# ---- decoder_2x4_flat ----
**decoder_2x4_flat: wiring by layer**

Scale bar: 10 um.
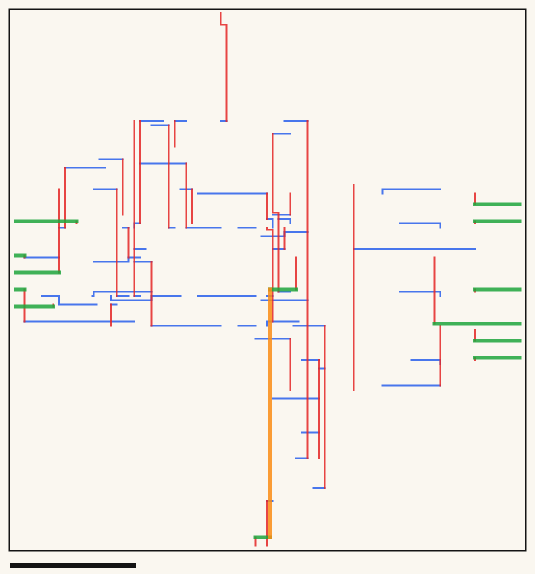

**config.mk**
```make
export PLATFORM = sky130hd
export DESIGN_NAME = decoder_2x4_flat
export DESIGN_NICKNAME = d
export VERILOG_FILES = /design/src/rtl/decoder_2x4_pkg.sv /design/src/rtl/decoder_2x4_if.sv /design/src/rtl/decoder_2x4_comb.sv /design/src/rtl/decoder_2x4.sv /design/src/flat_wrapper.sv
export SDC_FILE = /design/constraint.sdc
export NUM_CORES = 1
export LEC_CHECK = 0
export ABC_AREA = 1
export CORE_AREA = 2 2 39 41
export DETAILED_ROUTE_END_ITERATION = 12
export DIE_AREA = 0 0 41 43
export SYNTH_ARGS = -nofsm -noshare
export SYNTH_HDL_FRONTEND = slang
export SYNTH_SLANG_ARGS = --single-unit
```
**constraint.sdc**
```tcl
create_clock -name clk -period 1 [get_ports clk]
set_input_delay 0.3 -clock clk [delete_from_list [all_inputs] [get_ports clk]]
set_output_delay 0.3 -clock clk [all_outputs]
set_load 0.02 [all_outputs]
```
**src/rtl/decoder_2x4_pkg.sv**
```systemverilog
// decoder_2x4_pkg
//   Shared widths and the one-hot decode function for the 2-to-4 decoder.
//   Contents:
//     IDX_W       index width (2)
//     OUT_N       number of one-hot outputs (4)
//     ONEHOT_NONE all-zero pattern, used for reset and undefined indices
//     onehot4()   index -> one-hot, ascending range so bit 0 is the leftmost
package decoder_2x4_pkg;

  localparam int IDX_W = 2;
  localparam int OUT_N = 4;

  localparam logic [0:OUT_N-1] ONEHOT_NONE = 4'b0000;

  // An unknown index falls through to the default branch and yields all
  // zeros, so downstream enables are never multi-hot.
  function automatic logic [0:OUT_N-1] onehot4(input logic [IDX_W-1:0] idx);
    logic [0:OUT_N-1] res;
    case (idx)
      2'b00:   res = 4'b1000;
      2'b01:   res = 4'b0100;
      2'b10:   res = 4'b0010;
      2'b11:   res = 4'b0001;
      default: res = ONEHOT_NONE;
    endcase
    return res;
  endfunction

endpackage

```
**src/rtl/decoder_2x4_if.sv**
```systemverilog
// decoder_2x4_if
//   Groups the decoder's index/enable inputs and its decode outputs.
//   Signals:
//     en     decode enable for the registered path
//     w      binary index
//     y      combinational one-hot decode of w
//     y_q    registered one-hot decode (1-cycle latency)
//     y_vld  y_q holds a valid decode
//   Modports:
//     master  control logic: drives en/w, observes the decodes
//     slave   the decoder itself
interface decoder_2x4_if;
  import decoder_2x4_pkg::*;

  logic                en;
  logic [IDX_W-1:0]    w;
  logic [0:OUT_N-1]    y;
  logic [0:OUT_N-1]    y_q;
  logic                y_vld;

  modport master (output en, w, input y, y_q, y_vld);
  modport slave  (input en, w, output y, y_q, y_vld);

endinterface

```
**src/rtl/decoder_2x4_comb.sv**
```systemverilog
// decoder_2x4_comb
//   Pure combinational 2-to-4 one-hot decode. Feeds both the glue-logic
//   output y and the D-input of the registered copy in the top.
//   Ports:
//     w  in   [1:0]  binary index
//     y  out  [0:3]  one-hot decode (all zeros for an unknown index)
module decoder_2x4_comb
  import decoder_2x4_pkg::*;
(
  input  logic [IDX_W-1:0] w,
  output logic [0:OUT_N-1] y
);

  always_comb begin
    y = onehot4(w);
  end

endmodule

```
**src/rtl/decoder_2x4.sv**
```systemverilog
// decoder_2x4
//   2-to-4 one-hot select/enable generator. y is a same-cycle combinational
//   decode of w; y_q/y_vld are a registered, enable-gated copy for
//   timing-closed consumers.
//   Ports:
//     clk    in     system clock, rising edge
//     rst_n  in     asynchronous active-low reset (y_q=0000, y_vld=0)
//     bus    slave  decoder_2x4_if: en, w in; y, y_q, y_vld out
//   Build option:
//     DECODER_2X4_HOLD_EN  defined: en=0 keeps the last y_q
//                          undefined: en=0 clears y_q to 0000
//     y_vld drops to 0 whenever en=0 in either build.
module decoder_2x4
  import decoder_2x4_pkg::*;
(
  input  logic             clk,
  input  logic             rst_n,
  decoder_2x4_if.slave     bus
);

  logic [0:OUT_N-1] y_d;
  logic [0:OUT_N-1] y_q_r;
  logic             y_vld_r;

  decoder_2x4_comb u_comb (
    .w (bus.w),
    .y (y_d)
  );

  always_ff @(posedge clk or negedge rst_n) begin
    if (!rst_n) begin
      y_q_r   <= ONEHOT_NONE;
      y_vld_r <= 1'b0;
    end else if (bus.en) begin
      y_q_r   <= y_d;
      y_vld_r <= 1'b1;
    end else begin
`ifdef DECODER_2X4_HOLD_EN
      y_q_r   <= y_q_r;
`else
      y_q_r   <= ONEHOT_NONE;
`endif
      y_vld_r <= 1'b0;
    end
  end

  assign bus.y     = y_d;
  assign bus.y_q   = y_q_r;
  assign bus.y_vld = y_vld_r;

endmodule

```
**src/flat_wrapper.sv**
```systemverilog
// flat-port wrapper written by rule: the top's interface ports become plain ports
module decoder_2x4_flat import decoder_2x4_pkg::*;
  (clk, rst_n, bus_en, bus_w, bus_y, bus_y_q, bus_y_vld);
  decoder_2x4_if bus_i ();
  input  logic clk;
  input  logic rst_n;
  input wire logic [$bits(bus_i.en)-1:0] bus_en;
  input wire logic [$bits(bus_i.w)-1:0] bus_w;
  output wire logic [$bits(bus_i.y)-1:0] bus_y;
  output wire logic [$bits(bus_i.y_q)-1:0] bus_y_q;
  output wire logic [$bits(bus_i.y_vld)-1:0] bus_y_vld;
  assign bus_i.en = bus_en;
  assign bus_i.w = bus_w;
  assign bus_y = bus_i.y;
  assign bus_y_q = bus_i.y_q;
  assign bus_y_vld = bus_i.y_vld;
  decoder_2x4 u_core (.clk(clk), .rst_n(rst_n), .bus(bus_i));
endmodule
```
# ---- sram_row_streamer_flat ----
File: config.mk
export PLATFORM = sky130hd
export DESIGN_NAME = sram_row_streamer_flat
export DESIGN_NICKNAME = d
export VERILOG_FILES = /design/src/rtl/sram_row_streamer_if.sv /design/src/rtl/sram_row_streamer.sv /design/src/flat_wrapper.sv
export SDC_FILE = /design/constraint.sdc
export NUM_CORES = 1
export LEC_CHECK = 0
export ABC_AREA = 1
export CORE_AREA = 5 5 409 411
export CTS_CLUSTER_DIAMETER = 40
export DETAILED_ROUTE_END_ITERATION = 8
export DIE_AREA = 0 0 414 416
export SETUP_SLACK_MARGIN = 0.4
export SYNTH_ARGS = -nofsm -noshare
export SYNTH_HDL_FRONTEND = slang
export SYNTH_SLANG_ARGS = --single-unit
File: constraint.sdc
create_clock -name clk -period 4.8 [get_ports clk]
set_input_delay 0.48 -clock clk [delete_from_list [all_inputs] [get_ports clk]]
set_output_delay 0.48 -clock clk [all_outputs]
set_load 0.01 [all_outputs]
File: src/rtl/sram_row_streamer_if.sv
// Bus bundle between the row streamer, the SRAM macro read port and the
// compute-array stream sink.
interface sram_row_streamer_if #(
  parameter int DATA_WIDTH = 512,
  parameter int ADDR_WIDTH = 6
);
  logic                  sram_csb;
  logic                  sram_wsb;
  logic [ADDR_WIDTH-1:0] sram_raddr;
  logic [DATA_WIDTH-1:0] sram_rdata;
  logic                  m_valid;
  logic                  m_ready;
  logic [DATA_WIDTH-1:0] m_data;
  logic                  m_last;

  modport master (
    output sram_csb, sram_wsb, sram_raddr,
    input  sram_rdata,
    output m_valid, m_data, m_last,
    input  m_ready
  );

  modport slave (
    input  sram_csb, sram_wsb, sram_raddr,
    output sram_rdata,
    input  m_valid, m_data, m_last,
    output m_ready
  );
endinterface

File: src/rtl/sram_row_streamer.sv
// Streams len consecutive SRAM rows starting at base_addr onto a valid/ready
// stream. Reads are throttled so that rows in flight plus rows buffered never
// exceed the 2-entry skid FIFO, which lets the sink stall at any time.
module sram_row_streamer #(
  parameter int DATA_WIDTH = 512,
  parameter int ADDR_WIDTH = 6
) (
  input  logic                  clk,
  input  logic                  rst_n,
  input  logic                  start,
  input  logic [ADDR_WIDTH-1:0] base_addr,
  input  logic [ADDR_WIDTH:0]   len,
  output logic                  busy,
  output logic                  done,
  sram_row_streamer_if.master   bus
);

  typedef enum logic [1:0] {IDLE, RUN, DRAIN} state_t;

  state_t                state_q, state_d;
  logic                  done_q, done_d;
  logic                  accept;
  logic                  issue;
  logic                  push;
  logic                  pop;

  logic [ADDR_WIDTH-1:0] base_q;
  logic [ADDR_WIDTH:0]   len_q;
  logic [ADDR_WIDTH:0]   issued_q;
  logic [ADDR_WIDTH:0]   delivered_q;
  logic                  inflight_q;

  logic [DATA_WIDTH-1:0] fifo_mem [2];
  logic                  wr_ptr;
  logic                  rd_ptr;
  logic [1:0]            fifo_cnt;

  // Stream side is presented straight from the FIFO head.
  assign pop          = bus.m_valid & bus.m_ready;
  assign push         = inflight_q;
  assign bus.m_valid  = (fifo_cnt != 2'd0);
  assign bus.m_data   = fifo_mem[rd_ptr];
  assign bus.m_last   = bus.m_valid && (delivered_q == len_q - 1'b1);

  assign bus.sram_csb   = ~issue;
  assign bus.sram_wsb   = 1'b1;
  assign bus.sram_raddr = (state_q == RUN) ? base_q + issued_q[ADDR_WIDTH-1:0] : '0;

  assign busy = (state_q != IDLE);
  assign done = done_q;

  // Next-state, read-issue and completion decode.
  always_comb begin
    state_d = state_q;
    done_d  = 1'b0;
    accept  = 1'b0;
    issue   = 1'b0;
    case (state_q)
      IDLE: begin
        if (start) begin
          if (len != '0) begin
            accept  = 1'b1;
            state_d = RUN;
          end else begin
            done_d = 1'b1;
          end
        end
      end
      RUN: begin
        // Buffered + in-flight rows, after this cycle's pop, must stay below 2.
        issue = (issued_q < len_q) &&
                (({1'b0, fifo_cnt} + {2'b00, inflight_q}) < (3'd2 + {2'b00, pop}));
        if ((issued_q + {{ADDR_WIDTH{1'b0}}, issue}) == len_q) begin
          state_d = DRAIN;
        end
      end
      DRAIN: begin
        if (pop && bus.m_last) begin
          state_d = IDLE;
          done_d  = 1'b1;
        end
      end
      default: state_d = IDLE;
    endcase
  end

  // State register and registered done pulse.
  always_ff @(posedge clk or negedge rst_n) begin
    if (!rst_n) begin
      state_q <= IDLE;
      done_q  <= 1'b0;
    end else begin
      state_q <= state_d;
      done_q  <= done_d;
    end
  end

  // Job parameters plus issue/delivery counters.
  always_ff @(posedge clk or negedge rst_n) begin
    if (!rst_n) begin
      base_q      <= '0;
      len_q       <= '0;
      issued_q    <= '0;
      delivered_q <= '0;
    end else if (accept) begin
      base_q      <= base_addr;
      len_q       <= len;
      issued_q    <= '0;
      delivered_q <= '0;
    end else begin
      if (issue) issued_q <= issued_q + 1'b1;
      if (pop)   delivered_q <= delivered_q + 1'b1;
    end
  end

  // One-cycle SRAM read latency tracker: data of a read lands the next edge.
  always_ff @(posedge clk or negedge rst_n) begin
    if (!rst_n) begin
      inflight_q <= 1'b0;
    end else begin
      inflight_q <= issue;
    end
  end

  // Two-entry skid FIFO; simultaneous push and pop leave the count unchanged.
  always_ff @(posedge clk or negedge rst_n) begin
    if (!rst_n) begin
      for (int i = 0; i < 2; i++) fifo_mem[i] <= '0;
      wr_ptr   <= 1'b0;
      rd_ptr   <= 1'b0;
      fifo_cnt <= 2'd0;
    end else begin
      if (push) begin
        fifo_mem[wr_ptr] <= bus.sram_rdata;
        wr_ptr           <= ~wr_ptr;
      end
      if (pop) rd_ptr <= ~rd_ptr;
      fifo_cnt <= fifo_cnt + {1'b0, push} - {1'b0, pop};
    end
  end

endmodule
File: src/flat_wrapper.sv
// flat-port wrapper written by rule: the top's interface ports become plain ports
module sram_row_streamer_flat 
#(
  parameter int DATA_WIDTH = 512,
  parameter int ADDR_WIDTH = 6
)
  (clk, rst_n, start, base_addr, len, busy, done, bus_sram_csb, bus_sram_wsb, bus_sram_raddr, bus_sram_rdata, bus_m_valid, bus_m_data, bus_m_last, bus_m_ready);
  sram_row_streamer_if #(.DATA_WIDTH(DATA_WIDTH), .ADDR_WIDTH(ADDR_WIDTH)) bus_i ();
  input  logic clk;
  input  logic rst_n;
  input  logic start;
  input  logic [ADDR_WIDTH-1:0] base_addr;
  input  logic [ADDR_WIDTH:0] len;
  output logic busy;
  output logic done;
  output wire logic [$bits(bus_i.sram_csb)-1:0] bus_sram_csb;
  output wire logic [$bits(bus_i.sram_wsb)-1:0] bus_sram_wsb;
  output wire logic [$bits(bus_i.sram_raddr)-1:0] bus_sram_raddr;
  input wire logic [$bits(bus_i.sram_rdata)-1:0] bus_sram_rdata;
  output wire logic [$bits(bus_i.m_valid)-1:0] bus_m_valid;
  output wire logic [$bits(bus_i.m_data)-1:0] bus_m_data;
  output wire logic [$bits(bus_i.m_last)-1:0] bus_m_last;
  input wire logic [$bits(bus_i.m_ready)-1:0] bus_m_ready;
  assign bus_sram_csb = bus_i.sram_csb;
  assign bus_sram_wsb = bus_i.sram_wsb;
  assign bus_sram_raddr = bus_i.sram_raddr;
  assign bus_i.sram_rdata = bus_sram_rdata;
  assign bus_m_valid = bus_i.m_valid;
  assign bus_m_data = bus_i.m_data;
  assign bus_m_last = bus_i.m_last;
  assign bus_i.m_ready = bus_m_ready;
  sram_row_streamer #(.DATA_WIDTH(DATA_WIDTH), .ADDR_WIDTH(ADDR_WIDTH)) u_core (.clk(clk), .rst_n(rst_n), .start(start), .base_addr(base_addr), .len(len), .busy(busy), .done(done), .bus(bus_i));
endmodule

==> layout pictures side by side <==
Logic cells by family.
picture 1
Scale bar: 100 um.
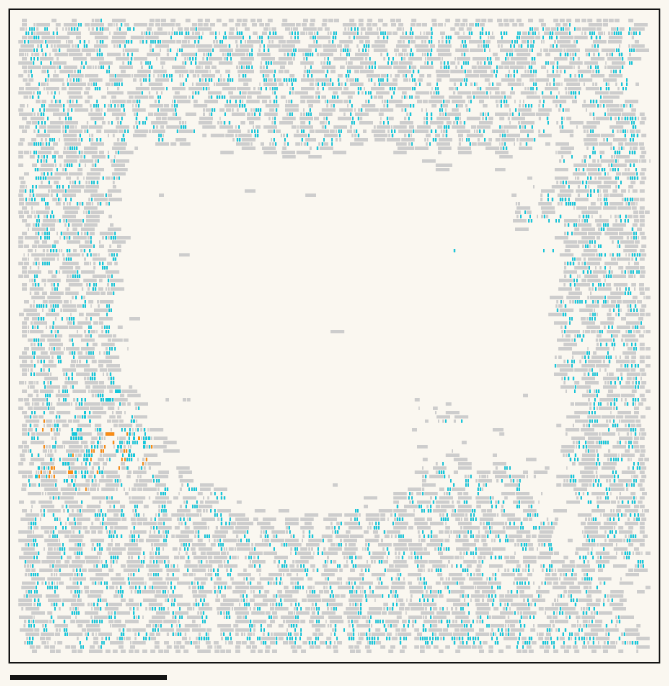
picture 2
Scale bar: 10 um.
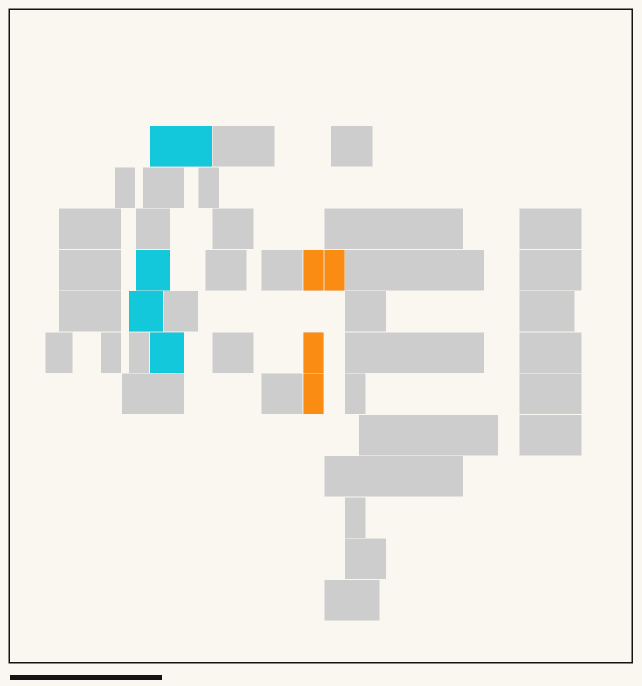
sram_row_streamer_flat: picture 1
decoder_2x4_flat: picture 2
- most cells: picture 1
- largest die: picture 1

Key to picture 2:
legend:
  cyan:
    family: nand cells
    cells: 4
    most_used: nand2_2
    where: west
  orange:
    family: nor cells
    cells: 4
    most_used: nor2_1
    where: center

**sram_row_streamer_flat: routing congestion map**

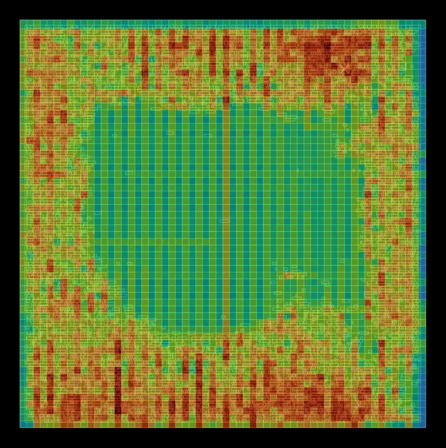
grt peak-use layer: met2
met2 usage in global routing: 29.67%

**sram_row_streamer_flat: clock distribution**

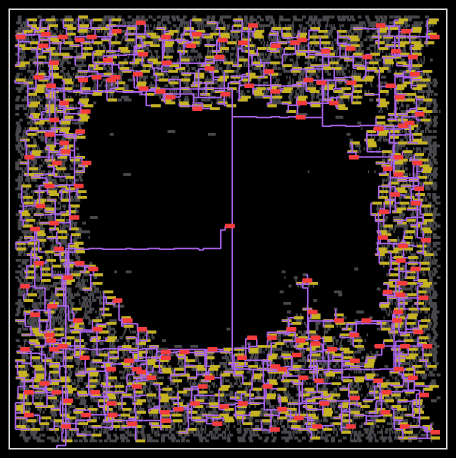
legend:
  purple:
    item: clock wires
    length: 15700 um
  red:
    item: clock-net drivers
    count: 184
  yellow:
    item: flip-flops
    count: 1059
flops lie: spread over the die

==> flow_summary.yaml, sram_row_streamer_flat <==
# flow metrics
clocking:
  clock_latency_ps: 810
  cts-root-buf: "clkbuf_16"
  cts.clk_slew.worst_paths_ps: 50
  cts_made_buffers: 184
sta:
  fmax_mhz: 242.5
  fin_hold_ws_ps: 208.6
  fin_crit_ps: 4124
  rsz0062_at_grt: "no"
  hold_viol_final: 0
worst_setup_path:
  critPathTopFamily: "buffers and inverters"
  crit_slowest_cell: "dfrtp_4"
  r2r_end: "u_core.state_q[1]"
  crit_end: "bus_m_data[388]"
  worstRegToRegCells: 15
  r2r_slack_ps: 1930
  critical_path_class: "flip-flop to output port"
  critPathArrivalTime_ps: 3640
routing:
  met1_length_mm: 67.24
  via_count: 41290
  wl_met3_mm: 12.02
  route.detailed.drc: 2
  drtIter0Drc: 3716
  ant_nets: 0
  dr.pass1.iters: 9
  via_per_inst: 4.518
  drt_wl_total_mm: 165.0
global_route:
  met1_usage_pct: 22.95
  grt_max_degree: 167
  grt_use_met3_pct: 5.187
  grt.overflow.total: 0
  grt_pass1_vias: 40510
  antenna_found_initial: 60
final_layout:
  regMostFlops: "u_core.fifo_mem"
  area.growth.synth_to_final_pct: 41.51
  nonClkBufAreaFrac_pct: 17.29
  num-clock-buffers: 217
  largest_class: "flip-flops and latches"
  inverters: 557
  seqCellArea_sq_um: 26500
  layout.cells.most_common: "nand2_1"
  final_util_pct: 40.16
  largest_reg_flops: 1024
  seq_cell_count: 1059
  logic_area_sq_um: 16100
min_path:
  min_path_type: "input pin to flip-flop"
  hold_path_startpoint: "bus_sram_rdata[144]"
logic_synthesis:
  synthDominantCellAreaShare_pct: 57.05
  yosys_warnings: 0
  ys_sh_adder_pct: 0.5818
  synth-simple-area-share_pct: 22.29
  synth_top_cell_by_area: "dfrtp_1"
  ys_ff: 1059
  ys.flop_type: "dfrtp_1"
  syn-num-nets: 6341
  synth_cells: 5791
floorplanning:
  taps: 2189
  ios: 1053
  core_sq_um: 163700
  die_w_um: 414
run_status:
  violations: "DRC"
  status: "finished with violations"
job:
  maxCapViolCount: 0
power:
  finalPower_uw: 52880
  peakVddDrop_v: 0.0005067
place:
  dpl_cell_area_sq_um: 58810
==> sram_row_streamer_flat: where the power goes <==
| part | switching [uW] | total [uW] | internal, uW | leakage (uW) |
|---|---|---|---|---|
| Combinational | 12900 | 22700 | 9860 | 0.0166 |
| Sequential | 2660 | 16000 | 13400 | 0.0130 |
| Clock | 5080 | 14100 | 9030 | 0.00323 |
==> sram_row_streamer_flat: through the flow <==
step / setup WS, ps / instances
final: 676.1 / 9139
after global routing: 574.0 / 9136
after CTS: 644.0 / 9096
after detailed placement: 1573 / 8751
after global placement: 1566 / 8751
after floorplan: 2375 / 5791
**decoder_2x4_flat: routing congestion map**

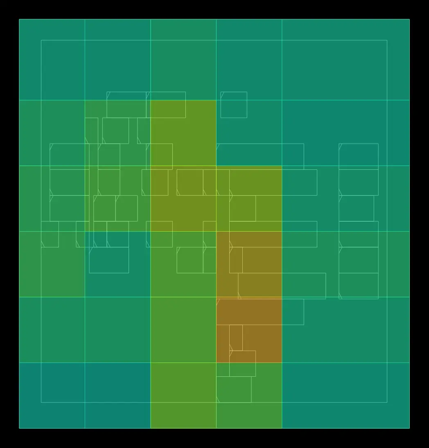
grt met3 use: 1.571%
Final Util: 31.10%
met2 usage in global routing: 9.688%
routed length per instance: 6.746 um

## Picture notes: 'wiring by layer' of decoder_2x4_flat
legend:
  blue:
    layer: M1
    wire_length: 139 um
  green:
    layer: M3
    wire_length: 40.5 um
  orange:
    layer: M4
    wire_length: 19.7 um
  red:
    layer: M2
    wire_length: 199 um

==> flow_summary.yaml, decoder_2x4_flat <==
# flow metrics
final_layout:
  nonClkBufAreaFrac_pct: 42.44
  nets: 49
  num_antenna_cells: 0
  layout.cells.most_common: "buf_6"
  logic_area_sq_um: 45.04
  area.growth.synth_to_final_pct: 137.2
  drive_gt1_share_pct: 67.44
  inverters: 7
clocking:
  clock_path_buffers: 2
  cts_hold_buf: 0
  cts-root-buf: "clkbuf_4"
  clock-sinks: 5
logic_synthesis:
  synthTopCellsByArea: "dfrtp_1 69%, inv_1 14%, nand2_1 8.3%"
  synth-compound-area-share_pct: 0
  ys_ff: 5
  ys_sh_mux_pct: 0
  ys_chip_area_sq_um: 181.4
  common_cells: "7 x inv_1, 5 x dfrtp_1, 4 x nand2_1, 4 x nor2_1"
  ys_seq_share_pct: 68.97
  synth_cell_types: 4
  synth_area_sq_um: 181.4
  synth_top_cell_by_area: "dfrtp_1"
  ys_sh_adder_pct: 0
global_route:
  met1_usage_pct: 5.825
  grt_max_degree: 6
  grt_pass1_vias: 208
  grt_pass1_wl_um: 745
worst_setup_path:
  critPathMaxFanout: 1
  path_cells: "buf_6"
  end_kind: "output port"
  critical_path_class: "flip-flop to output port"
  path_buffers: 1
sta:
  setup_viol: 5
  rsz0062_at_grt: "yes"
  final_min_period_over_clock_period_pct: 103.4
  slew_headroom_pct: 85.51
  final.setup.worst_slack_ps: -34.25
  report.final.slew_viol_count: 0
place:
  place_inst: 53
  dpl_cell_area_sq_um: 361.6
  portBuffers: 13
routing:
  drt_wl_total_um: 398
  ant_nets: 0
  wl_met2_um: 199
  dr.pass1.iters: 2
  top_layer: "met4"
run_status:
  status: "finished with violations"
  violations: "setup timing"
floorplanning:
  die_w_um: 41
  fp.dieH_um: 43
  num_rows: 14
  fp_util_pct: 13.11
power:
  p_seq_uw: 215
  p_comb_share_pct: 21.9
  p_int_uw: 428.3
  powerComb_uw: 124
job:
  maxCapViolCount: 0
[decoder_2x4_flat: state kept, by name (all words and copies together), names as in the netlist]
name / count
u_core.bus.y_vld: 1
u_core.bus.y_q: 4
[decoder_2x4_flat: path summary, 6_finish.rpt]
check	start	end	slack [ps]
min in group clk	bus_w[1]	u_core.bus.y_q[3]	380
worst min-delay path	rst_n	u_core.bus.y_q[2]	280
max in group asynchronous	rst_n	u_core.bus.y_q[3]	540
worst max-delay path	u_core.bus.y_q[3]	bus_y_q[0]	-30

# ---- simple_io_arbiter_flat ----
**simple_io_arbiter_flat: logic cells by family**

Scale bar: 10 um.
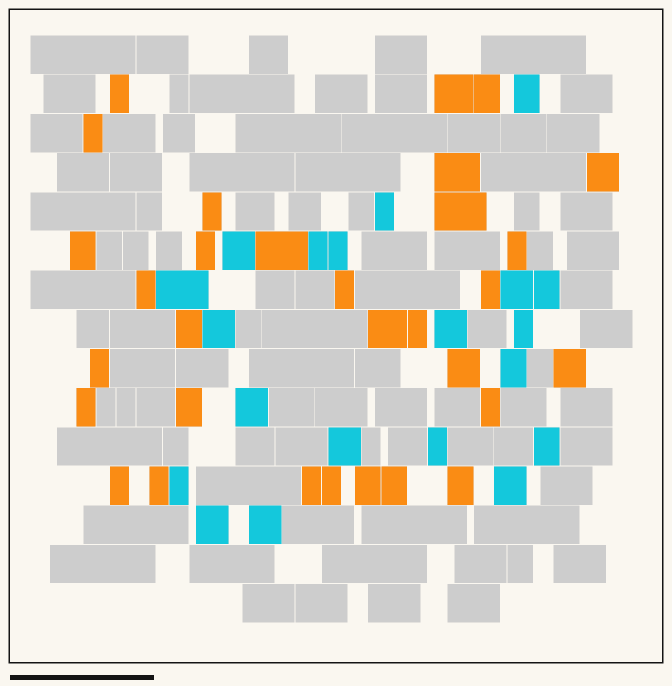

==> src/rtl/simple_io_arbiter_if.sv <==
// Requester and reduction-unit signal bundle for simple_io_arbiter.
// The arbiter side uses the slave modport; the requester/unit environment uses master.
interface simple_io_arbiter_if;
  logic       req_1, req_2, req_3;
  logic [2:0] op_1, op_2, op_3;
  logic       ack_1, ack_2, ack_3;
  logic       done_1, done_2, done_3;
  logic       res_and, res_or;
  logic       unit_in_1, unit_in_2, unit_in_3;
  logic       unit_out_1, unit_out_2;

  modport slave (
    input  req_1, req_2, req_3, op_1, op_2, op_3, unit_out_1, unit_out_2,
    output ack_1, ack_2, ack_3, done_1, done_2, done_3, res_and, res_or,
           unit_in_1, unit_in_2, unit_in_3
  );

  modport master (
    output req_1, req_2, req_3, op_1, op_2, op_3, unit_out_1, unit_out_2,
    input  ack_1, ack_2, ack_3, done_1, done_2, done_3, res_and, res_or,
           unit_in_1, unit_in_2, unit_in_3
  );
endinterface

==> src/rtl/simple_io_arbiter.sv <==
// Round-robin sequencer sharing one 3-input AND/OR unit among three requesters:
// grant, drive operand, wait SETTLE_CYCLES, capture results and pulse done to the owner.
module simple_io_arbiter #(
  parameter int SETTLE_CYCLES = 1
) (
  input logic               clock,
  input logic               reset,
  simple_io_arbiter_if.slave bus
);
  localparam logic [1:0] ST_IDLE    = 2'd0;
  localparam logic [1:0] ST_DRIVE   = 2'd1;
  localparam logic [1:0] ST_CAPTURE = 2'd2;
  localparam logic [3:0] SETTLE_INIT = 4'(SETTLE_CYCLES);

  logic [1:0] r_state;
  logic [3:0] r_count;
  logic [1:0] r_owner;
  logic [1:0] r_last;
  logic [2:0] r_ack;
  logic [2:0] r_done;
  logic [2:0] r_unit_in;
  logic       r_res_and;
  logic       r_res_or;

  logic [2:0] w_req;
  logic [1:0] w_cand0;
  logic [1:0] w_cand1;
  logic       w_grant_valid;
  logic [1:0] w_grant;
  logic [2:0] w_grant_op;

  function automatic logic [1:0] next_idx(input logic [1:0] idx);
    return (idx == 2'd2) ? 2'd0 : idx + 2'd1;
  endfunction

  assign w_req   = {bus.req_3, bus.req_2, bus.req_1};
  assign w_cand0 = next_idx(r_last);
  assign w_cand1 = next_idx(w_cand0);

  // Indices are 0-based internally; r_last itself is the lowest-priority candidate.
  always_comb begin
    w_grant_valid = |w_req;
    w_grant       = r_last;
    if (w_req[w_cand0]) begin
      w_grant = w_cand0;
    end else if (w_req[w_cand1]) begin
      w_grant = w_cand1;
    end
  end

  always_comb begin
    case (w_grant)
      2'd0:    w_grant_op = bus.op_1;
      2'd1:    w_grant_op = bus.op_2;
      default: w_grant_op = bus.op_3;
    endcase
  end

  always_ff @(posedge clock) begin
    if (reset) begin
      r_state   <= ST_IDLE;
      r_count   <= 4'd0;
      r_owner   <= 2'd0;
      r_last    <= 2'd2;
      r_ack     <= 3'b000;
      r_done    <= 3'b000;
      r_unit_in <= 3'b000;
      r_res_and <= 1'b0;
      r_res_or  <= 1'b0;
    end else begin
      r_ack  <= 3'b000;
      r_done <= 3'b000;
      case (r_state)
        ST_IDLE: begin
          if (w_grant_valid) begin
            r_unit_in <= w_grant_op;
            r_ack     <= 3'b001 << w_grant;
            r_count   <= SETTLE_INIT;
            r_owner   <= w_grant;
            r_last    <= w_grant;
            r_state   <= ST_DRIVE;
          end
        end
        ST_DRIVE: begin
          r_count <= r_count - 4'd1;
          // The unit has seen the operand for SETTLE_CYCLES edges by now.
          if (r_count == 4'd1) begin
            r_res_and <= bus.unit_out_1;
            r_res_or  <= bus.unit_out_2;
            r_done    <= 3'b001 << r_owner;
            r_state   <= ST_CAPTURE;
          end
        end
        ST_CAPTURE: r_state <= ST_IDLE;
        default:    r_state <= ST_IDLE;
      endcase
    end
  end

  assign bus.ack_1     = r_ack[0];
  assign bus.ack_2     = r_ack[1];
  assign bus.ack_3     = r_ack[2];
  assign bus.done_1    = r_done[0];
  assign bus.done_2    = r_done[1];
  assign bus.done_3    = r_done[2];
  assign bus.res_and   = r_res_and;
  assign bus.res_or    = r_res_or;
  assign bus.unit_in_1 = r_unit_in[0];
  assign bus.unit_in_2 = r_unit_in[1];
  assign bus.unit_in_3 = r_unit_in[2];
endmodule

==> src/flat_wrapper.sv <==
// flat-port wrapper written by rule: the top's interface ports become plain ports
module simple_io_arbiter_flat 
#(
  parameter int SETTLE_CYCLES = 1
)
  (clock, reset, bus_req_1, bus_req_2, bus_req_3, bus_op_1, bus_op_2, bus_op_3, bus_unit_out_1, bus_unit_out_2, bus_ack_1, bus_ack_2, bus_ack_3, bus_done_1, bus_done_2, bus_done_3, bus_res_and, bus_res_or, bus_unit_in_1, bus_unit_in_2, bus_unit_in_3);
  simple_io_arbiter_if bus_i ();
  input logic clock;
  input logic reset;
  input wire logic [$bits(bus_i.req_1)-1:0] bus_req_1;
  input wire logic [$bits(bus_i.req_2)-1:0] bus_req_2;
  input wire logic [$bits(bus_i.req_3)-1:0] bus_req_3;
  input wire logic [$bits(bus_i.op_1)-1:0] bus_op_1;
  input wire logic [$bits(bus_i.op_2)-1:0] bus_op_2;
  input wire logic [$bits(bus_i.op_3)-1:0] bus_op_3;
  input wire logic [$bits(bus_i.unit_out_1)-1:0] bus_unit_out_1;
  input wire logic [$bits(bus_i.unit_out_2)-1:0] bus_unit_out_2;
  output wire logic [$bits(bus_i.ack_1)-1:0] bus_ack_1;
  output wire logic [$bits(bus_i.ack_2)-1:0] bus_ack_2;
  output wire logic [$bits(bus_i.ack_3)-1:0] bus_ack_3;
  output wire logic [$bits(bus_i.done_1)-1:0] bus_done_1;
  output wire logic [$bits(bus_i.done_2)-1:0] bus_done_2;
  output wire logic [$bits(bus_i.done_3)-1:0] bus_done_3;
  output wire logic [$bits(bus_i.res_and)-1:0] bus_res_and;
  output wire logic [$bits(bus_i.res_or)-1:0] bus_res_or;
  output wire logic [$bits(bus_i.unit_in_1)-1:0] bus_unit_in_1;
  output wire logic [$bits(bus_i.unit_in_2)-1:0] bus_unit_in_2;
  output wire logic [$bits(bus_i.unit_in_3)-1:0] bus_unit_in_3;
  assign bus_i.req_1 = bus_req_1;
  assign bus_i.req_2 = bus_req_2;
  assign bus_i.req_3 = bus_req_3;
  assign bus_i.op_1 = bus_op_1;
  assign bus_i.op_2 = bus_op_2;
  assign bus_i.op_3 = bus_op_3;
  assign bus_i.unit_out_1 = bus_unit_out_1;
  assign bus_i.unit_out_2 = bus_unit_out_2;
  assign bus_ack_1 = bus_i.ack_1;
  assign bus_ack_2 = bus_i.ack_2;
  assign bus_ack_3 = bus_i.ack_3;
  assign bus_done_1 = bus_i.done_1;
  assign bus_done_2 = bus_i.done_2;
  assign bus_done_3 = bus_i.done_3;
  assign bus_res_and = bus_i.res_and;
  assign bus_res_or = bus_i.res_or;
  assign bus_unit_in_1 = bus_i.unit_in_1;
  assign bus_unit_in_2 = bus_i.unit_in_2;
  assign bus_unit_in_3 = bus_i.unit_in_3;
  simple_io_arbiter #(.SETTLE_CYCLES(SETTLE_CYCLES)) u_core (.clock(clock), .reset(reset), .bus(bus_i));
endmodule
==> config.mk <==
export PLATFORM = sky130hd
export DESIGN_NAME = simple_io_arbiter_flat
export DESIGN_NICKNAME = d
export VERILOG_FILES = /design/src/rtl/simple_io_arbiter_if.sv /design/src/rtl/simple_io_arbiter.sv /design/src/flat_wrapper.sv
export SDC_FILE = /design/constraint.sdc
export NUM_CORES = 1
export LEC_CHECK = 0
export CORE_MARGIN = 1
export CORE_UTILIZATION = 52
export CTS_BUF_LIST = sky130_fd_sc_hd__clkbuf_4 sky130_fd_sc_hd__clkbuf_8
export CTS_CLUSTER_SIZE = 8
export DETAILED_ROUTE_END_ITERATION = 10
export PLACE_DENSITY = 0.89
export SYNTH_ARGS = -nofsm -noshare
export SYNTH_HDL_FRONTEND = slang
export SYNTH_SLANG_ARGS = --single-unit
==> constraint.sdc <==
create_clock -name clock -period 3.7 [get_ports clock]
set_input_delay 0.555 -clock clock [delete_from_list [all_inputs] [get_ports clock]]
set_output_delay 0.555 -clock clock [all_outputs]
set_load 0.05 [all_outputs]
# ---- rf_wb_arbiter ----
--- src/rtl/rf_wb_arbiter.sv ---
// rf_wb_arbiter: shares the register-file write port between the ALU (A) and
// load (B) writeback requesters with round-robin arbitration. It also keeps
// a pending-write scoreboard that decode uses for RAW/WAW hazard checks.
// Register 0 is hardwired zero: it is never written and never pending.
module rf_wb_arbiter #(
  parameter int DW   = 32,
  parameter int AW   = 5,
  parameter int NREG = 32
) (
  input  logic          clk,
  input  logic          reset,
  input  logic          a_valid,
  output logic          a_ready,
  input  logic [AW-1:0] a_wr,
  input  logic [DW-1:0] a_wd,
  input  logic          b_valid,
  output logic          b_ready,
  input  logic [AW-1:0] b_wr,
  input  logic [DW-1:0] b_wd,
  input  logic          iss_valid,
  input  logic [AW-1:0] iss_wr,
  output logic          iss_ready,
  input  logic [AW-1:0] q_pr1,
  input  logic [AW-1:0] q_pr2,
  output logic          busy1,
  output logic          busy2,
  output logic          rf_write,
  output logic [AW-1:0] rf_wr,
  output logic [DW-1:0] rf_wd
);

  typedef enum logic {GNT_A = 1'b0, GNT_B = 1'b1} grant_t;

  grant_t          last_grant_q, last_grant_d;
  logic [NREG-1:0] pending_q, pending_d;
  logic            rf_write_q, rf_write_d;
  logic [AW-1:0]   rf_wr_q, rf_wr_d;
  logic [DW-1:0]   rf_wd_q, rf_wd_d;
  logic            hs;
  logic [AW-1:0]   sel_wr;
  logic [DW-1:0]   sel_wd;

  // Round-robin grant: a lone requester wins; on contention the one not granted last wins.
  always_comb begin
    a_ready = a_valid & (~b_valid | (last_grant_q == GNT_B));
    b_ready = b_valid & (~a_valid | (last_grant_q == GNT_A));
  end

  // Pick the winner's write and compute next write-port and grant-pointer state.
  always_comb begin
    hs           = a_ready | b_ready;
    sel_wr       = a_ready ? a_wr : b_wr;
    sel_wd       = a_ready ? a_wd : b_wd;
    last_grant_d = last_grant_q;
    if (a_ready)      last_grant_d = GNT_A;
    else if (b_ready) last_grant_d = GNT_B;
    // A handshake to r0 completes but produces no register-file write.
    rf_write_d = hs & (sel_wr != '0);
    rf_wr_d    = rf_wr_q;
    rf_wd_d    = rf_wd_q;
    if (rf_write_d) begin
      rf_wr_d = sel_wr;
      rf_wd_d = sel_wd;
    end
  end

  // Issue gating and hazard queries read the scoreboard directly, with no bypass.
  always_comb begin
    iss_ready = ~pending_q[iss_wr] | (iss_wr == '0);
    busy1     = pending_q[q_pr1];
    busy2     = pending_q[q_pr2];
  end

  // Scoreboard update: the retiring write clears first, so a same-edge issue set wins.
  always_comb begin
    pending_d = pending_q;
    if (rf_write_q) pending_d[rf_wr_q] = 1'b0;
    if (iss_valid && iss_ready && (iss_wr != '0)) pending_d[iss_wr] = 1'b1;
    pending_d[0] = 1'b0;
  end

  // State registers; reset drops any in-flight write and gives A the first contention.
  always_ff @(posedge clk or posedge reset) begin
    if (reset) begin
      last_grant_q <= GNT_B;
      pending_q    <= '0;
      rf_write_q   <= 1'b0;
      rf_wr_q      <= '0;
      rf_wd_q      <= '0;
    end else begin
      last_grant_q <= last_grant_d;
      pending_q    <= pending_d;
      rf_write_q   <= rf_write_d;
      rf_wr_q      <= rf_wr_d;
      rf_wd_q      <= rf_wd_d;
    end
  end

  // Register-file write interface is driven straight from flops.
  always_comb begin
    rf_write = rf_write_q;
    rf_wr    = rf_wr_q;
    rf_wd    = rf_wd_q;
  end

endmodule
--- config.mk ---
export PLATFORM = sky130hd
export DESIGN_NAME = rf_wb_arbiter
export DESIGN_NICKNAME = d
export VERILOG_FILES = /design/src/rtl/rf_wb_arbiter.sv
export SDC_FILE = /design/constraint.sdc
export NUM_CORES = 1
export LEC_CHECK = 0
export ABC_AREA = 1
export CORE_ASPECT_RATIO = 0.7
export CORE_UTILIZATION = 30
export CTS_CLUSTER_SIZE = 40
export DETAILED_ROUTE_END_ITERATION = 8
export PLACE_DENSITY = 0.67
export SYNTH_ARGS = -nofsm -noshare
export SYNTH_HDL_FRONTEND = slang
export SYNTH_SLANG_ARGS = --single-unit
--- constraint.sdc ---
create_clock -name clk -period 2.7 [get_ports clk]
set_clock_uncertainty 0.2 [all_clocks]
set_input_delay 0.405 -clock clk [delete_from_list [all_inputs] [get_ports clk]]
set_output_delay 0.405 -clock clk [all_outputs]
set_load 0.1 [all_outputs]
# ---- fixed_integer_matrix_dot_vector ----
**config.mk**
```make
export PLATFORM = sky130hd
export DESIGN_NAME = fixed_integer_matrix_dot_vector
export DESIGN_NICKNAME = d
export VERILOG_FILES = /design/src/rtl/fixed_integer_nn_pkg.sv /design/src/rtl/integer_mac_row.sv /design/src/rtl/fixed_integer_matrix_dot_vector.sv
export SDC_FILE = /design/constraint.sdc
export NUM_CORES = 2
export LEC_CHECK = 0
export ABC_AREA = 1
export CAP_MARGIN = 20
export CORE_UTILIZATION = 44
export CTS_CLUSTER_SIZE = 10
export DETAILED_ROUTE_END_ITERATION = 7
export SYNTH_ARGS = -nofsm -noshare
export SYNTH_HDL_FRONTEND = slang
export SYNTH_SLANG_ARGS = --single-unit
```
**constraint.sdc**
```tcl
create_clock -name clk -period 16.2 [get_ports clk]
set_input_delay 1.62 -clock clk [delete_from_list [all_inputs] [get_ports clk]]
set_output_delay 1.62 -clock clk [all_outputs]
set_load 0.02 [all_outputs]
```
**src/rtl/fixed_integer_nn_pkg.sv**
```systemverilog
// Shared definitions for the fixed-point integer neural-network blocks.
//   beat_ctl_t    : stage-1 control tag travelling alongside the registered products
//   acc_bits()    : accumulator width that cannot overflow for a LENGTH-term signed dot product
//   clamp_or_wrap(): final narrowing of an accumulator to the output word width
package fixed_integer_nn_pkg;

    // Working width for the narrowing helper; accumulators are sign-extended into it.
    localparam int SAT_W = 128;

    typedef struct packed {
        logic valid;   // a beat was accepted on the previous edge
        logic first;   // that beat opens a new vector
        logic last;    // that beat closes the vector
    } beat_ctl_t;

    function automatic int acc_bits(input int bits, input int length);
        return 2 * bits + $clog2(length);
    endfunction

    // Saturating mode clamps to the signed range of 'bits'; wrapping mode passes the
    // value through and the caller keeps only the low 'bits' bits.
    function automatic logic signed [SAT_W-1:0] clamp_or_wrap(
        input logic signed [SAT_W-1:0] acc,
        input int                      bits,
        input logic                    saturate
    );
        logic signed [SAT_W-1:0] max_v;
        logic signed [SAT_W-1:0] min_v;
        logic signed [SAT_W-1:0] res;
        max_v = (128'sd1 <<< (bits - 1)) - 128'sd1;
        min_v = -(128'sd1 <<< (bits - 1));
        if (!saturate) begin
            res = acc;
        end else if (acc > max_v) begin
            res = max_v;
        end else if (acc < min_v) begin
            res = min_v;
        end else begin
            res = acc;
        end
        return res;
    endfunction

endpackage

```
**src/rtl/integer_mac_row.sv**
```systemverilog
// One neuron row: MULTS signed multipliers, adder tree, accumulator and output narrowing.
// Ports:
//   clk, rstn    : clock and asynchronous active-low reset
//   accept       : a vector_b beat is taken on this edge (products are registered)
//   beat_idx     : position of the current beat inside the vector
//   ctl          : stage-1 tag for the products currently held
//   row_weights  : LENGTH weights of this row, element e at [e*BITS +: BITS]
//   vector_b     : MULTS input elements of the current beat
//   c_row        : registered row result, updated only when a vector completes
module integer_mac_row
    import fixed_integer_nn_pkg::*;
#(
    parameter int BITS     = 16,
    parameter int LENGTH   = 10,
    parameter int MULTS    = 2,
    parameter int SATURATE = 0,
    parameter int CNT_W    = 3
) (
    input  logic                     clk,
    input  logic                     rstn,
    input  logic                     accept,
    input  logic [CNT_W-1:0]         beat_idx,
    input  beat_ctl_t                ctl,
    input  logic [LENGTH*BITS-1:0]   row_weights,
    input  logic [MULTS*BITS-1:0]    vector_b,
    output logic [BITS-1:0]          c_row
);

    localparam int ACC_BITS  = acc_bits(BITS, LENGTH);
    localparam int PROD_BITS = 2 * BITS;
    localparam int BEAT_BITS = MULTS * BITS;

    logic [BEAT_BITS-1:0]        w_chunk_s;
    logic signed [PROD_BITS-1:0] prod_r [MULTS];
    logic signed [ACC_BITS-1:0]  psum_s;
    logic signed [ACC_BITS-1:0]  acc_next_s;
    logic signed [ACC_BITS-1:0]  acc_r;
    logic [BITS-1:0]             c_next_s;
    logic [BITS-1:0]             c_r;

    // Select the MULTS weights that pair with the elements of the current beat.
    always_comb begin
        w_chunk_s = BEAT_BITS'(row_weights >> (32'(beat_idx) * 32'(BEAT_BITS)));
    end

    // Stage 1: register the signed products of the accepted beat.
    always_ff @(posedge clk or negedge rstn) begin
        if (!rstn) begin
            for (int m = 0; m < MULTS; m++) begin
                prod_r[m] <= '0;
            end
        end else if (accept) begin
            for (int m = 0; m < MULTS; m++) begin
                prod_r[m] <= PROD_BITS'($signed(w_chunk_s[m*BITS +: BITS]))
                           * PROD_BITS'($signed(vector_b[m*BITS +: BITS]));
            end
        end else begin
            for (int m = 0; m < MULTS; m++) begin
                prod_r[m] <= prod_r[m];
            end
        end
    end

    // Adder tree plus accumulation; a first beat restarts the sum instead of adding to it.
    always_comb begin
        psum_s = '0;
        for (int m = 0; m < MULTS; m++) begin
            psum_s = psum_s + ACC_BITS'(prod_r[m]);
        end
        if (ctl.first) begin
            acc_next_s = psum_s;
        end else begin
            acc_next_s = acc_r + psum_s;
        end
        c_next_s = BITS'(clamp_or_wrap(SAT_W'(acc_next_s), BITS, SATURATE != 0));
    end

    // Stage 2: accumulate and, on the closing beat, capture the narrowed result.
    always_ff @(posedge clk or negedge rstn) begin
        if (!rstn) begin
            acc_r <= '0;
            c_r   <= '0;
        end else if (ctl.valid) begin
            acc_r <= acc_next_s;
            if (ctl.last) begin
                c_r <= c_next_s;
            end else begin
                c_r <= c_r;
            end
        end else begin
            acc_r <= acc_r;
            c_r   <= c_r;
        end
    end

    assign c_row = c_r;

endmodule

```
**src/rtl/fixed_integer_matrix_dot_vector.sv**
```systemverilog
// Streaming matrix-by-vector product: NEURONS stored weight rows dotted with an input
// vector that arrives MULTS elements per beat.
// Ports:
//   clk, rstn   : clock and asynchronous active-low reset
//   in_valid    : vector_b carries a beat
//   load_a      : vector_a_in carries a weight beat (wins over in_valid, aborts a partial vector)
//   vector_a_in : MULTS weight words, word m at [m*BITS +: BITS]
//   vector_b    : MULTS input words, word m at [m*BITS +: BITS]
//   out_valid   : one-cycle strobe when c is updated
//   c           : row r result at [r*BITS +: BITS]
module fixed_integer_matrix_dot_vector
    import fixed_integer_nn_pkg::*;
#(
    parameter int BITS     = 16,
    parameter int LENGTH   = 10,
    parameter int MULTS    = 2,
    parameter int NEURONS  = 4,
    parameter int SATURATE = 0
) (
    input  logic                      clk,
    input  logic                      rstn,
    input  logic                      in_valid,
    input  logic                      load_a,
    input  logic [BITS*MULTS-1:0]     vector_a_in,
    input  logic [BITS*MULTS-1:0]     vector_b,
    output logic                      out_valid,
    output logic [BITS*NEURONS-1:0]   c
);

    localparam int BEATS     = LENGTH / MULTS;
    localparam int CNT_W     = (BEATS > 1) ? $clog2(BEATS) : 1;
    localparam int BEAT_BITS = MULTS * BITS;
    localparam int W_BITS    = NEURONS * LENGTH * BITS;
    localparam logic [CNT_W-1:0] LAST_CNT = CNT_W'(BEATS - 1);

    logic [W_BITS-1:0] weights_r;
    logic [CNT_W-1:0]  cnt_r;
    beat_ctl_t         s1_ctl_r;
    logic              out_valid_r;
    logic              accept_s;

    assign accept_s = in_valid & ~load_a;

    // Weight shift store: each load beat moves everything up by MULTS words and
    // places the new words at flat indices 0..MULTS-1.
    always_ff @(posedge clk or negedge rstn) begin
        if (!rstn) begin
            weights_r <= '0;
        end else if (load_a) begin
            weights_r <= (weights_r << BEAT_BITS) | W_BITS'(vector_a_in);
        end else begin
            weights_r <= weights_r;
        end
    end

    // Beat counter and stage-1 tag; a load beat drops any concurrent in_valid beat and
    // restarts the vector so the next accepted beat is a first beat.
    always_ff @(posedge clk or negedge rstn) begin
        if (!rstn) begin
            cnt_r    <= '0;
            s1_ctl_r <= '0;
        end else if (load_a) begin
            cnt_r    <= '0;
            s1_ctl_r <= '0;
        end else if (in_valid) begin
            s1_ctl_r.valid <= 1'b1;
            s1_ctl_r.first <= (cnt_r == '0);
            s1_ctl_r.last  <= (cnt_r == LAST_CNT);
            cnt_r          <= (cnt_r == LAST_CNT) ? '0 : cnt_r + CNT_W'(1);
        end else begin
            cnt_r    <= cnt_r;
            s1_ctl_r <= '0;
        end
    end

    // Result strobe follows the stage-2 capture of a closing beat.
    always_ff @(posedge clk or negedge rstn) begin
        if (!rstn) begin
            out_valid_r <= 1'b0;
        end else begin
            out_valid_r <= s1_ctl_r.valid & s1_ctl_r.last;
        end
    end

    assign out_valid = out_valid_r;

    for (genvar r = 0; r < NEURONS; r++) begin : g_row
        integer_mac_row #(
            .BITS     (BITS),
            .LENGTH   (LENGTH),
            .MULTS    (MULTS),
            .SATURATE (SATURATE),
            .CNT_W    (CNT_W)
        ) u_row (
            .clk         (clk),
            .rstn        (rstn),
            .accept      (accept_s),
            .beat_idx    (cnt_r),
            .ctl         (s1_ctl_r),
            .row_weights (weights_r[r*LENGTH*BITS +: LENGTH*BITS]),
            .vector_b    (vector_b),
            .c_row       (c[r*BITS +: BITS])
        );
    end

endmodule

```
# ---- key_irq_queue ----
**src/rtl/key_irq_pkg.sv**
```systemverilog
// Shared types and defaults for the keyboard interrupt queue.
package key_irq_pkg;

    localparam int DEPTH_DEFAULT  = 8;
    localparam int CODE_W_DEFAULT = 9;
    localparam int INTDATA_W      = 16;

    typedef enum logic [1:0] {
        IDLE     = 2'd0,
        PRESENT  = 2'd1,
        WAIT_REL = 2'd2
    } irqState_t;

endpackage

```
**src/rtl/key_fifo.sv**
```systemverilog
// Small synchronous scan-code FIFO with same-cycle push and pop support.
// A push into a full FIFO is accepted only when a pop frees a slot in the same cycle.
module key_fifo import key_irq_pkg::*; #(
    parameter int DEPTH  = DEPTH_DEFAULT,
    parameter int CODE_W = CODE_W_DEFAULT
) (
    input  logic                       clk,
    input  logic                       rst,
    input  logic                       push,
    input  logic                       pop,
    input  logic [CODE_W-1:0]          wrData,
    output logic [CODE_W-1:0]          rdData,
    output logic                       full,
    output logic                       empty,
    output logic [$clog2(DEPTH):0]     count
);

    localparam int PW = $clog2(DEPTH);
    localparam int CW = PW + 1;
    localparam logic [PW-1:0] PTR_ONE = 1;
    localparam logic [CW-1:0] CNT_ONE = 1;
    localparam logic [CW-1:0] CNT_FULL = CW'(DEPTH);

    logic [CODE_W-1:0] mem [DEPTH];
    logic [PW-1:0]     wrPtr;
    logic [PW-1:0]     rdPtr;
    logic              doWrite;
    logic              doRead;

    assign full    = (count == CNT_FULL);
    assign empty   = (count == '0);
    assign doRead  = pop & ~empty;
    assign doWrite = push & (~full | doRead);
    assign rdData  = mem[rdPtr];

    // Storage array; written only when a push is accepted, never reset.
    always_ff @(posedge clk) begin
        if (doWrite) begin
            mem[wrPtr] <= wrData;
        end
    end

    // Pointer and occupancy bookkeeping; pointers wrap naturally at DEPTH.
    always_ff @(posedge clk) begin
        if (rst) begin
            wrPtr <= '0;
            rdPtr <= '0;
            count <= '0;
        end else begin
            if (doWrite) begin
                wrPtr <= wrPtr + PTR_ONE;
            end
            if (doRead) begin
                rdPtr <= rdPtr + PTR_ONE;
            end
            case ({doWrite, doRead})
                2'b10:   count <= count + CNT_ONE;
                2'b01:   count <= count - CNT_ONE;
                default: count <= count;
            endcase
        end
    end

endmodule

```
**src/rtl/key_irq_queue.sv**
```systemverilog
// Buffers key presses and hands them to the CPU one interrupt per code.
// A long acknowledge level only consumes one entry thanks to the WAIT_REL state.
module key_irq_queue import key_irq_pkg::*; #(
    parameter int DEPTH  = DEPTH_DEFAULT,
    parameter int CODE_W = CODE_W_DEFAULT
) (
    input  logic                       clk,
    input  logic                       rst,
    input  logic                       pressed,
    input  logic [CODE_W-1:0]          pressedKey,
    input  logic                       enable,
    input  logic                       ack,
    input  logic                       clearOvf,
    output logic                       irq,
    output logic [INTDATA_W-1:0]       intData,
    output logic [$clog2(DEPTH):0]     count,
    output logic                       overflow
);

    irqState_t         state;
    irqState_t         stateNext;
    logic              pressedPrev;
    logic              ackPrev;
    logic              pushReq;
    logic              ackRise;
    logic              popReq;
    logic              loadData;
    logic              irqNext;
    logic              dropCode;
    logic              fifoFull;
    logic              fifoEmpty;
    logic [CODE_W-1:0] fifoHead;

    assign pushReq  = pressed & ~pressedPrev & enable;
    assign ackRise  = ack & ~ackPrev;
    assign dropCode = pushReq & fifoFull & ~popReq;

    key_fifo #(
        .DEPTH  (DEPTH),
        .CODE_W (CODE_W)
    ) fifo (
        .clk    (clk),
        .rst    (rst),
        .push   (pushReq),
        .pop    (popReq),
        .wrData (pressedKey),
        .rdData (fifoHead),
        .full   (fifoFull),
        .empty  (fifoEmpty),
        .count  (count)
    );

    // Edge detectors track their inputs even in reset so held levels never look like edges.
    always_ff @(posedge clk) begin
        pressedPrev <= pressed;
        ackPrev     <= ack;
    end

    // State register.
    always_ff @(posedge clk) begin
        if (rst) begin
            state <= IDLE;
        end else begin
            state <= stateNext;
        end
    end

    // Next-state logic for the interrupt handshake.
    always_comb begin
        stateNext = state;
        case (state)
            IDLE:     if (!fifoEmpty) stateNext = PRESENT;
            PRESENT:  if (ackRise)    stateNext = WAIT_REL;
            WAIT_REL: if (!ack)       stateNext = IDLE;
            default:                  stateNext = IDLE;
        endcase
    end

    // Output decode: when to load the head, pop it, and what irq should become.
    always_comb begin
        loadData = 1'b0;
        popReq   = 1'b0;
        irqNext  = 1'b0;
        case (state)
            IDLE: begin
                loadData = ~fifoEmpty;
                irqNext  = ~fifoEmpty;
            end
            PRESENT: begin
                popReq  = ackRise;
                irqNext = ~ackRise;
            end
            default: begin
                irqNext = 1'b0;
            end
        endcase
    end

    // Registered interrupt outputs; intData keeps its last value after a pop.
    always_ff @(posedge clk) begin
        if (rst) begin
            irq     <= 1'b0;
            intData <= '0;
        end else begin
            irq <= irqNext;
            if (loadData) begin
                intData <= {{(INTDATA_W-CODE_W){1'b0}}, fifoHead};
            end
        end
    end

    // Sticky overflow flag; a drop in the same cycle as a clear keeps it set.
    always_ff @(posedge clk) begin
        if (rst) begin
            overflow <= 1'b0;
        end else if (dropCode) begin
            overflow <= 1'b1;
        end else if (clearOvf) begin
            overflow <= 1'b0;
        end
    end

endmodule

```
**config.mk**
```make
export PLATFORM = sky130hd
export DESIGN_NAME = key_irq_queue
export DESIGN_NICKNAME = d
export VERILOG_FILES = /design/src/rtl/key_irq_pkg.sv /design/src/rtl/key_fifo.sv /design/src/rtl/key_irq_queue.sv
export SDC_FILE = /design/constraint.sdc
export NUM_CORES = 1
export LEC_CHECK = 0
export CORE_UTILIZATION = 52
export CTS_CLUSTER_SIZE = 16
export DETAILED_ROUTE_END_ITERATION = 10
export GPL_TIMING_DRIVEN = 0
export PLACE_DENSITY = 0.76
export SLEW_MARGIN = 25
export SYNTH_ARGS = -nofsm -noshare
export SYNTH_HDL_FRONTEND = slang
export SYNTH_HIERARCHICAL = 1
export SYNTH_SLANG_ARGS = --single-unit
```
**constraint.sdc**
```tcl
create_clock -name clk -period 2.5 [get_ports clk]
set_clock_uncertainty 0.1 [all_clocks]
set_input_delay 0.5 -clock clk [delete_from_list [all_inputs] [get_ports clk]]
set_output_delay 0.5 -clock clk [all_outputs]
set_load 0.01 [all_outputs]
```
**simple_io_arbiter_flat: wiring by layer**

Scale bar: 10 um.
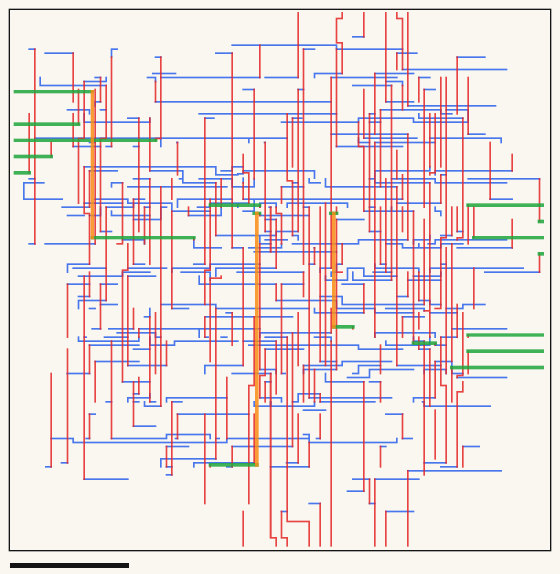
legend:
  red:
    layer: M2
    wire_length: 1090 um
  green:
    layer: M3
    wire_length: 80.5 um
  orange:
    layer: M4
    wire_length: 42.8 um
  blue:
    layer: M1
    wire_length: 929 um

About 'logic cells by family' of simple_io_arbiter_flat:
legend:
  orange:
    family: nor cells
    cells: 31
    most_used: nor2_1
  cyan:
    family: nand cells
    cells: 20
    most_used: nand2b_1

==> flow_summary.yaml, simple_io_arbiter_flat <==
# flow metrics
logic_synthesis:
  avgSynthCellArea_sq_um: 8.539
  synth_area_sq_um: 973.4
  ys.flop_type: "dfxtp_1"
sta:
  fin_hold_ws_ps: 505.6
  fmax_mhz: 430.5
  final_min_period_over_clock_period_pct: 62.78
  setup_viol: 0
  rsz0062_at_grt: "no"
place:
  gp_congestion: 0.8096
  portBuffers: 26
power:
  peakVddDrop_v: 0.0002481
  swShare_pct: 33.79
global_route:
  grt_pass1_vias: 803
  met1_usage_pct: 26.25
routing:
  dr.pass1.iters: 4
  top_layer: "met4"
worst_setup_path:
  cpMostUsedCell: "nor3_2"
  cp.required_ps: 3900
  critPathLaunch: "bus_req_1"
  critPathMaxFanout: 12
final_layout:
  largest_class: "combinational gates"
  nonClkBufAreaFrac_pct: 20.37
  clkCellAreaFrac_pct: 2.840
run_status:
  status: "finished, final reports clean"
clocking:
  postCtsSetupBuffers: 0
  cts.clk_slew.worst_paths_ps: 100
floorplanning:
  num_rows: 15
min_path:
  whs_path_depth: 2
-- simple_io_arbiter_flat: power groups by stage --
stage	Sequential, uW	Clock (uW)	Combinational [uW]
floorplan	292	0	97.7
global placement	263	0	176
detailed placement	265	0	181
CTS	260	128	182
global route	262	136	199
finish	260	123	182
-- simple_io_arbiter_flat: state kept, by name, summed over array words and instances (netlist names) --
register            flops
u_core.r_count          4
u_core.r_ack            3
u_core.r_done           3
u_core.r_unit_in        3
u_core.r_owner          2
u_core.r_state          2
u_core.bus.res_and      1
u_core.bus.res_or       1
u_core.r_last           1
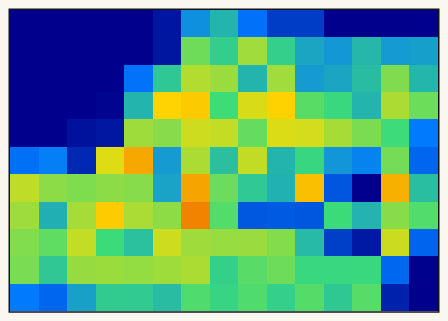
**Above:** rf_wb_arbiter (local utilization).
The die is cut into 15 by 11 equal tiles; dark blue is low, red is high, 0 to 100% covered.
fullest tile: 85%
emptiest ninth of the die: north-west
tiles over 75% full: 5.5%
nearly empty tiles: 16%

**rf_wb_arbiter: clock distribution**

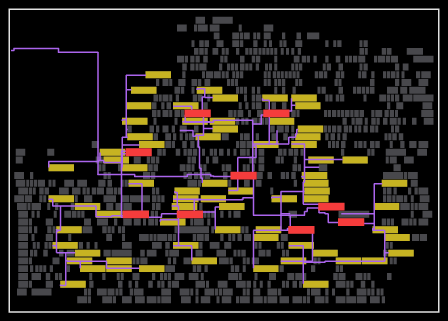
legend:
  purple:
    item: clock wires
    length: 1000 um
  yellow:
    item: flip-flops
    count: 70
  red:
    item: clock-net drivers
    count: 9
routed clock nets: 10

==> flow_summary.yaml, rf_wb_arbiter <==
# flow metrics
final_layout:
  final_util_pct: 44.30
  nonClkBufAreaFrac_pct: 23.74
  buffers: 162
  clkCellAreaFrac_pct: 4.919
  num-clock-buffers: 9
  nets: 952
worst_setup_path:
  r2r_end: "rf_wd[5]"
  start_kind: "input pin"
  critPathArrivalTime_ps: 1970
logic_synthesis:
  synth_cells: 722
  common_cells: "341 x nand2_1, 92 x nand3_1, 69 x dfrtp_1, 40 x o21ai_0, 38 x nor2_1"
  ys_seq_share_pct: 38.09
routing:
  drtIter0Drc: 377
  met1_length_mm: 7.328
  dr.pass1.iters: 5
sta:
  report.final.slew_viol_count: 0
  setup_viol: 0
power:
  finalPower_uw: 5593
  powerComb_uw: 2410
  p_sw_uw: 2682
  power_frac_seq_pct: 34.2
floorplanning:
  fp_util_pct: 31.06
  fp.dieH_um: 105.6
run_status:
  status: "finished, final reports clean"
clocking:
  cts-root-buf: "clkbuf_16"
  clock_path_buffers: 2
## rf_wb_arbiter: worst max-delay path: cells and delay by family
kind                   cells  cell delay, ps
buffers and inverters      3             820
AND/OR/NAND/NOR            5             740
## rf_wb_arbiter: state kept, by name (all words and copies together), names as in the netlist
name / count
last_grant_q: 1
rf_wr: 5
rf_wd: 32
rf_write: 1
pending_q: 31
## rf_wb_arbiter: kinds of logic after synthesis
family          Yosys count  synth area share, %
compound gates           56                6.471
buf+inv                  75                7.585
flops                    70                38.09
simple gates            521                47.85
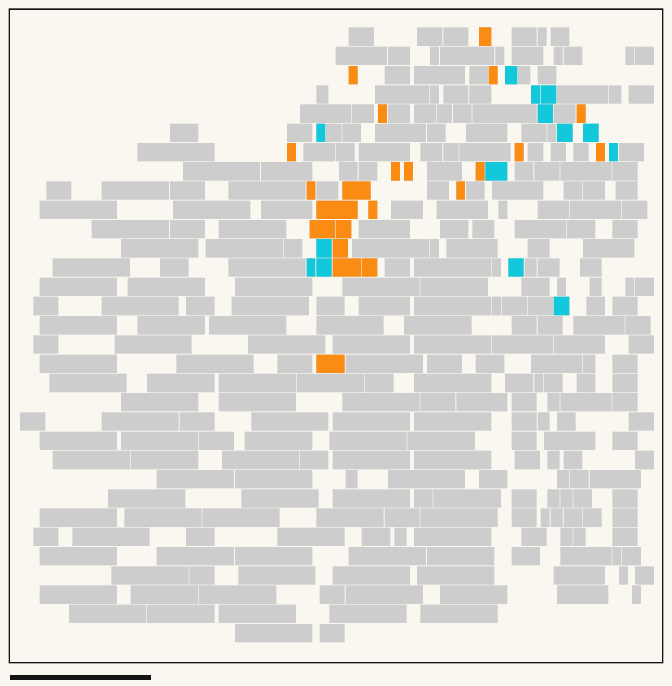
**Above:** key_irq_queue (logic cells by family).
Scale bar: 20 um.
legend:
  orange:
    family: nor cells
    cells: 22
    most_used: nor2_1
  cyan:
    family: nand cells
    cells: 14
    most_used: nand2b_1

**key_irq_queue: clock distribution**

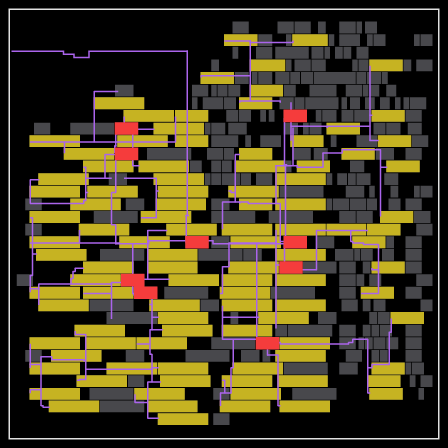
legend:
  purple:
    item: clock wires
    length: 979 um
  red:
    item: clock-net drivers
    count: 9
  yellow:
    item: flip-flops
    count: 100
routed clock nets: 10

==> flow_summary.yaml, key_irq_queue <==
# flow metrics
global_route:
  use_met2_pct: 30.53
  grt.overflow.total: 0
  grt_pass1_wl_mm: 11.37
final_layout:
  regMostFlops: "fifo/mem"
  largest_class: "flip-flops and latches"
  stdcell_area_sq_um: 5005
  logic_area_sq_um: 1414
  seqCellArea_sq_um: 2729
  nets: 333
  clkCellAreaFrac_pct: 4.125
clocking:
  cts_made_buffers: 9
  clock-sinks: 100
  clock_path_buffers: 2
floorplanning:
  ios: 37
  fp_util_pct: 54.15
  die_area_sq_um: 8495
  taps: 102
logic_synthesis:
  synth-simple-area-share_pct: 8.020
  ys_sh_adder_pct: 1.657
  synthDominantCellAreaShare_pct: 51.14
worst_setup_path:
  end_kind: "flip-flop"
  cpMostUsedCell: "buf_6"
  r2r_end: "fifo/count[3]"
  critPathTopFamily: "simple AND/OR/NAND/NOR gates"
run_status:
  status: "finished, final reports clean"
power:
  power_density_nw_per_um2: 607.8
  finalPower_uw: 3042
  peakVddDrop_v: 0.0004082
place:
  dp_hpwl_mm: 4.638
  gp_congestion: 0.7369
job:
  warnings: 26
sta:
  report.final.slew_viol_count: 0
routing:
  wire_per_inst_um: 17.43
==> key_irq_queue: worst min-delay path by stage <==
stage          slack, ps  depth (start not counted)        start        to
6_report             350                          1          ack   ackPrev
3_5_place_dp         340                          1  pressedPrev  overflow
2_1_floorplan        320                          1  pressedPrev  overflow
5_1_grt              350                          1          ack   ackPrev
4_1_cts              320                          1          ack   ackPrev
3_3_place_gp         340                          1  pressedPrev  overflow
==> key_irq_queue: power breakdown <==
group          total (uW)  leakage (uW)  internal (uW)  switching [uW]
Sequential           1810      0.000877           1800            12.1
Combinational         185      0.000699           89.7            94.9
Clock                1050      0.000104            482             568
Total                3040       0.00168           2370             675
**fixed_integer_matrix_dot_vector: routing congestion map**

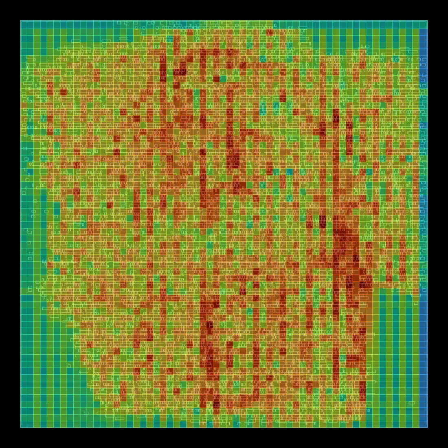
met2 usage in global routing: 38.93%
Total Routing Usage GR: 25.43%
grt met3 use: 3.369%
grt peak-use layer: met2

==> flow_summary.yaml, fixed_integer_matrix_dot_vector <==
# flow metrics
logic_synthesis:
  synth-simple-area-share_pct: 21.22
  ys_sh_mux_pct: 0
  common_cells: "2753 x nand2_1, 1784 x inv_1, 904 x o21ai_0, 903 x dfrtp_1, 648 x nor2_1"
  synth_cell_types: 51
  synthDominantCellAreaShare_pct: 29.00
  ys_sh_adder_pct: 26.24
run_status:
  status: "finished, final reports clean"
power:
  maxPowerGroup: "combinational cells"
  p_sw_uw: 9781
final_layout:
  num_antenna_cells: 0
  area.growth.synth_to_final_pct: 8.177
  largestRegisters: "weights_r: 640 flops, g_row.u_row.prod_r: 128 flops"
worst_setup_path:
  r2r_end: "g_row[0].u_row.prod_r[47]"
  critPathArrivalTime_ps: 9890
  start_kind: "flip-flop"
global_route:
  grt.overflow.total: 0
  antenna_found_initial: 0
sta:
  fin_hold_ws_ps: 442.4
  hold_viol_final: 0
  slew_headroom_pct: 24.24
min_path:
  whs_path_depth: 2
clocking:
  clock-sinks: 903
  cts_hold_buf: 0
  postCtsSetupBuffers: 0
routing:
  drt_wl_total_mm: 225.7
  met1_length_mm: 106.4
  via_count: 64450
place:
  dp_hpwl_mm: 163.9
==> fixed_integer_matrix_dot_vector: worst max path at each step <==
stage | slack, ps | end
final | 6950 | g_row[0].u_row.prod_r[47]
after global routing | 6270 | g_row[0].u_row.prod_r[47]
after CTS | 7020 | g_row[0].u_row.prod_r[47]
after detailed placement | 7030 | g_row[0].u_row.prod_r[47]
after global placement | 7130 | g_row[0].u_row.prod_r[47]
after floorplan | 9230 | g_row[2].u_row.prod_r[46]

# ---- serial_pattern_source_flat ----
File: config.mk
export PLATFORM = sky130hd
export DESIGN_NAME = serial_pattern_source_flat
export DESIGN_NICKNAME = d
export VERILOG_FILES = /design/src/rtl/serial_pattern_source_if.sv /design/src/rtl/serial_pattern_source.sv /design/src/flat_wrapper.sv
export SDC_FILE = /design/constraint.sdc
export NUM_CORES = 1
export LEC_CHECK = 0
export CORE_ASPECT_RATIO = 1.4
export CORE_MARGIN = 5
export CORE_UTILIZATION = 55
export DETAILED_ROUTE_END_ITERATION = 7
export GPL_TIMING_DRIVEN = 0
export PLACE_DENSITY = 0.75
export SYNTH_ARGS = -nofsm -noshare
export SYNTH_HDL_FRONTEND = slang
export SYNTH_SLANG_ARGS = --single-unit
File: constraint.sdc
create_clock -name clk -period 6.5 [get_ports clk]
set_clock_uncertainty 0.1 [all_clocks]
set_input_delay 0.65 -clock clk [delete_from_list [all_inputs] [get_ports clk]]
set_output_delay 0.65 -clock clk [all_outputs]
set_load 0.02 [all_outputs]
File: src/rtl/serial_pattern_source_if.sv
// Word-in / bit-out handshake bundle for serial_pattern_source.
// master = host and bit consumer side, slave = the pattern source itself.
interface serial_pattern_source_if #(
  parameter int WORD_W = 16
) ();
  logic [WORD_W-1:0] in_word;
  logic              in_last;
  logic              in_valid;
  logic              in_ready;
  logic              bit_out;
  logic              bit_valid;
  logic              bit_ready;
  logic              bit_last;

  modport master (
    output in_word, in_last, in_valid, bit_ready,
    input  in_ready, bit_out, bit_valid, bit_last
  );

  modport slave (
    input  in_word, in_last, in_valid, bit_ready,
    output in_ready, bit_out, bit_valid, bit_last
  );
endinterface

File: src/rtl/serial_pattern_source.sv
// Buffers host words in a small FIFO and streams them MSB-first with bit-level valid/ready.
// Build option STREAM_PRELOAD_EN: reset leaves one frame (1001100110010010, last) queued.
module serial_pattern_source #(
  parameter int WORD_W     = 16,
  parameter int FIFO_DEPTH = 4
) (
  input  logic                    clk,
  input  logic                    rst_n,
  serial_pattern_source_if.slave  s_if,
  output logic                    busy,
  output logic [7:0]              words_sent
);

  localparam int AW = $clog2(FIFO_DEPTH);
  localparam int PW = AW + 1;
  localparam int IW = $clog2(WORD_W);

`ifdef STREAM_PRELOAD_EN
  localparam logic [WORD_W:0] PRELOAD_ENTRY = {1'b1, 16'b1001100110010010};
  localparam logic [PW-1:0]   WR_PTR_RST    = PW'(1);
`else
  localparam logic [WORD_W:0] PRELOAD_ENTRY = '0;
  localparam logic [PW-1:0]   WR_PTR_RST    = '0;
`endif

  typedef enum logic [0:0] {
    S_IDLE  = 1'b0,
    S_SHIFT = 1'b1
  } state_t;

  state_t            state_q, state_d;
  logic [WORD_W-1:0] shreg_q, shreg_d;
  logic              last_q, last_d;
  logic [IW-1:0]     idx_q, idx_d;
  logic [7:0]        ws_q, ws_d;
  logic [PW-1:0]     wr_ptr_q, rd_ptr_q;
  logic [WORD_W:0]   mem_q [FIFO_DEPTH];

  logic [PW-1:0]     count_s;
  logic              full_s;
  logic              empty_s;
  logic              push_s;
  logic              pop_s;
  logic              accept_s;
  logic              word_done_s;
  logic [WORD_W:0]   head_s;

  assign count_s     = wr_ptr_q - rd_ptr_q;
  assign full_s      = (count_s == PW'(FIFO_DEPTH));
  assign empty_s     = (wr_ptr_q == rd_ptr_q);
  assign push_s      = s_if.in_valid && !full_s;
  assign accept_s    = (state_q == S_SHIFT) && s_if.bit_ready;
  assign word_done_s = accept_s && (idx_q == IW'(WORD_W - 1));
  assign head_s      = mem_q[rd_ptr_q[AW-1:0]];

  // FIFO storage and pointers; a full FIFO refuses pushes even while popping.
  always_ff @(posedge clk or negedge rst_n) begin
    if (!rst_n) begin
      for (int i = 0; i < FIFO_DEPTH; i++) begin
        mem_q[i] <= '0;
      end
      mem_q[0] <= PRELOAD_ENTRY;
      wr_ptr_q <= WR_PTR_RST;
      rd_ptr_q <= '0;
    end else begin
      if (push_s) begin
        mem_q[wr_ptr_q[AW-1:0]] <= {s_if.in_last, s_if.in_word};
        wr_ptr_q                <= wr_ptr_q + PW'(1);
      end
      if (pop_s) begin
        rd_ptr_q <= rd_ptr_q + PW'(1);
      end
    end
  end

  // Shifter state registers.
  always_ff @(posedge clk or negedge rst_n) begin
    if (!rst_n) begin
      state_q <= S_IDLE;
      shreg_q <= '0;
      last_q  <= 1'b0;
      idx_q   <= '0;
      ws_q    <= 8'd0;
    end else begin
      state_q <= state_d;
      shreg_q <= shreg_d;
      last_q  <= last_d;
      idx_q   <= idx_d;
      ws_q    <= ws_d;
    end
  end

  // Shifter next state: loads from the FIFO head in IDLE or back-to-back on the last bit.
  always_comb begin
    state_d = state_q;
    shreg_d = shreg_q;
    last_d  = last_q;
    idx_d   = idx_q;
    ws_d    = ws_q;
    pop_s   = 1'b0;
    case (state_q)
      S_IDLE: begin
        if (!empty_s) begin
          pop_s   = 1'b1;
          shreg_d = head_s[WORD_W-1:0];
          last_d  = head_s[WORD_W];
          idx_d   = '0;
          state_d = S_SHIFT;
        end else begin
          state_d = S_IDLE;
        end
      end
      S_SHIFT: begin
        if (accept_s) begin
          shreg_d = {shreg_q[WORD_W-2:0], 1'b0};
          idx_d   = idx_q + IW'(1);
          if (word_done_s) begin
            if (ws_q != 8'hFF) begin
              ws_d = ws_q + 8'd1;
            end else begin
              ws_d = ws_q;
            end
            if (!empty_s) begin
              pop_s   = 1'b1;
              shreg_d = head_s[WORD_W-1:0];
              last_d  = head_s[WORD_W];
              idx_d   = '0;
              state_d = S_SHIFT;
            end else begin
              last_d  = 1'b0;
              idx_d   = '0;
              state_d = S_IDLE;
            end
          end else begin
            state_d = S_SHIFT;
          end
        end else begin
          state_d = S_SHIFT;
        end
      end
      default: begin
        shreg_d = '0;
        last_d  = 1'b0;
        idx_d   = '0;
        state_d = S_IDLE;
      end
    endcase
  end

  assign s_if.in_ready  = !full_s;
  assign s_if.bit_out   = shreg_q[WORD_W-1];
  assign s_if.bit_valid = (state_q == S_SHIFT);
  assign s_if.bit_last  = (state_q == S_SHIFT) && last_q && (idx_q == IW'(WORD_W - 1));
  assign busy           = !empty_s || (state_q == S_SHIFT);
  assign words_sent     = ws_q;

endmodule

File: src/flat_wrapper.sv
// flat-port wrapper written by rule: the top's interface ports become plain ports
module serial_pattern_source_flat 
#(
  parameter int WORD_W     = 16,
  parameter int FIFO_DEPTH = 4
)
  (clk, rst_n, busy, words_sent, s_if_in_word, s_if_in_last, s_if_in_valid, s_if_bit_ready, s_if_in_ready, s_if_bit_out, s_if_bit_valid, s_if_bit_last);
  serial_pattern_source_if #(.WORD_W(WORD_W)) s_if_i ();
  input  logic clk;
  input  logic rst_n;
  output logic busy;
  output logic [7:0] words_sent;
  input wire logic [$bits(s_if_i.in_word)-1:0] s_if_in_word;
  input wire logic [$bits(s_if_i.in_last)-1:0] s_if_in_last;
  input wire logic [$bits(s_if_i.in_valid)-1:0] s_if_in_valid;
  input wire logic [$bits(s_if_i.bit_ready)-1:0] s_if_bit_ready;
  output wire logic [$bits(s_if_i.in_ready)-1:0] s_if_in_ready;
  output wire logic [$bits(s_if_i.bit_out)-1:0] s_if_bit_out;
  output wire logic [$bits(s_if_i.bit_valid)-1:0] s_if_bit_valid;
  output wire logic [$bits(s_if_i.bit_last)-1:0] s_if_bit_last;
  assign s_if_i.in_word = s_if_in_word;
  assign s_if_i.in_last = s_if_in_last;
  assign s_if_i.in_valid = s_if_in_valid;
  assign s_if_i.bit_ready = s_if_bit_ready;
  assign s_if_in_ready = s_if_i.in_ready;
  assign s_if_bit_out = s_if_i.bit_out;
  assign s_if_bit_valid = s_if_i.bit_valid;
  assign s_if_bit_last = s_if_i.bit_last;
  serial_pattern_source #(.WORD_W(WORD_W), .FIFO_DEPTH(FIFO_DEPTH)) u_core (.clk(clk), .rst_n(rst_n), .s_if(s_if_i), .busy(busy), .words_sent(words_sent));
endmodule
# ---- seq_div16 ----
--- src/rtl/seq_div16.sv ---
// Iterative 16-bit unsigned restoring divider: one quotient bit per clock,
// quotient/remainder/div_by_zero published 16 cycles after an accepted start.
module seq_div16 (
    input  logic        clk,
    input  logic        reset,
    input  logic        start,
    input  logic [15:0] dividend,
    input  logic [15:0] divisor,
    output logic        ready,
    output logic        done,
    output logic [15:0] quotient,
    output logic [15:0] remainder,
    output logic        div_by_zero,
    output logic [1:0]  state_dbg
);

    typedef enum logic [1:0] {
        IDLE = 2'd0,
        RUN  = 2'd1,
        DONE = 2'd2
    } state_t;

    state_t      state;
    logic [3:0]  cnt;
    logic [16:0] r;
    logic [15:0] q;
    logic [15:0] d;
    logic        dz;

    logic [16:0] s;
    logic [17:0] t;
    logic        c;
    logic [16:0] r_next;
    logic [15:0] q_next;

    // Trial subtract S - {0,D} as S + {1,~D} + 1; bit 17 is the carry-out of bit 16.
    always_comb begin
        s      = {r[15:0], q[15]};
        t      = {1'b0, s} + {1'b0, 1'b1, ~d} + 18'd1;
        c      = t[17];
        r_next = c ? t[16:0] : s;
        q_next = {q[14:0], c};
    end

    // Handshake: a start is taken on any rising edge where start=1 and ready=1;
    // done is a single-cycle pulse with quotient/remainder/div_by_zero valid from then on.
    assign ready     = (state == IDLE) || (state == DONE);
    assign state_dbg = state;

    always_ff @(posedge clk) begin
        if (reset) begin
            state       <= IDLE;
            cnt         <= 4'd0;
            r           <= 17'd0;
            q           <= 16'd0;
            d           <= 16'd0;
            dz          <= 1'b0;
            done        <= 1'b0;
            quotient    <= 16'd0;
            remainder   <= 16'd0;
            div_by_zero <= 1'b0;
        end else begin
            case (state)
                IDLE, DONE: begin
                    done <= 1'b0;
                    if (start) begin
                        q     <= dividend;
                        d     <= divisor;
                        r     <= 17'd0;
                        cnt   <= 4'd0;
                        dz    <= (divisor == 16'd0);
                        state <= RUN;
                    end else begin
                        state <= IDLE;
                    end
                end
                RUN: begin
                    r   <= r_next;
                    q   <= q_next;
                    cnt <= cnt + 4'd1;
                    if (cnt == 4'd15) begin
                        quotient    <= q_next;
                        remainder   <= r_next[15:0];
                        div_by_zero <= dz;
                        done        <= 1'b1;
                        state       <= DONE;
                    end
                end
                default: begin
                    done  <= 1'b0;
                    state <= IDLE;
                end
            endcase
        end
    end

endmodule
--- config.mk ---
export PLATFORM = sky130hd
export DESIGN_NAME = seq_div16
export DESIGN_NICKNAME = d
export VERILOG_FILES = /design/src/rtl/seq_div16.sv
export SDC_FILE = /design/constraint.sdc
export NUM_CORES = 1
export LEC_CHECK = 0
export ABC_CLOCK_PERIOD_IN_PS = 2900
export CELL_PAD_IN_SITES_DETAIL_PLACEMENT = 0
export CELL_PAD_IN_SITES_GLOBAL_PLACEMENT = 1
export CORE_MARGIN = 4
export CORE_UTILIZATION = 40
export DETAILED_ROUTE_END_ITERATION = 8
export GPL_TIMING_DRIVEN = 0
export PLACE_DENSITY_LB_ADDON = 0.3
export SYNTH_ARGS = -nofsm -noshare
export SYNTH_HDL_FRONTEND = slang
export SYNTH_SLANG_ARGS = --single-unit
--- constraint.sdc ---
create_clock -name clk -period 2.9 [get_ports clk]
set_input_delay 0.725 -clock clk [delete_from_list [all_inputs] [get_ports clk]]
set_output_delay 0.725 -clock clk [all_outputs]
set_load 0.01 [all_outputs]

## Gallery

Local utilization.
(a)
The die is cut into 11 by 11 equal tiles; dark blue is low, red is high, 0 to 100% covered.
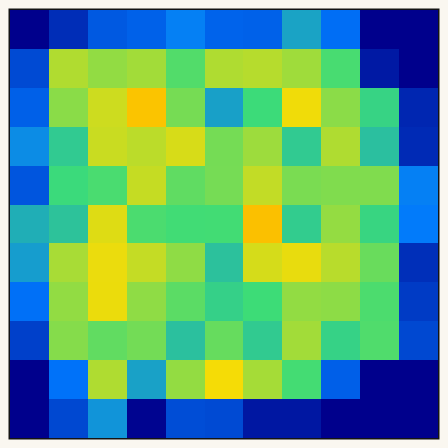
(b)
The die is cut into 9 by 12 equal tiles; dark blue is low, red is high, 0 to 100% covered.
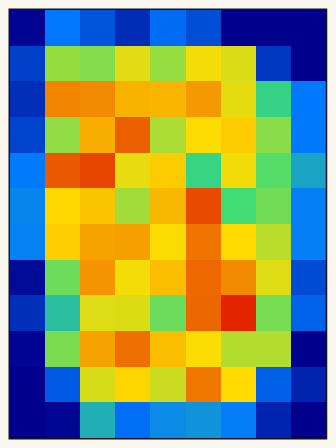
The one with the highest utilization is (b).
(a): seq_div16
(b): serial_pattern_source_flat

**serial_pattern_source_flat: clock distribution**

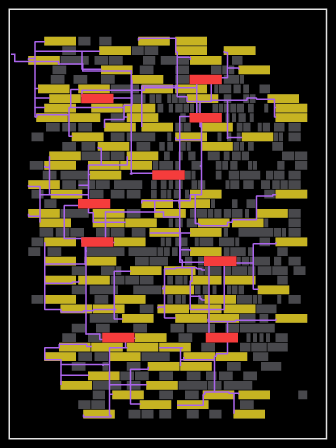
legend:
  yellow:
    item: flip-flops
    count: 104
  red:
    item: clock-net drivers
    count: 9
  purple:
    item: clock wires
    length: 1200 um
flops lie: spread over the die
routed clock nets: 10

==> flow_summary.yaml, serial_pattern_source_flat <==
# flow metrics
logic_synthesis:
  avgSynthCellArea_sq_um: 13.30
  top_cell: "dfrtp_1"
  top_logic_kind: "multiplexers"
  synthTopCellsByArea: "dfrtp_1 53%, mux2_2 16%, mux4_2 7.8%"
  synth-compound-area-share_pct: 8.850
  ys_ff: 104
  yosys_warnings: 0
  ys_seq_share_pct: 53.05
  ys_sh_mux_pct: 24.31
final_layout:
  largest_reg_flops: 68
  seq_cell_count: 104
  layout.cells.most_common: "dfrtp_1"
  final_util_pct: 65.74
  seq_area_share_pct: 45.72
  num-clock-buffers: 12
  lay_top_cells: "104 x dfrtp_1, 68 x mux2_2, 31 x clkdlybuf4s50_1, 23 x o21ai_0, 19 x a21oi_1"
  nFillCells: 632
place:
  gp_congestion: 0.7947
  dp_hpwl_mm: 6.647
  place_inst: 507
clocking:
  cts_tree: "built"
  cts_made_buffers: 9
  cts_hold_buf: 0
  postCtsSetupBuffers: 0
job:
  maxCapViolCount: 0
power:
  leakage_uw: 0.002324
  peakVddDrop_v: 0.0002761
worst_setup_path:
  path_buffers: 4
  slowest_delay_ps: 600
  cp.required_ps: 5750
  critPathMaxFanout: 10
  reg2reg_from: "u_core.rd_ptr_q[1]"
  cpMostUsedCell: "clkbuf_1"
sta:
  rsz0062_at_grt: "no"
  setup_viol: 0
  hold_viol_final: 0
floorplanning:
  die_w_um: 89.82
  core_sq_um: 8658
  ios: 34
global_route:
  met1_usage_pct: 24.08
  gr-max-usage-layer: "met2"
  grt_max_degree: 72
  antenna_found_initial: 0
  grt_usage_pct: 19.13
routing:
  wl_met3_um: 313
  top_layer: "met4"
  drt_wl_total_mm: 9.606
run_status:
  status: "finished, final reports clean"
min_path:
  min_path_type: "input pin to asynchronous set/reset pin"
## serial_pattern_source_flat: per-stage QoR
step	worst slack [ps]	instance area (sq um)
floorplan	3739	4906
global placement	879.2	5358
detailed placement	2731	5383
CTS	2422	5692
global route	2266	5692
finish	2462	5692
## serial_pattern_source_flat: where the power goes
group / total [uW] / internal [uW] / switching [uW]
combinational: 1030 / 570 / 459
sequential: 1110 / 943 / 164
clock: 555 / 320 / 234
total: 2690 / 1830 / 857
**seq_div16: routing congestion map**

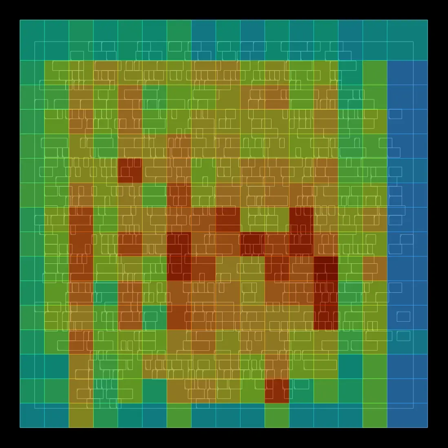
routed length per instance: 17.25 um
met2 usage in global routing: 32.10%

==> flow_summary.yaml, seq_div16 <==
# flow metrics
final_layout:
  seq_cell_count: 89
  drive_gt1_share_pct: 6.098
  stdcell_area_sq_um: 5731
  largest_class: "combinational gates"
  inverters: 20
  fin_cells: 796
routing:
  via_count: 4455
  wl_met3_um: 951
  top_layer: "met4"
  dr.pass1.iters: 5
  met1_length_mm: 6.490
  via_per_inst: 5.597
logic_synthesis:
  synth_area_sq_um: 4571
  ys_ff: 89
  edf_count: 0
  synth_cell_types: 59
  async_flop_share_pct: 0
  syn-num-nets: 624
  synth_top_cell_by_area: "dfxtp_1"
  ys_sh_mux_pct: 0
  ys_sh_xor_pct: 1.725
  ys_sh_adder_pct: 5.092
  synth_cells: 571
  common_cells: "105 x nand2_1, 89 x dfxtp_1, 73 x a21oi_1, 31 x nor2_1, 29 x clkbuf_1"
  synthTopCellsByArea: "dfxtp_1 39%, nand2_1 8.6%, a21oi_1 8.0%"
clocking:
  cts-root-buf: "clkbuf_16"
  cts_tree: "built"
  clock_latency_ps: 350
  clock_path_buffers: 2
place:
  dp_hpwl_mm: 10.30
  place_inst: 781
  dpl_cell_area_sq_um: 5446
  portBuffers: 70
worst_setup_path:
  path_buffers: 2
  slowest_delay_ps: 410
  critPathLaunch: "q[15]"
  reg2reg_from: "q[15]"
  end_kind: "flip-flop"
power:
  p_clk_share_pct: 19.0
  power_frac_seq_pct: 25.0
  finalPower_uw: 5887
  p_int_uw: 3160
  p_sw_uw: 2727
  leakage_uw: 0.002013
  swShare_pct: 46.33
sta:
  final_min_period_over_clock_period_pct: 89.42
  report.final.slew_viol_count: 0
  fin_crit_ps: 2593
  final.setup.worst_slack_ps: 306.9
  hold_viol_final: 0
  clock_skew_ps: 10.53
global_route:
  antenna_found_initial: 0
  grt_usage_pct: 21.42
floorplanning:
  die_w_um: 114.9
  fp_util_pct: 41.44
  taps: 140
run_status:
  status: "finished, final reports clean"
job:
  maxCapViolCount: 0
min_path:
  min_path_type: "flip-flop to flip-flop"
==> seq_div16: power groups by stage <==
stage	combinational, uW	sequential (uW)	clock, uW
after global placement	3210	1490	0
final	3300	1470	1120
after CTS	3260	1470	1130
after detailed placement	3240	1490	0
after floorplan	2400	1440	0
after global routing	3620	1480	1170
==> seq_div16: repair_timing <==
action,CTS,global route
resized,0,1
hold endpoints to repair,0,0
setup endpoints to repair,0,10
==> seq_div16: final timing paths <==
path                   end  slack (ps)  cells after the start
max reg2reg  remainder[12]         310                     10
min reg2reg          d[12]         450                      2
min                  d[12]         450                      2
max          remainder[12]         310                     10

# ---- instruction_fetch ----
**instruction_fetch: local utilization**

The die is cut into 12 by 14 equal tiles; dark blue is low, red is high, 0 to 100% covered.
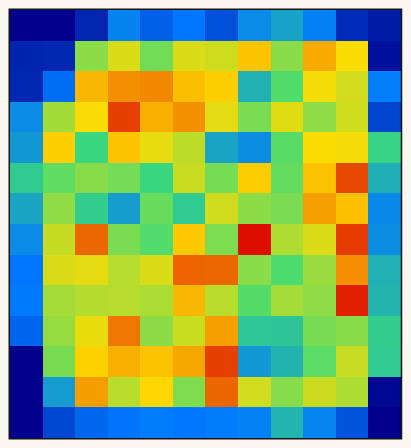

File: config.mk
export PLATFORM = sky130hd
export DESIGN_NAME = instruction_fetch
export DESIGN_NICKNAME = d
export VERILOG_FILES = /design/src/rtl/instruction_fetch_pkg.sv /design/src/rtl/fetch_queue.sv /design/src/rtl/instruction_fetch.sv
export SDC_FILE = /design/constraint.sdc
export NUM_CORES = 1
export LEC_CHECK = 0
export ABC_AREA = 1
export CORE_ASPECT_RATIO = 1.1
export CORE_MARGIN = 3
export CORE_UTILIZATION = 45
export DETAILED_ROUTE_END_ITERATION = 10
export MAX_ROUTING_LAYER = met4
export PLACE_DENSITY = 0.7
export SLEW_MARGIN = 10
export SYNTH_ARGS = -nofsm -noshare
export SYNTH_HDL_FRONTEND = slang
export SYNTH_SLANG_ARGS = --single-unit
File: constraint.sdc
create_clock -name clock -period 4.25 [get_ports clock]
set_input_delay 1.0625 -clock clock [delete_from_list [all_inputs] [get_ports clock]]
set_output_delay 1.0625 -clock clock [all_outputs]
set_load 0.05 [all_outputs]
File: src/rtl/instruction_fetch_pkg.sv
// Shared constants and types for the instruction fetch slice.
package instruction_fetch_pkg;

  // Word and byte-address width used throughout the fetch path.
  localparam int unsigned WORD_WIDTH = 32;

  // Sequential fetch advances one 32-bit word at a time.
  localparam logic [WORD_WIDTH-1:0] PC_INCREMENT = 32'd4;

  // One queue entry carries the PC alongside the raw instruction bits.
  typedef struct packed {
    logic [WORD_WIDTH-1:0] pc;
    logic [WORD_WIDTH-1:0] instruction;
  } fetch_entry_t;

  localparam int unsigned ENTRY_WIDTH = $bits(fetch_entry_t);

  // Force a byte address down to its containing word.
  function automatic logic [WORD_WIDTH-1:0] align_word(input logic [WORD_WIDTH-1:0] addr);
    return {addr[WORD_WIDTH-1:2], 2'b00};
  endfunction

endpackage

File: src/rtl/fetch_queue.sv
// Small circular FIFO holding fetched entries between imem and decode.
// DEPTH must be a power of two so the pointers wrap naturally.
module fetch_queue #(
  parameter int unsigned WIDTH = 64,
  parameter int unsigned DEPTH = 2
) (
  input  logic             clock,
  input  logic             reset_n,
  input  logic             push,
  input  logic [WIDTH-1:0] push_data,
  input  logic             pop,
  input  logic             flush,
  output logic [WIDTH-1:0] head_data,
  output logic             full,
  output logic             empty
);

  localparam int unsigned PTR_WIDTH = (DEPTH > 1) ? $clog2(DEPTH) : 1;
  localparam int unsigned CNT_WIDTH = $clog2(DEPTH + 1);

  logic [WIDTH-1:0]     storage_q [DEPTH];
  logic [PTR_WIDTH-1:0] wr_ptr_q;
  logic [PTR_WIDTH-1:0] rd_ptr_q;
  logic [CNT_WIDTH-1:0] count_q;
  logic                 do_push;
  logic                 do_pop;

  assign full      = (count_q == CNT_WIDTH'(DEPTH));
  assign empty     = (count_q == '0);
  assign do_pop    = pop & ~empty;
  // A pop frees the head slot in the same edge, so a full queue may still accept.
  assign do_push   = push & (~full | do_pop);
  assign head_data = storage_q[rd_ptr_q];

  // Pointer and occupancy bookkeeping; flush discards everything at once.
  always_ff @(posedge clock or negedge reset_n) begin
    if (!reset_n) begin
      wr_ptr_q <= '0;
      rd_ptr_q <= '0;
      count_q  <= '0;
    end else if (flush) begin
      wr_ptr_q <= '0;
      rd_ptr_q <= '0;
      count_q  <= '0;
    end else begin
      if (do_push) wr_ptr_q <= wr_ptr_q + PTR_WIDTH'(1);
      if (do_pop)  rd_ptr_q <= rd_ptr_q + PTR_WIDTH'(1);
      case ({do_push, do_pop})
        2'b10:   count_q <= count_q + CNT_WIDTH'(1);
        2'b01:   count_q <= count_q - CNT_WIDTH'(1);
        default: count_q <= count_q;
      endcase
    end
  end

  // Entry storage needs no reset: contents are only observed while non-empty.
  always_ff @(posedge clock) begin
    if (do_push && !flush) storage_q[wr_ptr_q] <= push_data;
  end

endmodule

File: src/rtl/instruction_fetch.sv
// Fetch stage: owns the PC, presents it to instruction memory and queues
// {pc, instruction} pairs for decode. Redirects flush the queue.
module instruction_fetch
  import instruction_fetch_pkg::*;
#(
  parameter logic [WORD_WIDTH-1:0] RESET_PC = 32'h0000_0000,
  parameter int unsigned           DEPTH    = 2
) (
  input  logic                  clock,
  input  logic                  reset_n,
  output logic [WORD_WIDTH-1:0] imem_address,
  input  logic [WORD_WIDTH-1:0] imem_instruction,
  input  logic                  redirect_valid,
  input  logic [WORD_WIDTH-1:0] redirect_pc,
  output logic                  out_valid,
  input  logic                  out_ready,
  output logic [WORD_WIDTH-1:0] out_instruction,
  output logic [WORD_WIDTH-1:0] out_pc
);

  logic [WORD_WIDTH-1:0] pc_q;
  logic                  q_full;
  logic                  q_empty;
  logic                  pop;
  logic                  push;
  fetch_entry_t          push_entry;
  fetch_entry_t          head_entry;

  assign imem_address    = pc_q;
  assign out_valid       = ~q_empty;
  assign pop             = out_valid & out_ready;
  // No fetch during a redirect cycle; otherwise fetch whenever a slot is or becomes free.
  assign push            = ~redirect_valid & (~q_full | pop);
  assign push_entry      = '{pc: pc_q, instruction: imem_instruction};
  assign out_pc          = head_entry.pc;
  assign out_instruction = head_entry.instruction;

  // PC: jump to the aligned redirect target, else step past each fetched word.
  always_ff @(posedge clock or negedge reset_n) begin
    if (!reset_n) begin
      pc_q <= RESET_PC;
    end else if (redirect_valid) begin
      pc_q <= align_word(redirect_pc);
    end else if (push) begin
      pc_q <= pc_q + PC_INCREMENT;
    end
  end

  fetch_queue #(
    .WIDTH (ENTRY_WIDTH),
    .DEPTH (DEPTH)
  ) u_fetch_queue (
    .clock     (clock),
    .reset_n   (reset_n),
    .push      (push),
    .push_data (push_entry),
    .pop       (pop),
    .flush     (redirect_valid),
    .head_data (head_entry),
    .full      (q_full),
    .empty     (q_empty)
  );

endmodule

# ---- rst_stage_seq ----
$ cat src/rtl/rst_stage_seq.sv
// Staged reset sequencer: releases NUM_STAGES reset outputs in order 0..N-1 after a
// minimum assert window, with soft-reset restart/abort, busy/done status and a completion count.
module rst_stage_seq #(
  parameter int NUM_STAGES  = 4,
  parameter int MIN_ASSERT  = 4,
  parameter int STAGE_DELAY = 8
) (
  input  logic                  clk,
  input  logic                  rst,
  input  logic                  sw_rst_req,
  output logic [NUM_STAGES-1:0] stage_rst,
  output logic                  busy,
  output logic                  done,
  output logic [7:0]            seq_count
);

  localparam int CMAX = (MIN_ASSERT > STAGE_DELAY) ? MIN_ASSERT : STAGE_DELAY;
  localparam int CW   = $clog2(CMAX + 1);
  localparam int IW   = (NUM_STAGES > 1) ? $clog2(NUM_STAGES) : 1;

  if (NUM_STAGES < 1 || NUM_STAGES > 32 || MIN_ASSERT < 1 || STAGE_DELAY < 1) begin : g_bad_param
    $fatal(1, "rst_stage_seq: illegal parameters");
  end

  typedef enum logic [1:0] {ASSERT, RELEASE, RUN} state_t;

  state_t                state, state_n;
  logic [CW-1:0]         cnt, cnt_n;
  logic [IW-1:0]         idx, idx_n;
  logic [NUM_STAGES-1:0] stage_n;
  logic                  done_n;
  logic [7:0]            seq_n;

  always_comb begin
    state_n = state;
    cnt_n   = cnt;
    idx_n   = idx;
    stage_n = stage_rst;
    done_n  = 1'b0;
    seq_n   = seq_count;
    if (sw_rst_req) begin
      // a request in any state restarts the whole schedule; held high it stretches ASSERT
      state_n = ASSERT;
      cnt_n   = '0;
      idx_n   = '0;
      stage_n = '1;
    end else begin
      case (state)
        ASSERT: begin
          stage_n = '1;
          if (cnt == CW'(MIN_ASSERT - 1)) begin
            stage_n[0] = 1'b0;
            cnt_n      = '0;
            if (NUM_STAGES == 1) begin
              state_n = RUN;
              done_n  = 1'b1;
              seq_n   = (seq_count == 8'hFF) ? seq_count : seq_count + 8'd1;
            end else begin
              state_n = RELEASE;
              idx_n   = IW'(1);
            end
          end else begin
            cnt_n = cnt + CW'(1);
          end
        end
        RELEASE: begin
          if (cnt == CW'(STAGE_DELAY - 1)) begin
            stage_n[idx] = 1'b0;
            cnt_n        = '0;
            if (idx == IW'(NUM_STAGES - 1)) begin
              state_n = RUN;
              done_n  = 1'b1;
              seq_n   = (seq_count == 8'hFF) ? seq_count : seq_count + 8'd1;
            end else begin
              idx_n = idx + IW'(1);
            end
          end else begin
            cnt_n = cnt + CW'(1);
          end
        end
        default: begin
          stage_n = '0;
        end
      endcase
    end
  end

  always_ff @(posedge clk) begin
    if (rst) begin
      state     <= ASSERT;
      cnt       <= '0;
      idx       <= '0;
      stage_rst <= '1;
      busy      <= 1'b1;
      done      <= 1'b0;
      seq_count <= '0;
    end else begin
      state     <= state_n;
      cnt       <= cnt_n;
      idx       <= idx_n;
      stage_rst <= stage_n;
      busy      <= |stage_n;
      done      <= done_n;
      seq_count <= seq_n;
    end
  end

endmodule

$ cat config.mk
export PLATFORM = sky130hd
export DESIGN_NAME = rst_stage_seq
export DESIGN_NICKNAME = d
export VERILOG_FILES = /design/src/rtl/rst_stage_seq.sv
export SDC_FILE = /design/constraint.sdc
export NUM_CORES = 1
export LEC_CHECK = 0
export CORE_ASPECT_RATIO = 0.7
export CORE_UTILIZATION = 50
export CTS_BUF_LIST = sky130_fd_sc_hd__clkbuf_4 sky130_fd_sc_hd__clkbuf_8 sky130_fd_sc_hd__clkbuf_16
export CTS_CLUSTER_SIZE = 25
export DETAILED_ROUTE_END_ITERATION = 12
export PLACE_DENSITY = 0.86
export SLEW_MARGIN = 15
export SYNTH_ARGS = -nofsm -noshare
export SYNTH_HDL_FRONTEND = slang
export SYNTH_SLANG_ARGS = --single-unit
$ cat constraint.sdc
create_clock -name clk -period 4.3 [get_ports clk]
set_input_delay 0.86 -clock clk [delete_from_list [all_inputs] [get_ports clk]]
set_output_delay 0.86 -clock clk [all_outputs]
set_load 0.03 [all_outputs]
# ---- dm_arbiter ----
File: src/rtl/dm_arb_pkg.sv
// Shared types for the data-memory arbiter: FSM states and access owner.
package dm_arb_pkg;
  typedef enum logic [1:0] {IDLE, ACCESS, RESP} state_t;
  typedef enum logic {OWN_PIPE, OWN_EXT} owner_t;
endpackage

File: src/rtl/sat_counter.sv
// Saturating up-counter with synchronous clear; clear wins over increment.
module sat_counter #(
  parameter int W   = 3,
  parameter int SAT = 4
) (
  input  logic         clk,
  input  logic         rst,
  input  logic         inc,
  input  logic         clr,
  output logic [W-1:0] cnt
);
  always_ff @(posedge clk or negedge rst) begin
    if (!rst)                            cnt <= '0;
    else if (clr)                        cnt <= '0;
    else if (inc && (cnt != W'(SAT)))    cnt <= cnt + 1'b1;
  end
endmodule

File: src/rtl/dm_arbiter.sv
// Shares the single-ported data memory between the MEM stage and an external
// requester; pipe has priority unless the external side has waited too long.
module dm_arbiter
  import dm_arb_pkg::*;
#(
  parameter int ADDR_W       = 16,
  parameter int DATA_W       = 16,
  parameter int MEM_LAT      = 2,
  parameter int EXT_MAX_WAIT = 4
) (
  input  logic              clk,
  input  logic              rst,
  input  logic              pipe_re,
  input  logic              pipe_we,
  input  logic [ADDR_W-1:0] pipe_addr,
  input  logic [DATA_W-1:0] pipe_wdata,
  output logic [DATA_W-1:0] pipe_rdata,
  output logic              stall,
  input  logic              ext_req,
  input  logic              ext_we,
  input  logic [ADDR_W-1:0] ext_addr,
  input  logic [DATA_W-1:0] ext_wdata,
  output logic              ext_gnt,
  output logic              ext_rvalid,
  output logic [DATA_W-1:0] ext_rdata,
  output logic [ADDR_W-1:0] dm_addr,
  output logic              dm_re,
  output logic              dm_we,
  output logic [DATA_W-1:0] dm_wdata,
  input  logic [DATA_W-1:0] dm_rdata
);
  localparam int CNT_W  = (MEM_LAT > 1) ? $clog2(MEM_LAT) : 1;
  localparam int WAIT_W = (EXT_MAX_WAIT > 0) ? $clog2(EXT_MAX_WAIT + 1) : 1;

  if (MEM_LAT < 1) begin : g_lat_chk
    $error("dm_arbiter: MEM_LAT must be >= 1");
  end

  typedef struct packed {
    logic              we;
    logic [ADDR_W-1:0] addr;
    logic [DATA_W-1:0] wdata;
  } dm_req_t;

  state_t            state, state_nxt;
  owner_t            owner;
  dm_req_t           lat;
  logic [CNT_W-1:0]  cnt;
  logic [WAIT_W-1:0] wait_cnt;
  logic              pipe_req, ext_force, ext_win, pipe_win;

  assign pipe_req  = pipe_re | pipe_we;
  assign ext_force = (wait_cnt == WAIT_W'(EXT_MAX_WAIT));

  always_comb begin
    state_nxt = state;
    ext_win   = 1'b0;
    pipe_win  = 1'b0;
    case (state)
      IDLE: begin
        if (ext_req && (!pipe_req || ext_force)) ext_win  = 1'b1;
        else if (pipe_req)                       pipe_win = 1'b1;
        if (ext_win || pipe_win) state_nxt = ACCESS;
      end
      ACCESS:  if (cnt == '0) state_nxt = RESP;
      RESP:    state_nxt = IDLE;
      default: state_nxt = IDLE;
    endcase
  end

  // Strobes decode from the FSM so an async reset kills them immediately.
  assign ext_gnt    = ext_win;
  assign dm_re      = (state == ACCESS) && !lat.we;
  assign dm_we      = (state == ACCESS) && lat.we && (cnt == '0);
  assign dm_addr    = lat.addr;
  assign dm_wdata   = lat.wdata;
  assign ext_rvalid = (state == RESP) && (owner == OWN_EXT) && !lat.we;
  assign stall      = rst && pipe_req && !((state == RESP) && (owner == OWN_PIPE));

  always_ff @(posedge clk or negedge rst) begin
    if (!rst) begin
      state      <= IDLE;
      owner      <= OWN_PIPE;
      lat        <= '0;
      cnt        <= '0;
      pipe_rdata <= '0;
      ext_rdata  <= '0;
    end else begin
      state <= state_nxt;
      if (ext_win) begin
        owner <= OWN_EXT;
        lat   <= '{we: ext_we, addr: ext_addr, wdata: ext_wdata};
        cnt   <= CNT_W'(MEM_LAT - 1);
      end else if (pipe_win) begin
        // Simultaneous re/we is treated as a write.
        owner <= OWN_PIPE;
        lat   <= '{we: pipe_we, addr: pipe_addr, wdata: pipe_wdata};
        cnt   <= CNT_W'(MEM_LAT - 1);
      end else if (state == ACCESS) begin
        if (cnt != '0) begin
          cnt <= cnt - 1'b1;
        end else if (!lat.we) begin
          if (owner == OWN_PIPE) pipe_rdata <= dm_rdata;
          else                   ext_rdata  <= dm_rdata;
        end
      end
    end
  end

  sat_counter #(.W(WAIT_W), .SAT(EXT_MAX_WAIT)) u_wait (
    .clk (clk),
    .rst (rst),
    .inc (ext_req && !ext_gnt),
    .clr (ext_gnt || !ext_req),
    .cnt (wait_cnt)
  );
endmodule
File: config.mk
export PLATFORM = sky130hd
export DESIGN_NAME = dm_arbiter
export DESIGN_NICKNAME = d
export VERILOG_FILES = /design/src/rtl/dm_arb_pkg.sv /design/src/rtl/sat_counter.sv /design/src/rtl/dm_arbiter.sv
export SDC_FILE = /design/constraint.sdc
export NUM_CORES = 1
export LEC_CHECK = 0
export ABC_AREA = 0
export CAP_MARGIN = 20
export CORE_MARGIN = 2
export CORE_UTILIZATION = 35
export DETAILED_ROUTE_END_ITERATION = 12
export PLACE_DENSITY = 0.78
export SLEW_MARGIN = 10
export SYNTH_ARGS = -nofsm -noshare
export SYNTH_HDL_FRONTEND = slang
export SYNTH_SLANG_ARGS = --single-unit
File: constraint.sdc
create_clock -name clk -period 2.1 [get_ports clk]
set_input_delay 0.315 -clock clk [delete_from_list [all_inputs] [get_ports clk]]
set_output_delay 0.315 -clock clk [all_outputs]
set_load 0.05 [all_outputs]
# ---- instruction_fetcher ----
--- src/rtl/instruction_fetcher.sv ---
// Per-core instruction fetcher with a small direct-mapped instruction buffer.
// A buffer hit delivers the instruction one cycle after the FETCH lookup.
// A miss issues a valid/ready read to the program memory controller, then
// fills the buffer line with the returned instruction.
module instruction_fetcher #(
  parameter int PROGRAM_MEM_ADDR_BITS = 8,
  parameter int PROGRAM_MEM_DATA_BITS = 16,
  parameter int BUFFER_ENTRIES        = 4
) (
  input  logic                             clk,
  input  logic                             reset,
  input  logic [2:0]                       core_state,
  input  logic [PROGRAM_MEM_ADDR_BITS-1:0] current_pc,
  input  logic                             invalidate,
  output logic                             mem_read_valid,
  output logic [PROGRAM_MEM_ADDR_BITS-1:0] mem_read_address,
  input  logic                             mem_read_ready,
  input  logic [PROGRAM_MEM_DATA_BITS-1:0] mem_read_data,
  output logic [2:0]                       fetcher_state,
  output logic [PROGRAM_MEM_DATA_BITS-1:0] instruction
);
  localparam int IDX_BITS = $clog2(BUFFER_ENTRIES);
  localparam int TAG_BITS = PROGRAM_MEM_ADDR_BITS - IDX_BITS;

  localparam logic [2:0] CORE_FETCH  = 3'b001;
  localparam logic [2:0] CORE_DECODE = 3'b010;

  typedef enum logic [2:0] {
    IDLE     = 3'b000,
    FETCHING = 3'b001,
    FETCHED  = 3'b010
  } state_t;

  state_t state;

  logic [PROGRAM_MEM_DATA_BITS-1:0] buf_data  [BUFFER_ENTRIES];
  logic [TAG_BITS-1:0]              buf_tag   [BUFFER_ENTRIES];
  logic [BUFFER_ENTRIES-1:0]        buf_valid;

  // Lookup uses the live PC; the fill uses the latched request address so a
  // PC change during an in-flight fetch cannot redirect the fill.
  logic [IDX_BITS-1:0] lk_idx, fill_idx;
  logic [TAG_BITS-1:0] lk_tag, fill_tag;
  logic                lk_hit;

  always_comb begin
    lk_idx   = current_pc[IDX_BITS-1:0];
    lk_tag   = current_pc[PROGRAM_MEM_ADDR_BITS-1:IDX_BITS];
    fill_idx = mem_read_address[IDX_BITS-1:0];
    fill_tag = mem_read_address[PROGRAM_MEM_ADDR_BITS-1:IDX_BITS];
    lk_hit   = buf_valid[lk_idx] && (buf_tag[lk_idx] == lk_tag);
  end

  assign fetcher_state = state;

  // Fetch FSM, buffer fill and invalidate; invalidate is applied last so it
  // wins over a same-cycle fill. Buffer data/tags need no reset: valid gates them.
  always_ff @(posedge clk) begin
    if (reset) begin
      state            <= IDLE;
      mem_read_valid   <= 1'b0;
      mem_read_address <= '0;
      instruction      <= '0;
      buf_valid        <= '0;
    end else begin
      case (state)
        IDLE: begin
          if (core_state == CORE_FETCH) begin
            if (lk_hit) begin
              instruction <= buf_data[lk_idx];
              state       <= FETCHED;
            end else begin
              mem_read_valid   <= 1'b1;
              mem_read_address <= current_pc;
              state            <= FETCHING;
            end
          end
        end
        FETCHING: begin
          if (mem_read_ready) begin
            instruction         <= mem_read_data;
            buf_data[fill_idx]  <= mem_read_data;
            buf_tag[fill_idx]   <= fill_tag;
            buf_valid[fill_idx] <= 1'b1;
            mem_read_valid      <= 1'b0;
            state               <= FETCHED;
          end
        end
        FETCHED: begin
          if (core_state == CORE_DECODE) state <= IDLE;
        end
        default: state <= IDLE;
      endcase
      if (invalidate) buf_valid <= '0;
    end
  end
endmodule

--- config.mk ---
export PLATFORM = sky130hd
export DESIGN_NAME = instruction_fetcher
export DESIGN_NICKNAME = d
export VERILOG_FILES = /design/src/rtl/instruction_fetcher.sv
export SDC_FILE = /design/constraint.sdc
export NUM_CORES = 1
export LEC_CHECK = 0
export CAP_MARGIN = 0
export CORE_MARGIN = 3
export CORE_UTILIZATION = 50
export DETAILED_ROUTE_END_ITERATION = 10
export PLACE_DENSITY = 0.81
export SYNTH_ARGS = -nofsm -noshare
export SYNTH_HDL_FRONTEND = slang
export SYNTH_SLANG_ARGS = --single-unit
--- constraint.sdc ---
create_clock -name clk -period 5.7 [get_ports clk]
set_input_delay 0.57 -clock clk [delete_from_list [all_inputs] [get_ports clk]]
set_output_delay 0.57 -clock clk [all_outputs]
set_load 0.02 [all_outputs]

==> screenshots <==
Logic cells by family.
Scale bar: 20 um.
Plate I
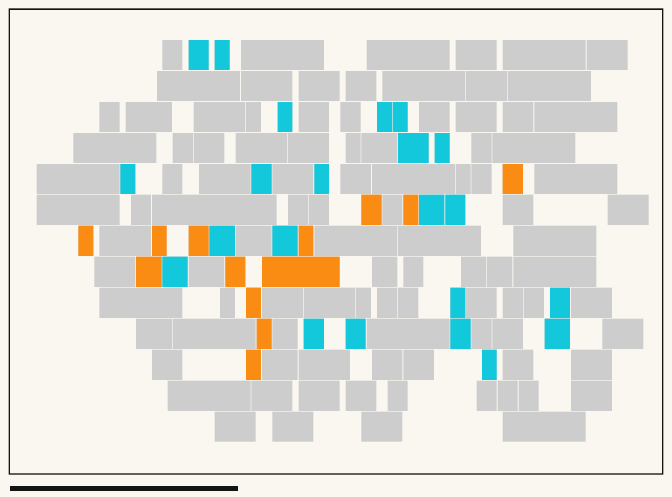
Plate II
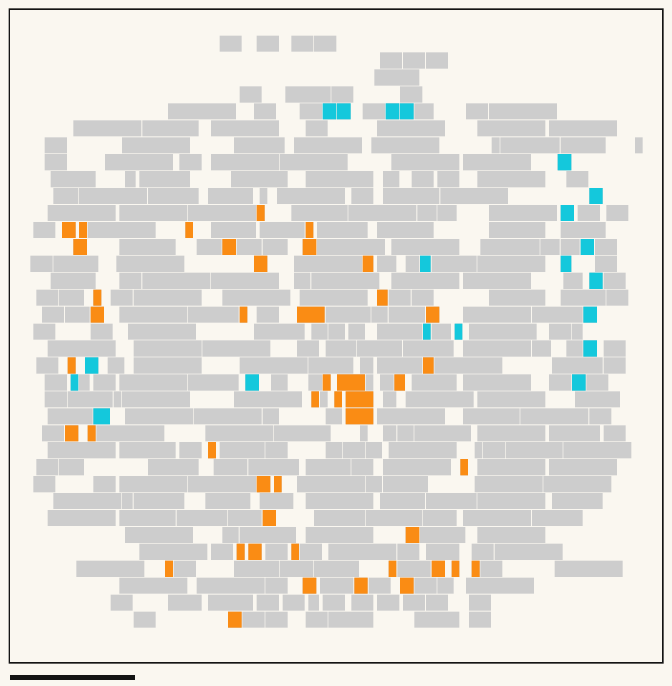
Plate III
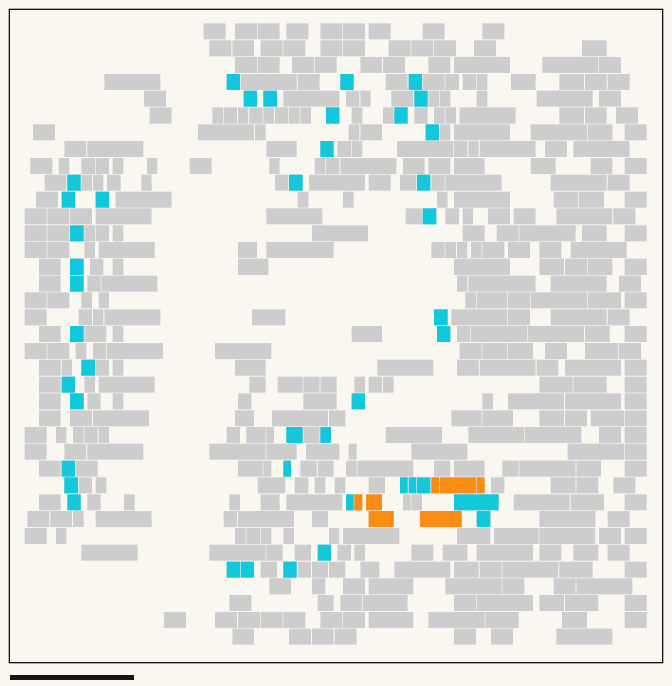
Plate IV
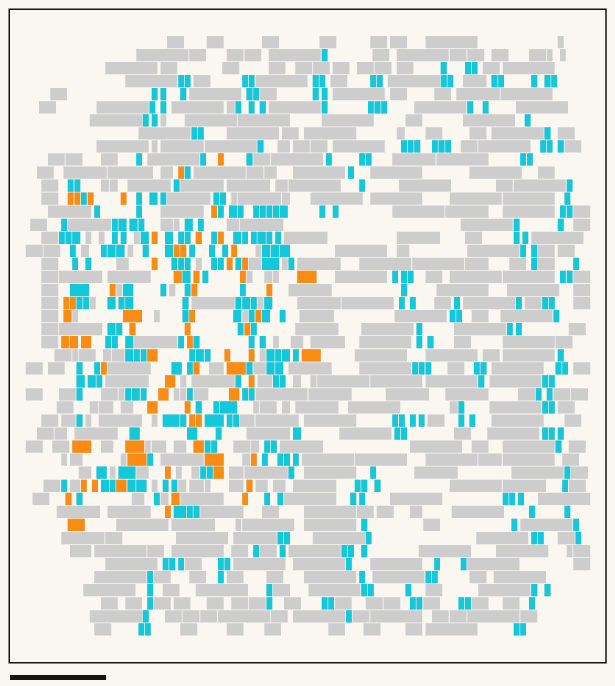
Plate II comes from instruction_fetcher.
Plate I comes from rst_stage_seq.
Plate IV comes from instruction_fetch.
Plate III comes from dm_arbiter.

Key to Plate II:
legend:
  cyan:
    family: nand cells
    cells: 20
    most_used: nand2b_1
  orange:
    family: nor cells
    cells: 45
    most_used: nor2_1

**dm_arbiter: clock distribution**

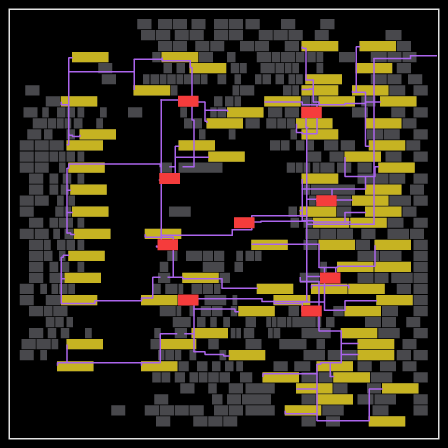
legend:
  yellow:
    item: flip-flops
    count: 72
  purple:
    item: clock wires
    length: 984 um
  red:
    item: clock-net drivers
    count: 9
routed clock nets: 10
flops lie: spread over the die

**dm_arbiter: wiring by layer**

Scale bar: 20 um.
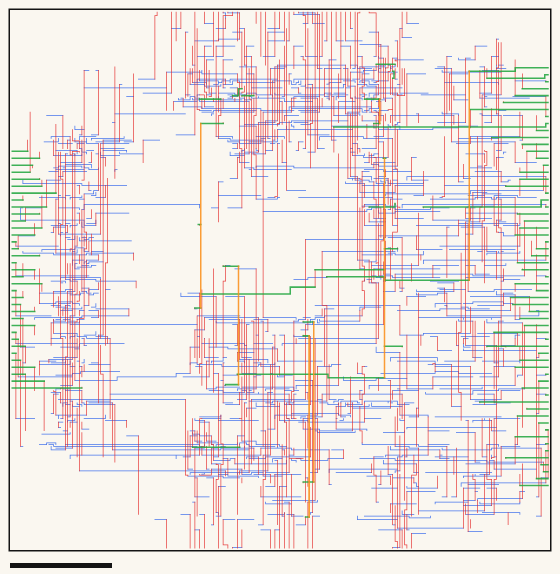
legend:
  red:
    layer: M2
    wire_length: 4870 um
  blue:
    layer: M1
    wire_length: 4250 um
  green:
    layer: M3
    wire_length: 633 um
  orange:
    layer: M4
    wire_length: 214 um

==> flow_summary.yaml, dm_arbiter <==
# flow metrics
logic_synthesis:
  ys_cells: 334
  async_flop_share_pct: 100.0
  synthDominantCellAreaShare_pct: 50.00
sta:
  fmax_mhz: 506.3
  worst_pin_slew_ps: 912.6
  clock_skew_ps: 11.20
  slew_headroom_pct: 39.16
floorplanning:
  num_rows: 37
  fp_util_pct: 35.54
clocking:
  cts-root-buf: "clkbuf_8"
  clock-sinks: 72
  clock_path_buffers: 2
routing:
  via_count: 3072
  ant_nets: 0
power:
  powerComb_uw: 5660
final_layout:
  fin_cells: 594
  lay_top_cells: "148 x clkdlybuf4s50_1, 72 x dfrtp_1, 35 x o21ai_0"
  logic_area_sq_um: 1413
  area.growth.synth_to_final_pct: 47.78
worst_setup_path:
  cpMostUsedCell: "inv_1"
  critPathArrivalTime_ps: 1660
place:
  gp_congestion: 0.7804
  place_inst: 578
global_route:
  antenna_found_initial: 0
  use_met2_pct: 30.83
run_status:
  status: "finished, final reports clean"
dm_arbiter: worst paths after layout:
check	cells past startpoint	slack, ps	start	end
worst max register to register	3	400	state[0]	pipe_rdata[3]
worst max-delay path	6	120	u_wait.cnt[1]	ext_gnt
max in group asynchronous	2	1310	rst	u_wait.cnt[1]
worst min-delay path	2	220	rst	dm_wdata[13]
worst min register to register	1	510	pipe_rdata[12]	pipe_rdata[12]
min in group clk	1	510	pipe_rdata[12]	pipe_rdata[12]
dm_arbiter: repair_timing:
action / 4_1_cts / 5_1_grt
gates resized: 0 / 1
hold buffers: 0 / 0
setup endpoints to repair: 0 / 1
**instruction_fetcher: local utilization**

The die is cut into 10 by 10 equal tiles; dark blue is low, red is high, 0 to 100% covered.
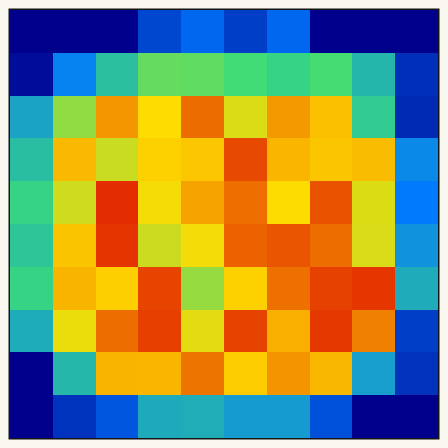
nearly empty tiles: 10%
densest ninth of the die: center
fullest tile: 95%
mean over tiles: 55%
tiles over 75% full: 39%

==> flow_summary.yaml, instruction_fetcher <==
# flow metrics
final_layout:
  comb_area_share_pct: 25.02
  seqCellArea_sq_um: 3263
  regMostFlops: "buf_data"
  layout.cells.most_common: "edfxtp_1"
  area.growth.synth_to_final_pct: 26.06
  largest_class: "flip-flops and latches"
power:
  p_clk_share_pct: 48.4
  power_density_nw_per_um2: 330.2
sta:
  rsz0062_at_grt: "no"
  clock_skew_ps: 12.22
  hold_viol_final: 0
  report.final.slew_viol_count: 0
routing:
  ant_nets: 0
  wl_met2_mm: 5.012
logic_synthesis:
  top_cell: "edfxtp_1"
clocking:
  cts-root-buf: "clkbuf_8"
run_status:
  status: "finished, final reports clean"
min_path:
  min_to: "mem_read_valid"
  min_path_type: "flip-flop to flip-flop"
worst_setup_path:
  path_depth: 7
==> instruction_fetcher: per-stage QoR <==
stage / setup slack, ps / hold WS [ps] / instances / area, sq um / util, %
after floorplan: 1884 / 480.9 / 291 / 4868 / -
after global placement: 2258 / 492.9 / 468 / 5584 / 59.59
after detailed placement: 2182 / 494.5 / 468 / 5584 / 59.59
after CTS: 2748 / 517.4 / 500 / 6137 / 65.49
after global routing: 2628 / 527.4 / 500 / 6137 / 65.49
final: 2818 / 515.1 / 500 / 6137 / 65.49
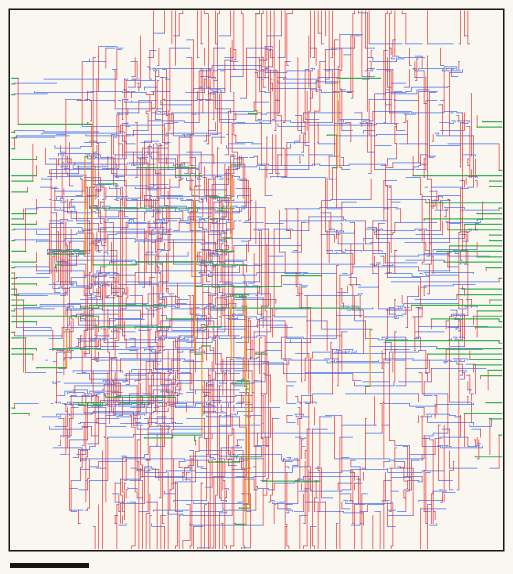
**Above:** instruction_fetch (wiring by layer).
Scale bar: 20 um.
legend:
  red:
    layer: M2
    wire_length: 8570 um
  orange:
    layer: M4
    wire_length: 294 um
  blue:
    layer: M1
    wire_length: 6740 um
  green:
    layer: M3
    wire_length: 921 um

Notes on 'local utilization' of instruction_fetch above:
nearly empty tiles: 4.2%
tiles over 75% full: 21%
fullest tile: 98%
mean over tiles: 54%

==> flow_summary.yaml, instruction_fetch <==
# flow metrics
final_layout:
  seqCellArea_sq_um: 4576
  nets: 915
  stdcell_area_sq_um: 9284
  num_antenna_cells: 0
  logic_area_sq_um: 2074
  area.growth.synth_to_final_pct: 34.54
  drive_gt1_share_pct: 8.382
routing:
  via_per_inst: 5.004
  ant_nets: 0
  via_count: 5259
  drt_wl_total_mm: 16.53
  dr.pass1.iters: 5
  top_layer: "met4"
worst_setup_path:
  crit_end: "out_instruction[30]"
  cp.required_ps: 3190
  path_depth: 4
  crit_slowest_cell: "clkdlybuf4s50_1"
  end_kind: "output port"
  reg2reg_from: "u_fetch_queue.count_q[1]"
  r2r_end: "u_fetch_queue.storage_q[0][59]"
  critPathTopFamily: "buffers and inverters"
  start_kind: "flip-flop"
  r2r_slack_ps: 2370
min_path:
  hold_path_startpoint: "imem_address[31]"
  min_path_type: "flip-flop to flip-flop"
  min_to: "u_fetch_queue.storage_q[1][63]"
place:
  dp_slack_ps: 1022
  gp_congestion: 0.8773
job:
  maxCapViolCount: 0
  warnings: 28
sta:
  hold_viol_final: 0
  report.final.slew_viol_count: 0
  slew_headroom_pct: 36.17
  setup_tns_ps: 0
  fin_hold_ws_ps: 553.5
logic_synthesis:
  common_cells: "305 x nand2_1, 124 x edfxtp_1, 47 x nor2_1, 37 x nand3_1, 34 x dfrtp_1"
  synth-simple-area-share_pct: 25.78
  synthTopCellsByArea: "edfxtp_1 54%, nand2_1 17%, dfrtp_1 12%"
  ys_sh_xor_pct: 0.8885
  top_logic_kind: "simple AND/OR/NAND/NOR gates"
  ys_sh_mux_pct: 0
  ys_chip_area_sq_um: 6900
run_status:
  status: "finished, final reports clean"
power:
  maxPowerGroup: "registers"
  pg_clk_uw: 1480
  p_int_uw: 3027
  finalPower_uw: 4348
clocking:
  cts.clk_slew.worst_paths_ps: 60
  cts_made_buffers: 17
  cts_hold_buf: 0
  post_cts_resized: 0
  clock-sinks: 158
global_route:
  grt_usage_pct: 21.06
  gr-max-usage-layer: "met2"
  grt_pass1_vias: 5335
floorplanning:
  core_sq_um: 14730
  die_w_um: 124.1
  die_area_sq_um: 16860
==> instruction_fetch: final cells by class <==
type                            instances  share of cell area, %
Tap cell                              192                  2.588
Timing Repair Buffer                  166                  17.95
Multi-Input combinational cell        466                  22.35
Sequential cell                       158                  49.29
Inverter                               37                  1.496
Clock buffer                           22                  5.108
Clock inverter                         10                  1.226
==> instruction_fetch: sequential cells by signal, summed over array words and instances, names as in the netlist <==
| name | count |
|---|---|
| imem_address | 30 |
| u_fetch_queue.storage_q | 124 |
| u_fetch_queue.count_q | 2 |
| u_fetch_queue.wr_ptr_q | 1 |
| u_fetch_queue.rd_ptr_q | 1 |
**rst_stage_seq: routing congestion map**

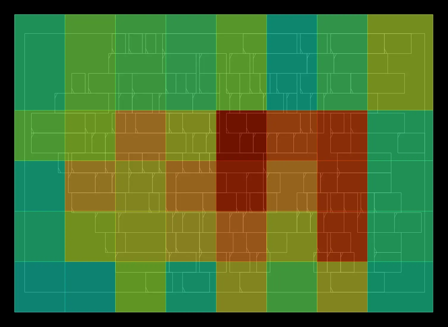
met2 usage in global routing: 41.76%
grt met3 use: 7.571%
routed length per instance: 14.83 um

**rst_stage_seq: local utilization**

The die is cut into 11 by 8 equal tiles; dark blue is low, red is high, 0 to 100% covered.
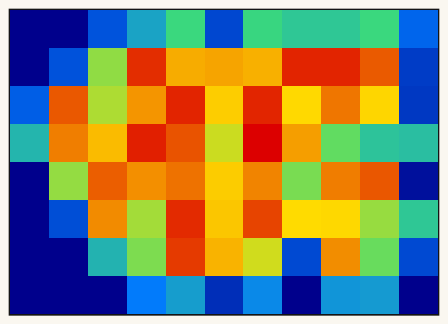
nearly empty tiles: 14%
mean over tiles: 53%
densest ninth of the die: center
emptiest ninth of the die: south-west

==> flow_summary.yaml, rst_stage_seq <==
# flow metrics
power:
  p_comb_share_pct: 2.5
  p_int_uw: 303.0
  p_clk_share_pct: 43.0
  pg_clk_uw: 162
  power_frac_seq_pct: 54.5
floorplanning:
  die_w_um: 57.26
  num_rows: 13
  fp_util_pct: 55.20
  die_area_sq_um: 2329
  fp.dieH_um: 40.68
final_layout:
  drive_gt1_share_pct: 6.716
  area.growth.synth_to_final_pct: 18.27
  seq_area_share_pct: 34.85
  largest_class: "combinational gates"
  nonClkBufAreaFrac_pct: 12.67
  num-multi-input-gates: 87
sta:
  worst_pin_slew_ps: 570.8
  setup_viol: 0
  setup_tns_ps: 0
  clock_skew_ps: 6.959
  final.setup.worst_slack_ps: 1957
  report.final.slew_viol_count: 0
run_status:
  status: "finished, final reports clean"
place:
  place_inst: 152
  gp_congestion: 0.8248
job:
  warnings: 29
  maxCapViolCount: 0
logic_synthesis:
  avgSynthCellArea_sq_um: 8.904
  synth-compound-area-share_pct: 17.33
  syn-num-nets: 129
  ys_sh_mux_pct: 2.927
  edf_count: 0
  top_cell: "dfxtp_1"
  synth_cell_types: 32
  synth_top_cell_by_area: "dfxtp_1"
clocking:
  postCtsSetupBuffers: 0
  cts-root-buf: "clkbuf_4"
  htreeDepth: 1
  cts_tree: "built"
worst_setup_path:
  path_buffers: 1
  crit_slowest_cell: "clkdlybuf4s50_1"
  slowest_delay_ps: 710
  cp.required_ps: 3440
  r2r_end: "seq_count[5]"
  critical_path_class: "flip-flop to output port"
global_route:
  grt_pass1_wl_mm: 3.677
  antenna_found_initial: 0
min_path:
  hold_path_startpoint: "seq_count[7]"
  whs_path_depth: 2
  min_path_type: "flip-flop to flip-flop"
  min_to: "seq_count[7]"
routing:
  wl_met3_um: 144
  top_layer: "met4"
  via_per_inst: 6.038
  wl_met2_mm: 1.141
  route.detailed.drc: 0
-- rst_stage_seq: placed cells by master (no fill, tap or decap), drive strengths merged, types with 4 or more instances in the layout --
cell and instances:
nor3 4, inv 5, a21oi 12, nand2 9
clkdlybuf4s50 16, dfxtp 22, ha 6, nand3 7
o21ai 9, nor2 7
-- rst_stage_seq: sequential cells by signal, indices dropped and copies added, names as in the netlist --
register / flops
cnt: 4
stage_rst: 4
done: 1
seq_count: 8
idx: 2
state: 2
busy: 1


==> notes/layouts.md <==
Pictures saved along the way, in no particular order.

Logic cells by family.
shot_01.png
Scale bar: 20 um.
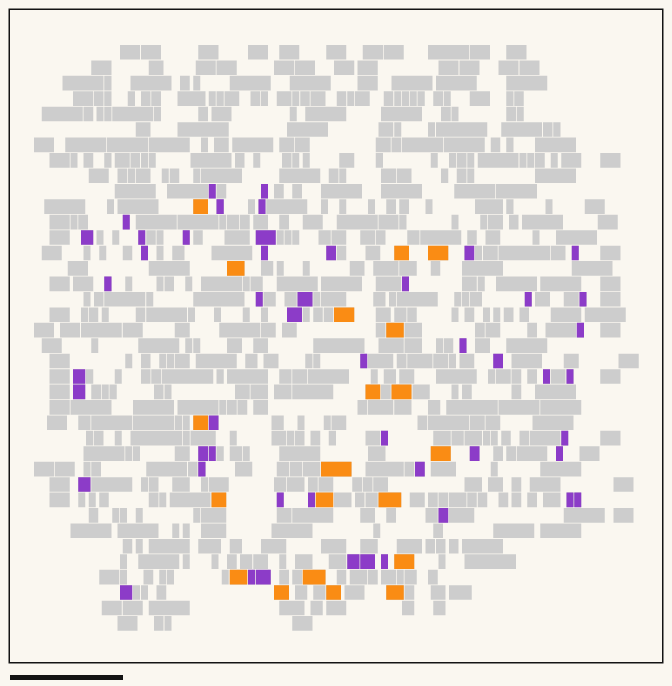
shot_02.png
Scale bar: 20 um.
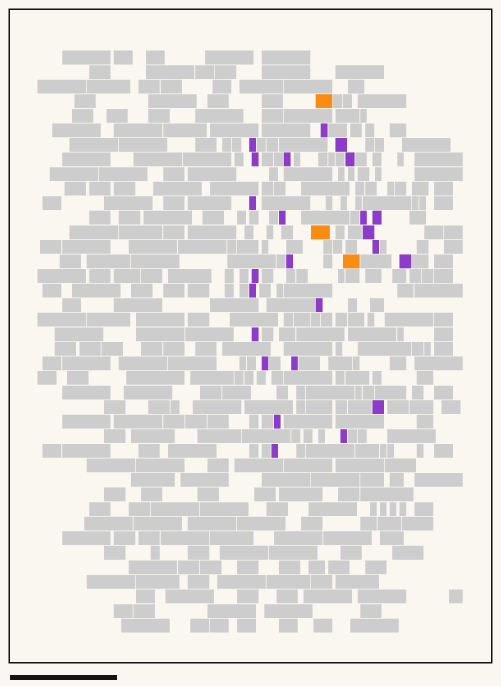
shot_03.png
Scale bar: 100 um.
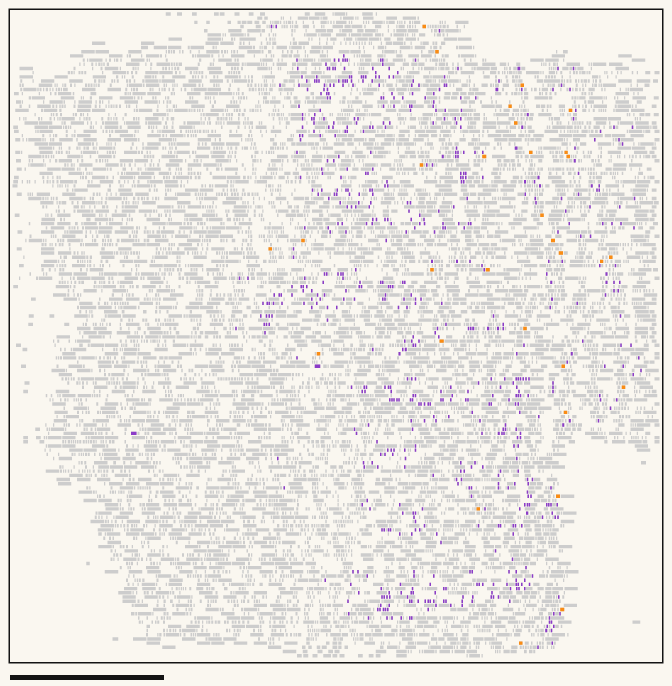
shot_04.png
Scale bar: 50 um.
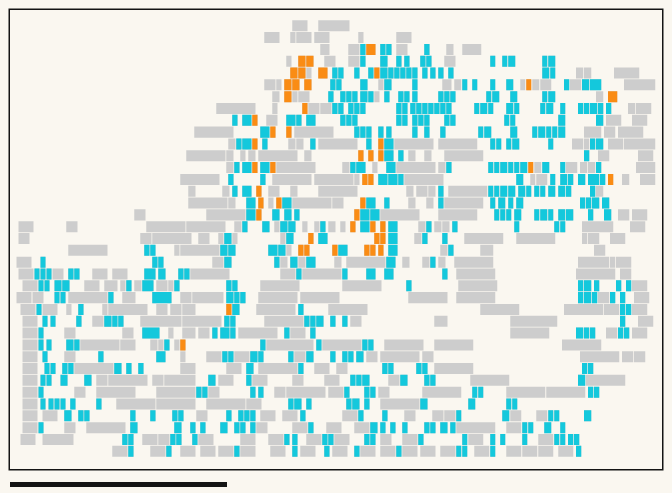
shot_03.png: fixed_integer_matrix_dot_vector
shot_04.png: rf_wb_arbiter
shot_01.png: seq_div16
shot_02.png: serial_pattern_source_flat

Key to shot_02.png:
legend:
  purple:
    family: nor cells
    cells: 24
    most_used: nor2_1
  orange:
    family: non-inverting ao/oa cells
    cells: 3


## Gallery

Local utilization.
panel A
The die is cut into 9 by 9 equal tiles; dark blue is low, red is high, 0 to 100% covered.
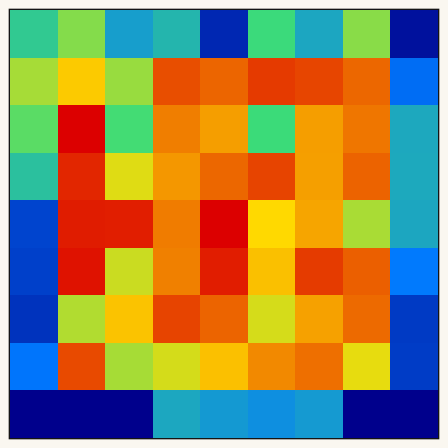
panel B
The die is cut into 8 by 9 equal tiles; dark blue is low, red is high, 0 to 100% covered.
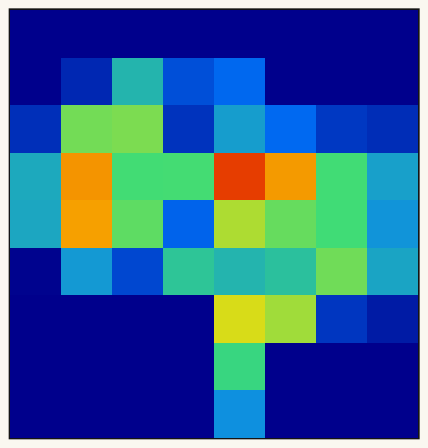
panel C
The die is cut into 21 by 21 equal tiles; dark blue is low, red is high, 0 to 100% covered.
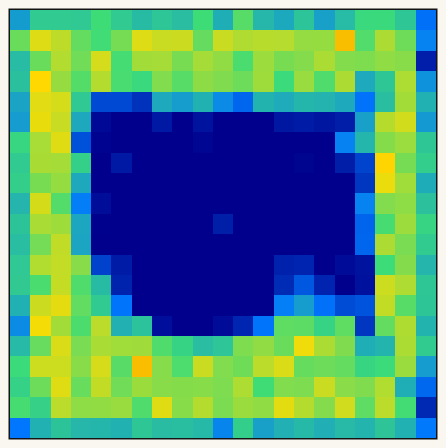
panel D
The die is cut into 21 by 21 equal tiles; dark blue is low, red is high, 0 to 100% covered.
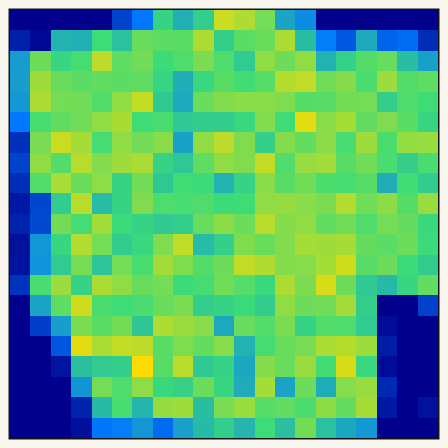
panel E
The die is cut into 11 by 11 equal tiles; dark blue is low, red is high, 0 to 100% covered.
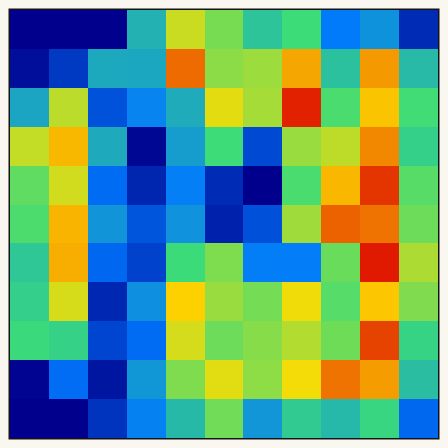
panel F
The die is cut into 9 by 9 equal tiles; dark blue is low, red is high, 0 to 100% covered.
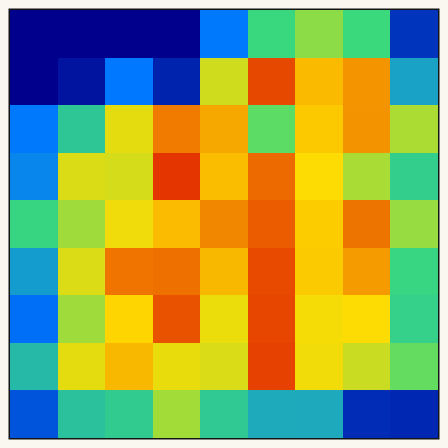
panel E -> dm_arbiter
panel A -> simple_io_arbiter_flat
panel D -> fixed_integer_matrix_dot_vector
panel F -> key_irq_queue
panel C -> sram_row_streamer_flat
panel B -> decoder_2x4_flat

Power figures rest on the tool's default switching activity, not on a simulated workload.
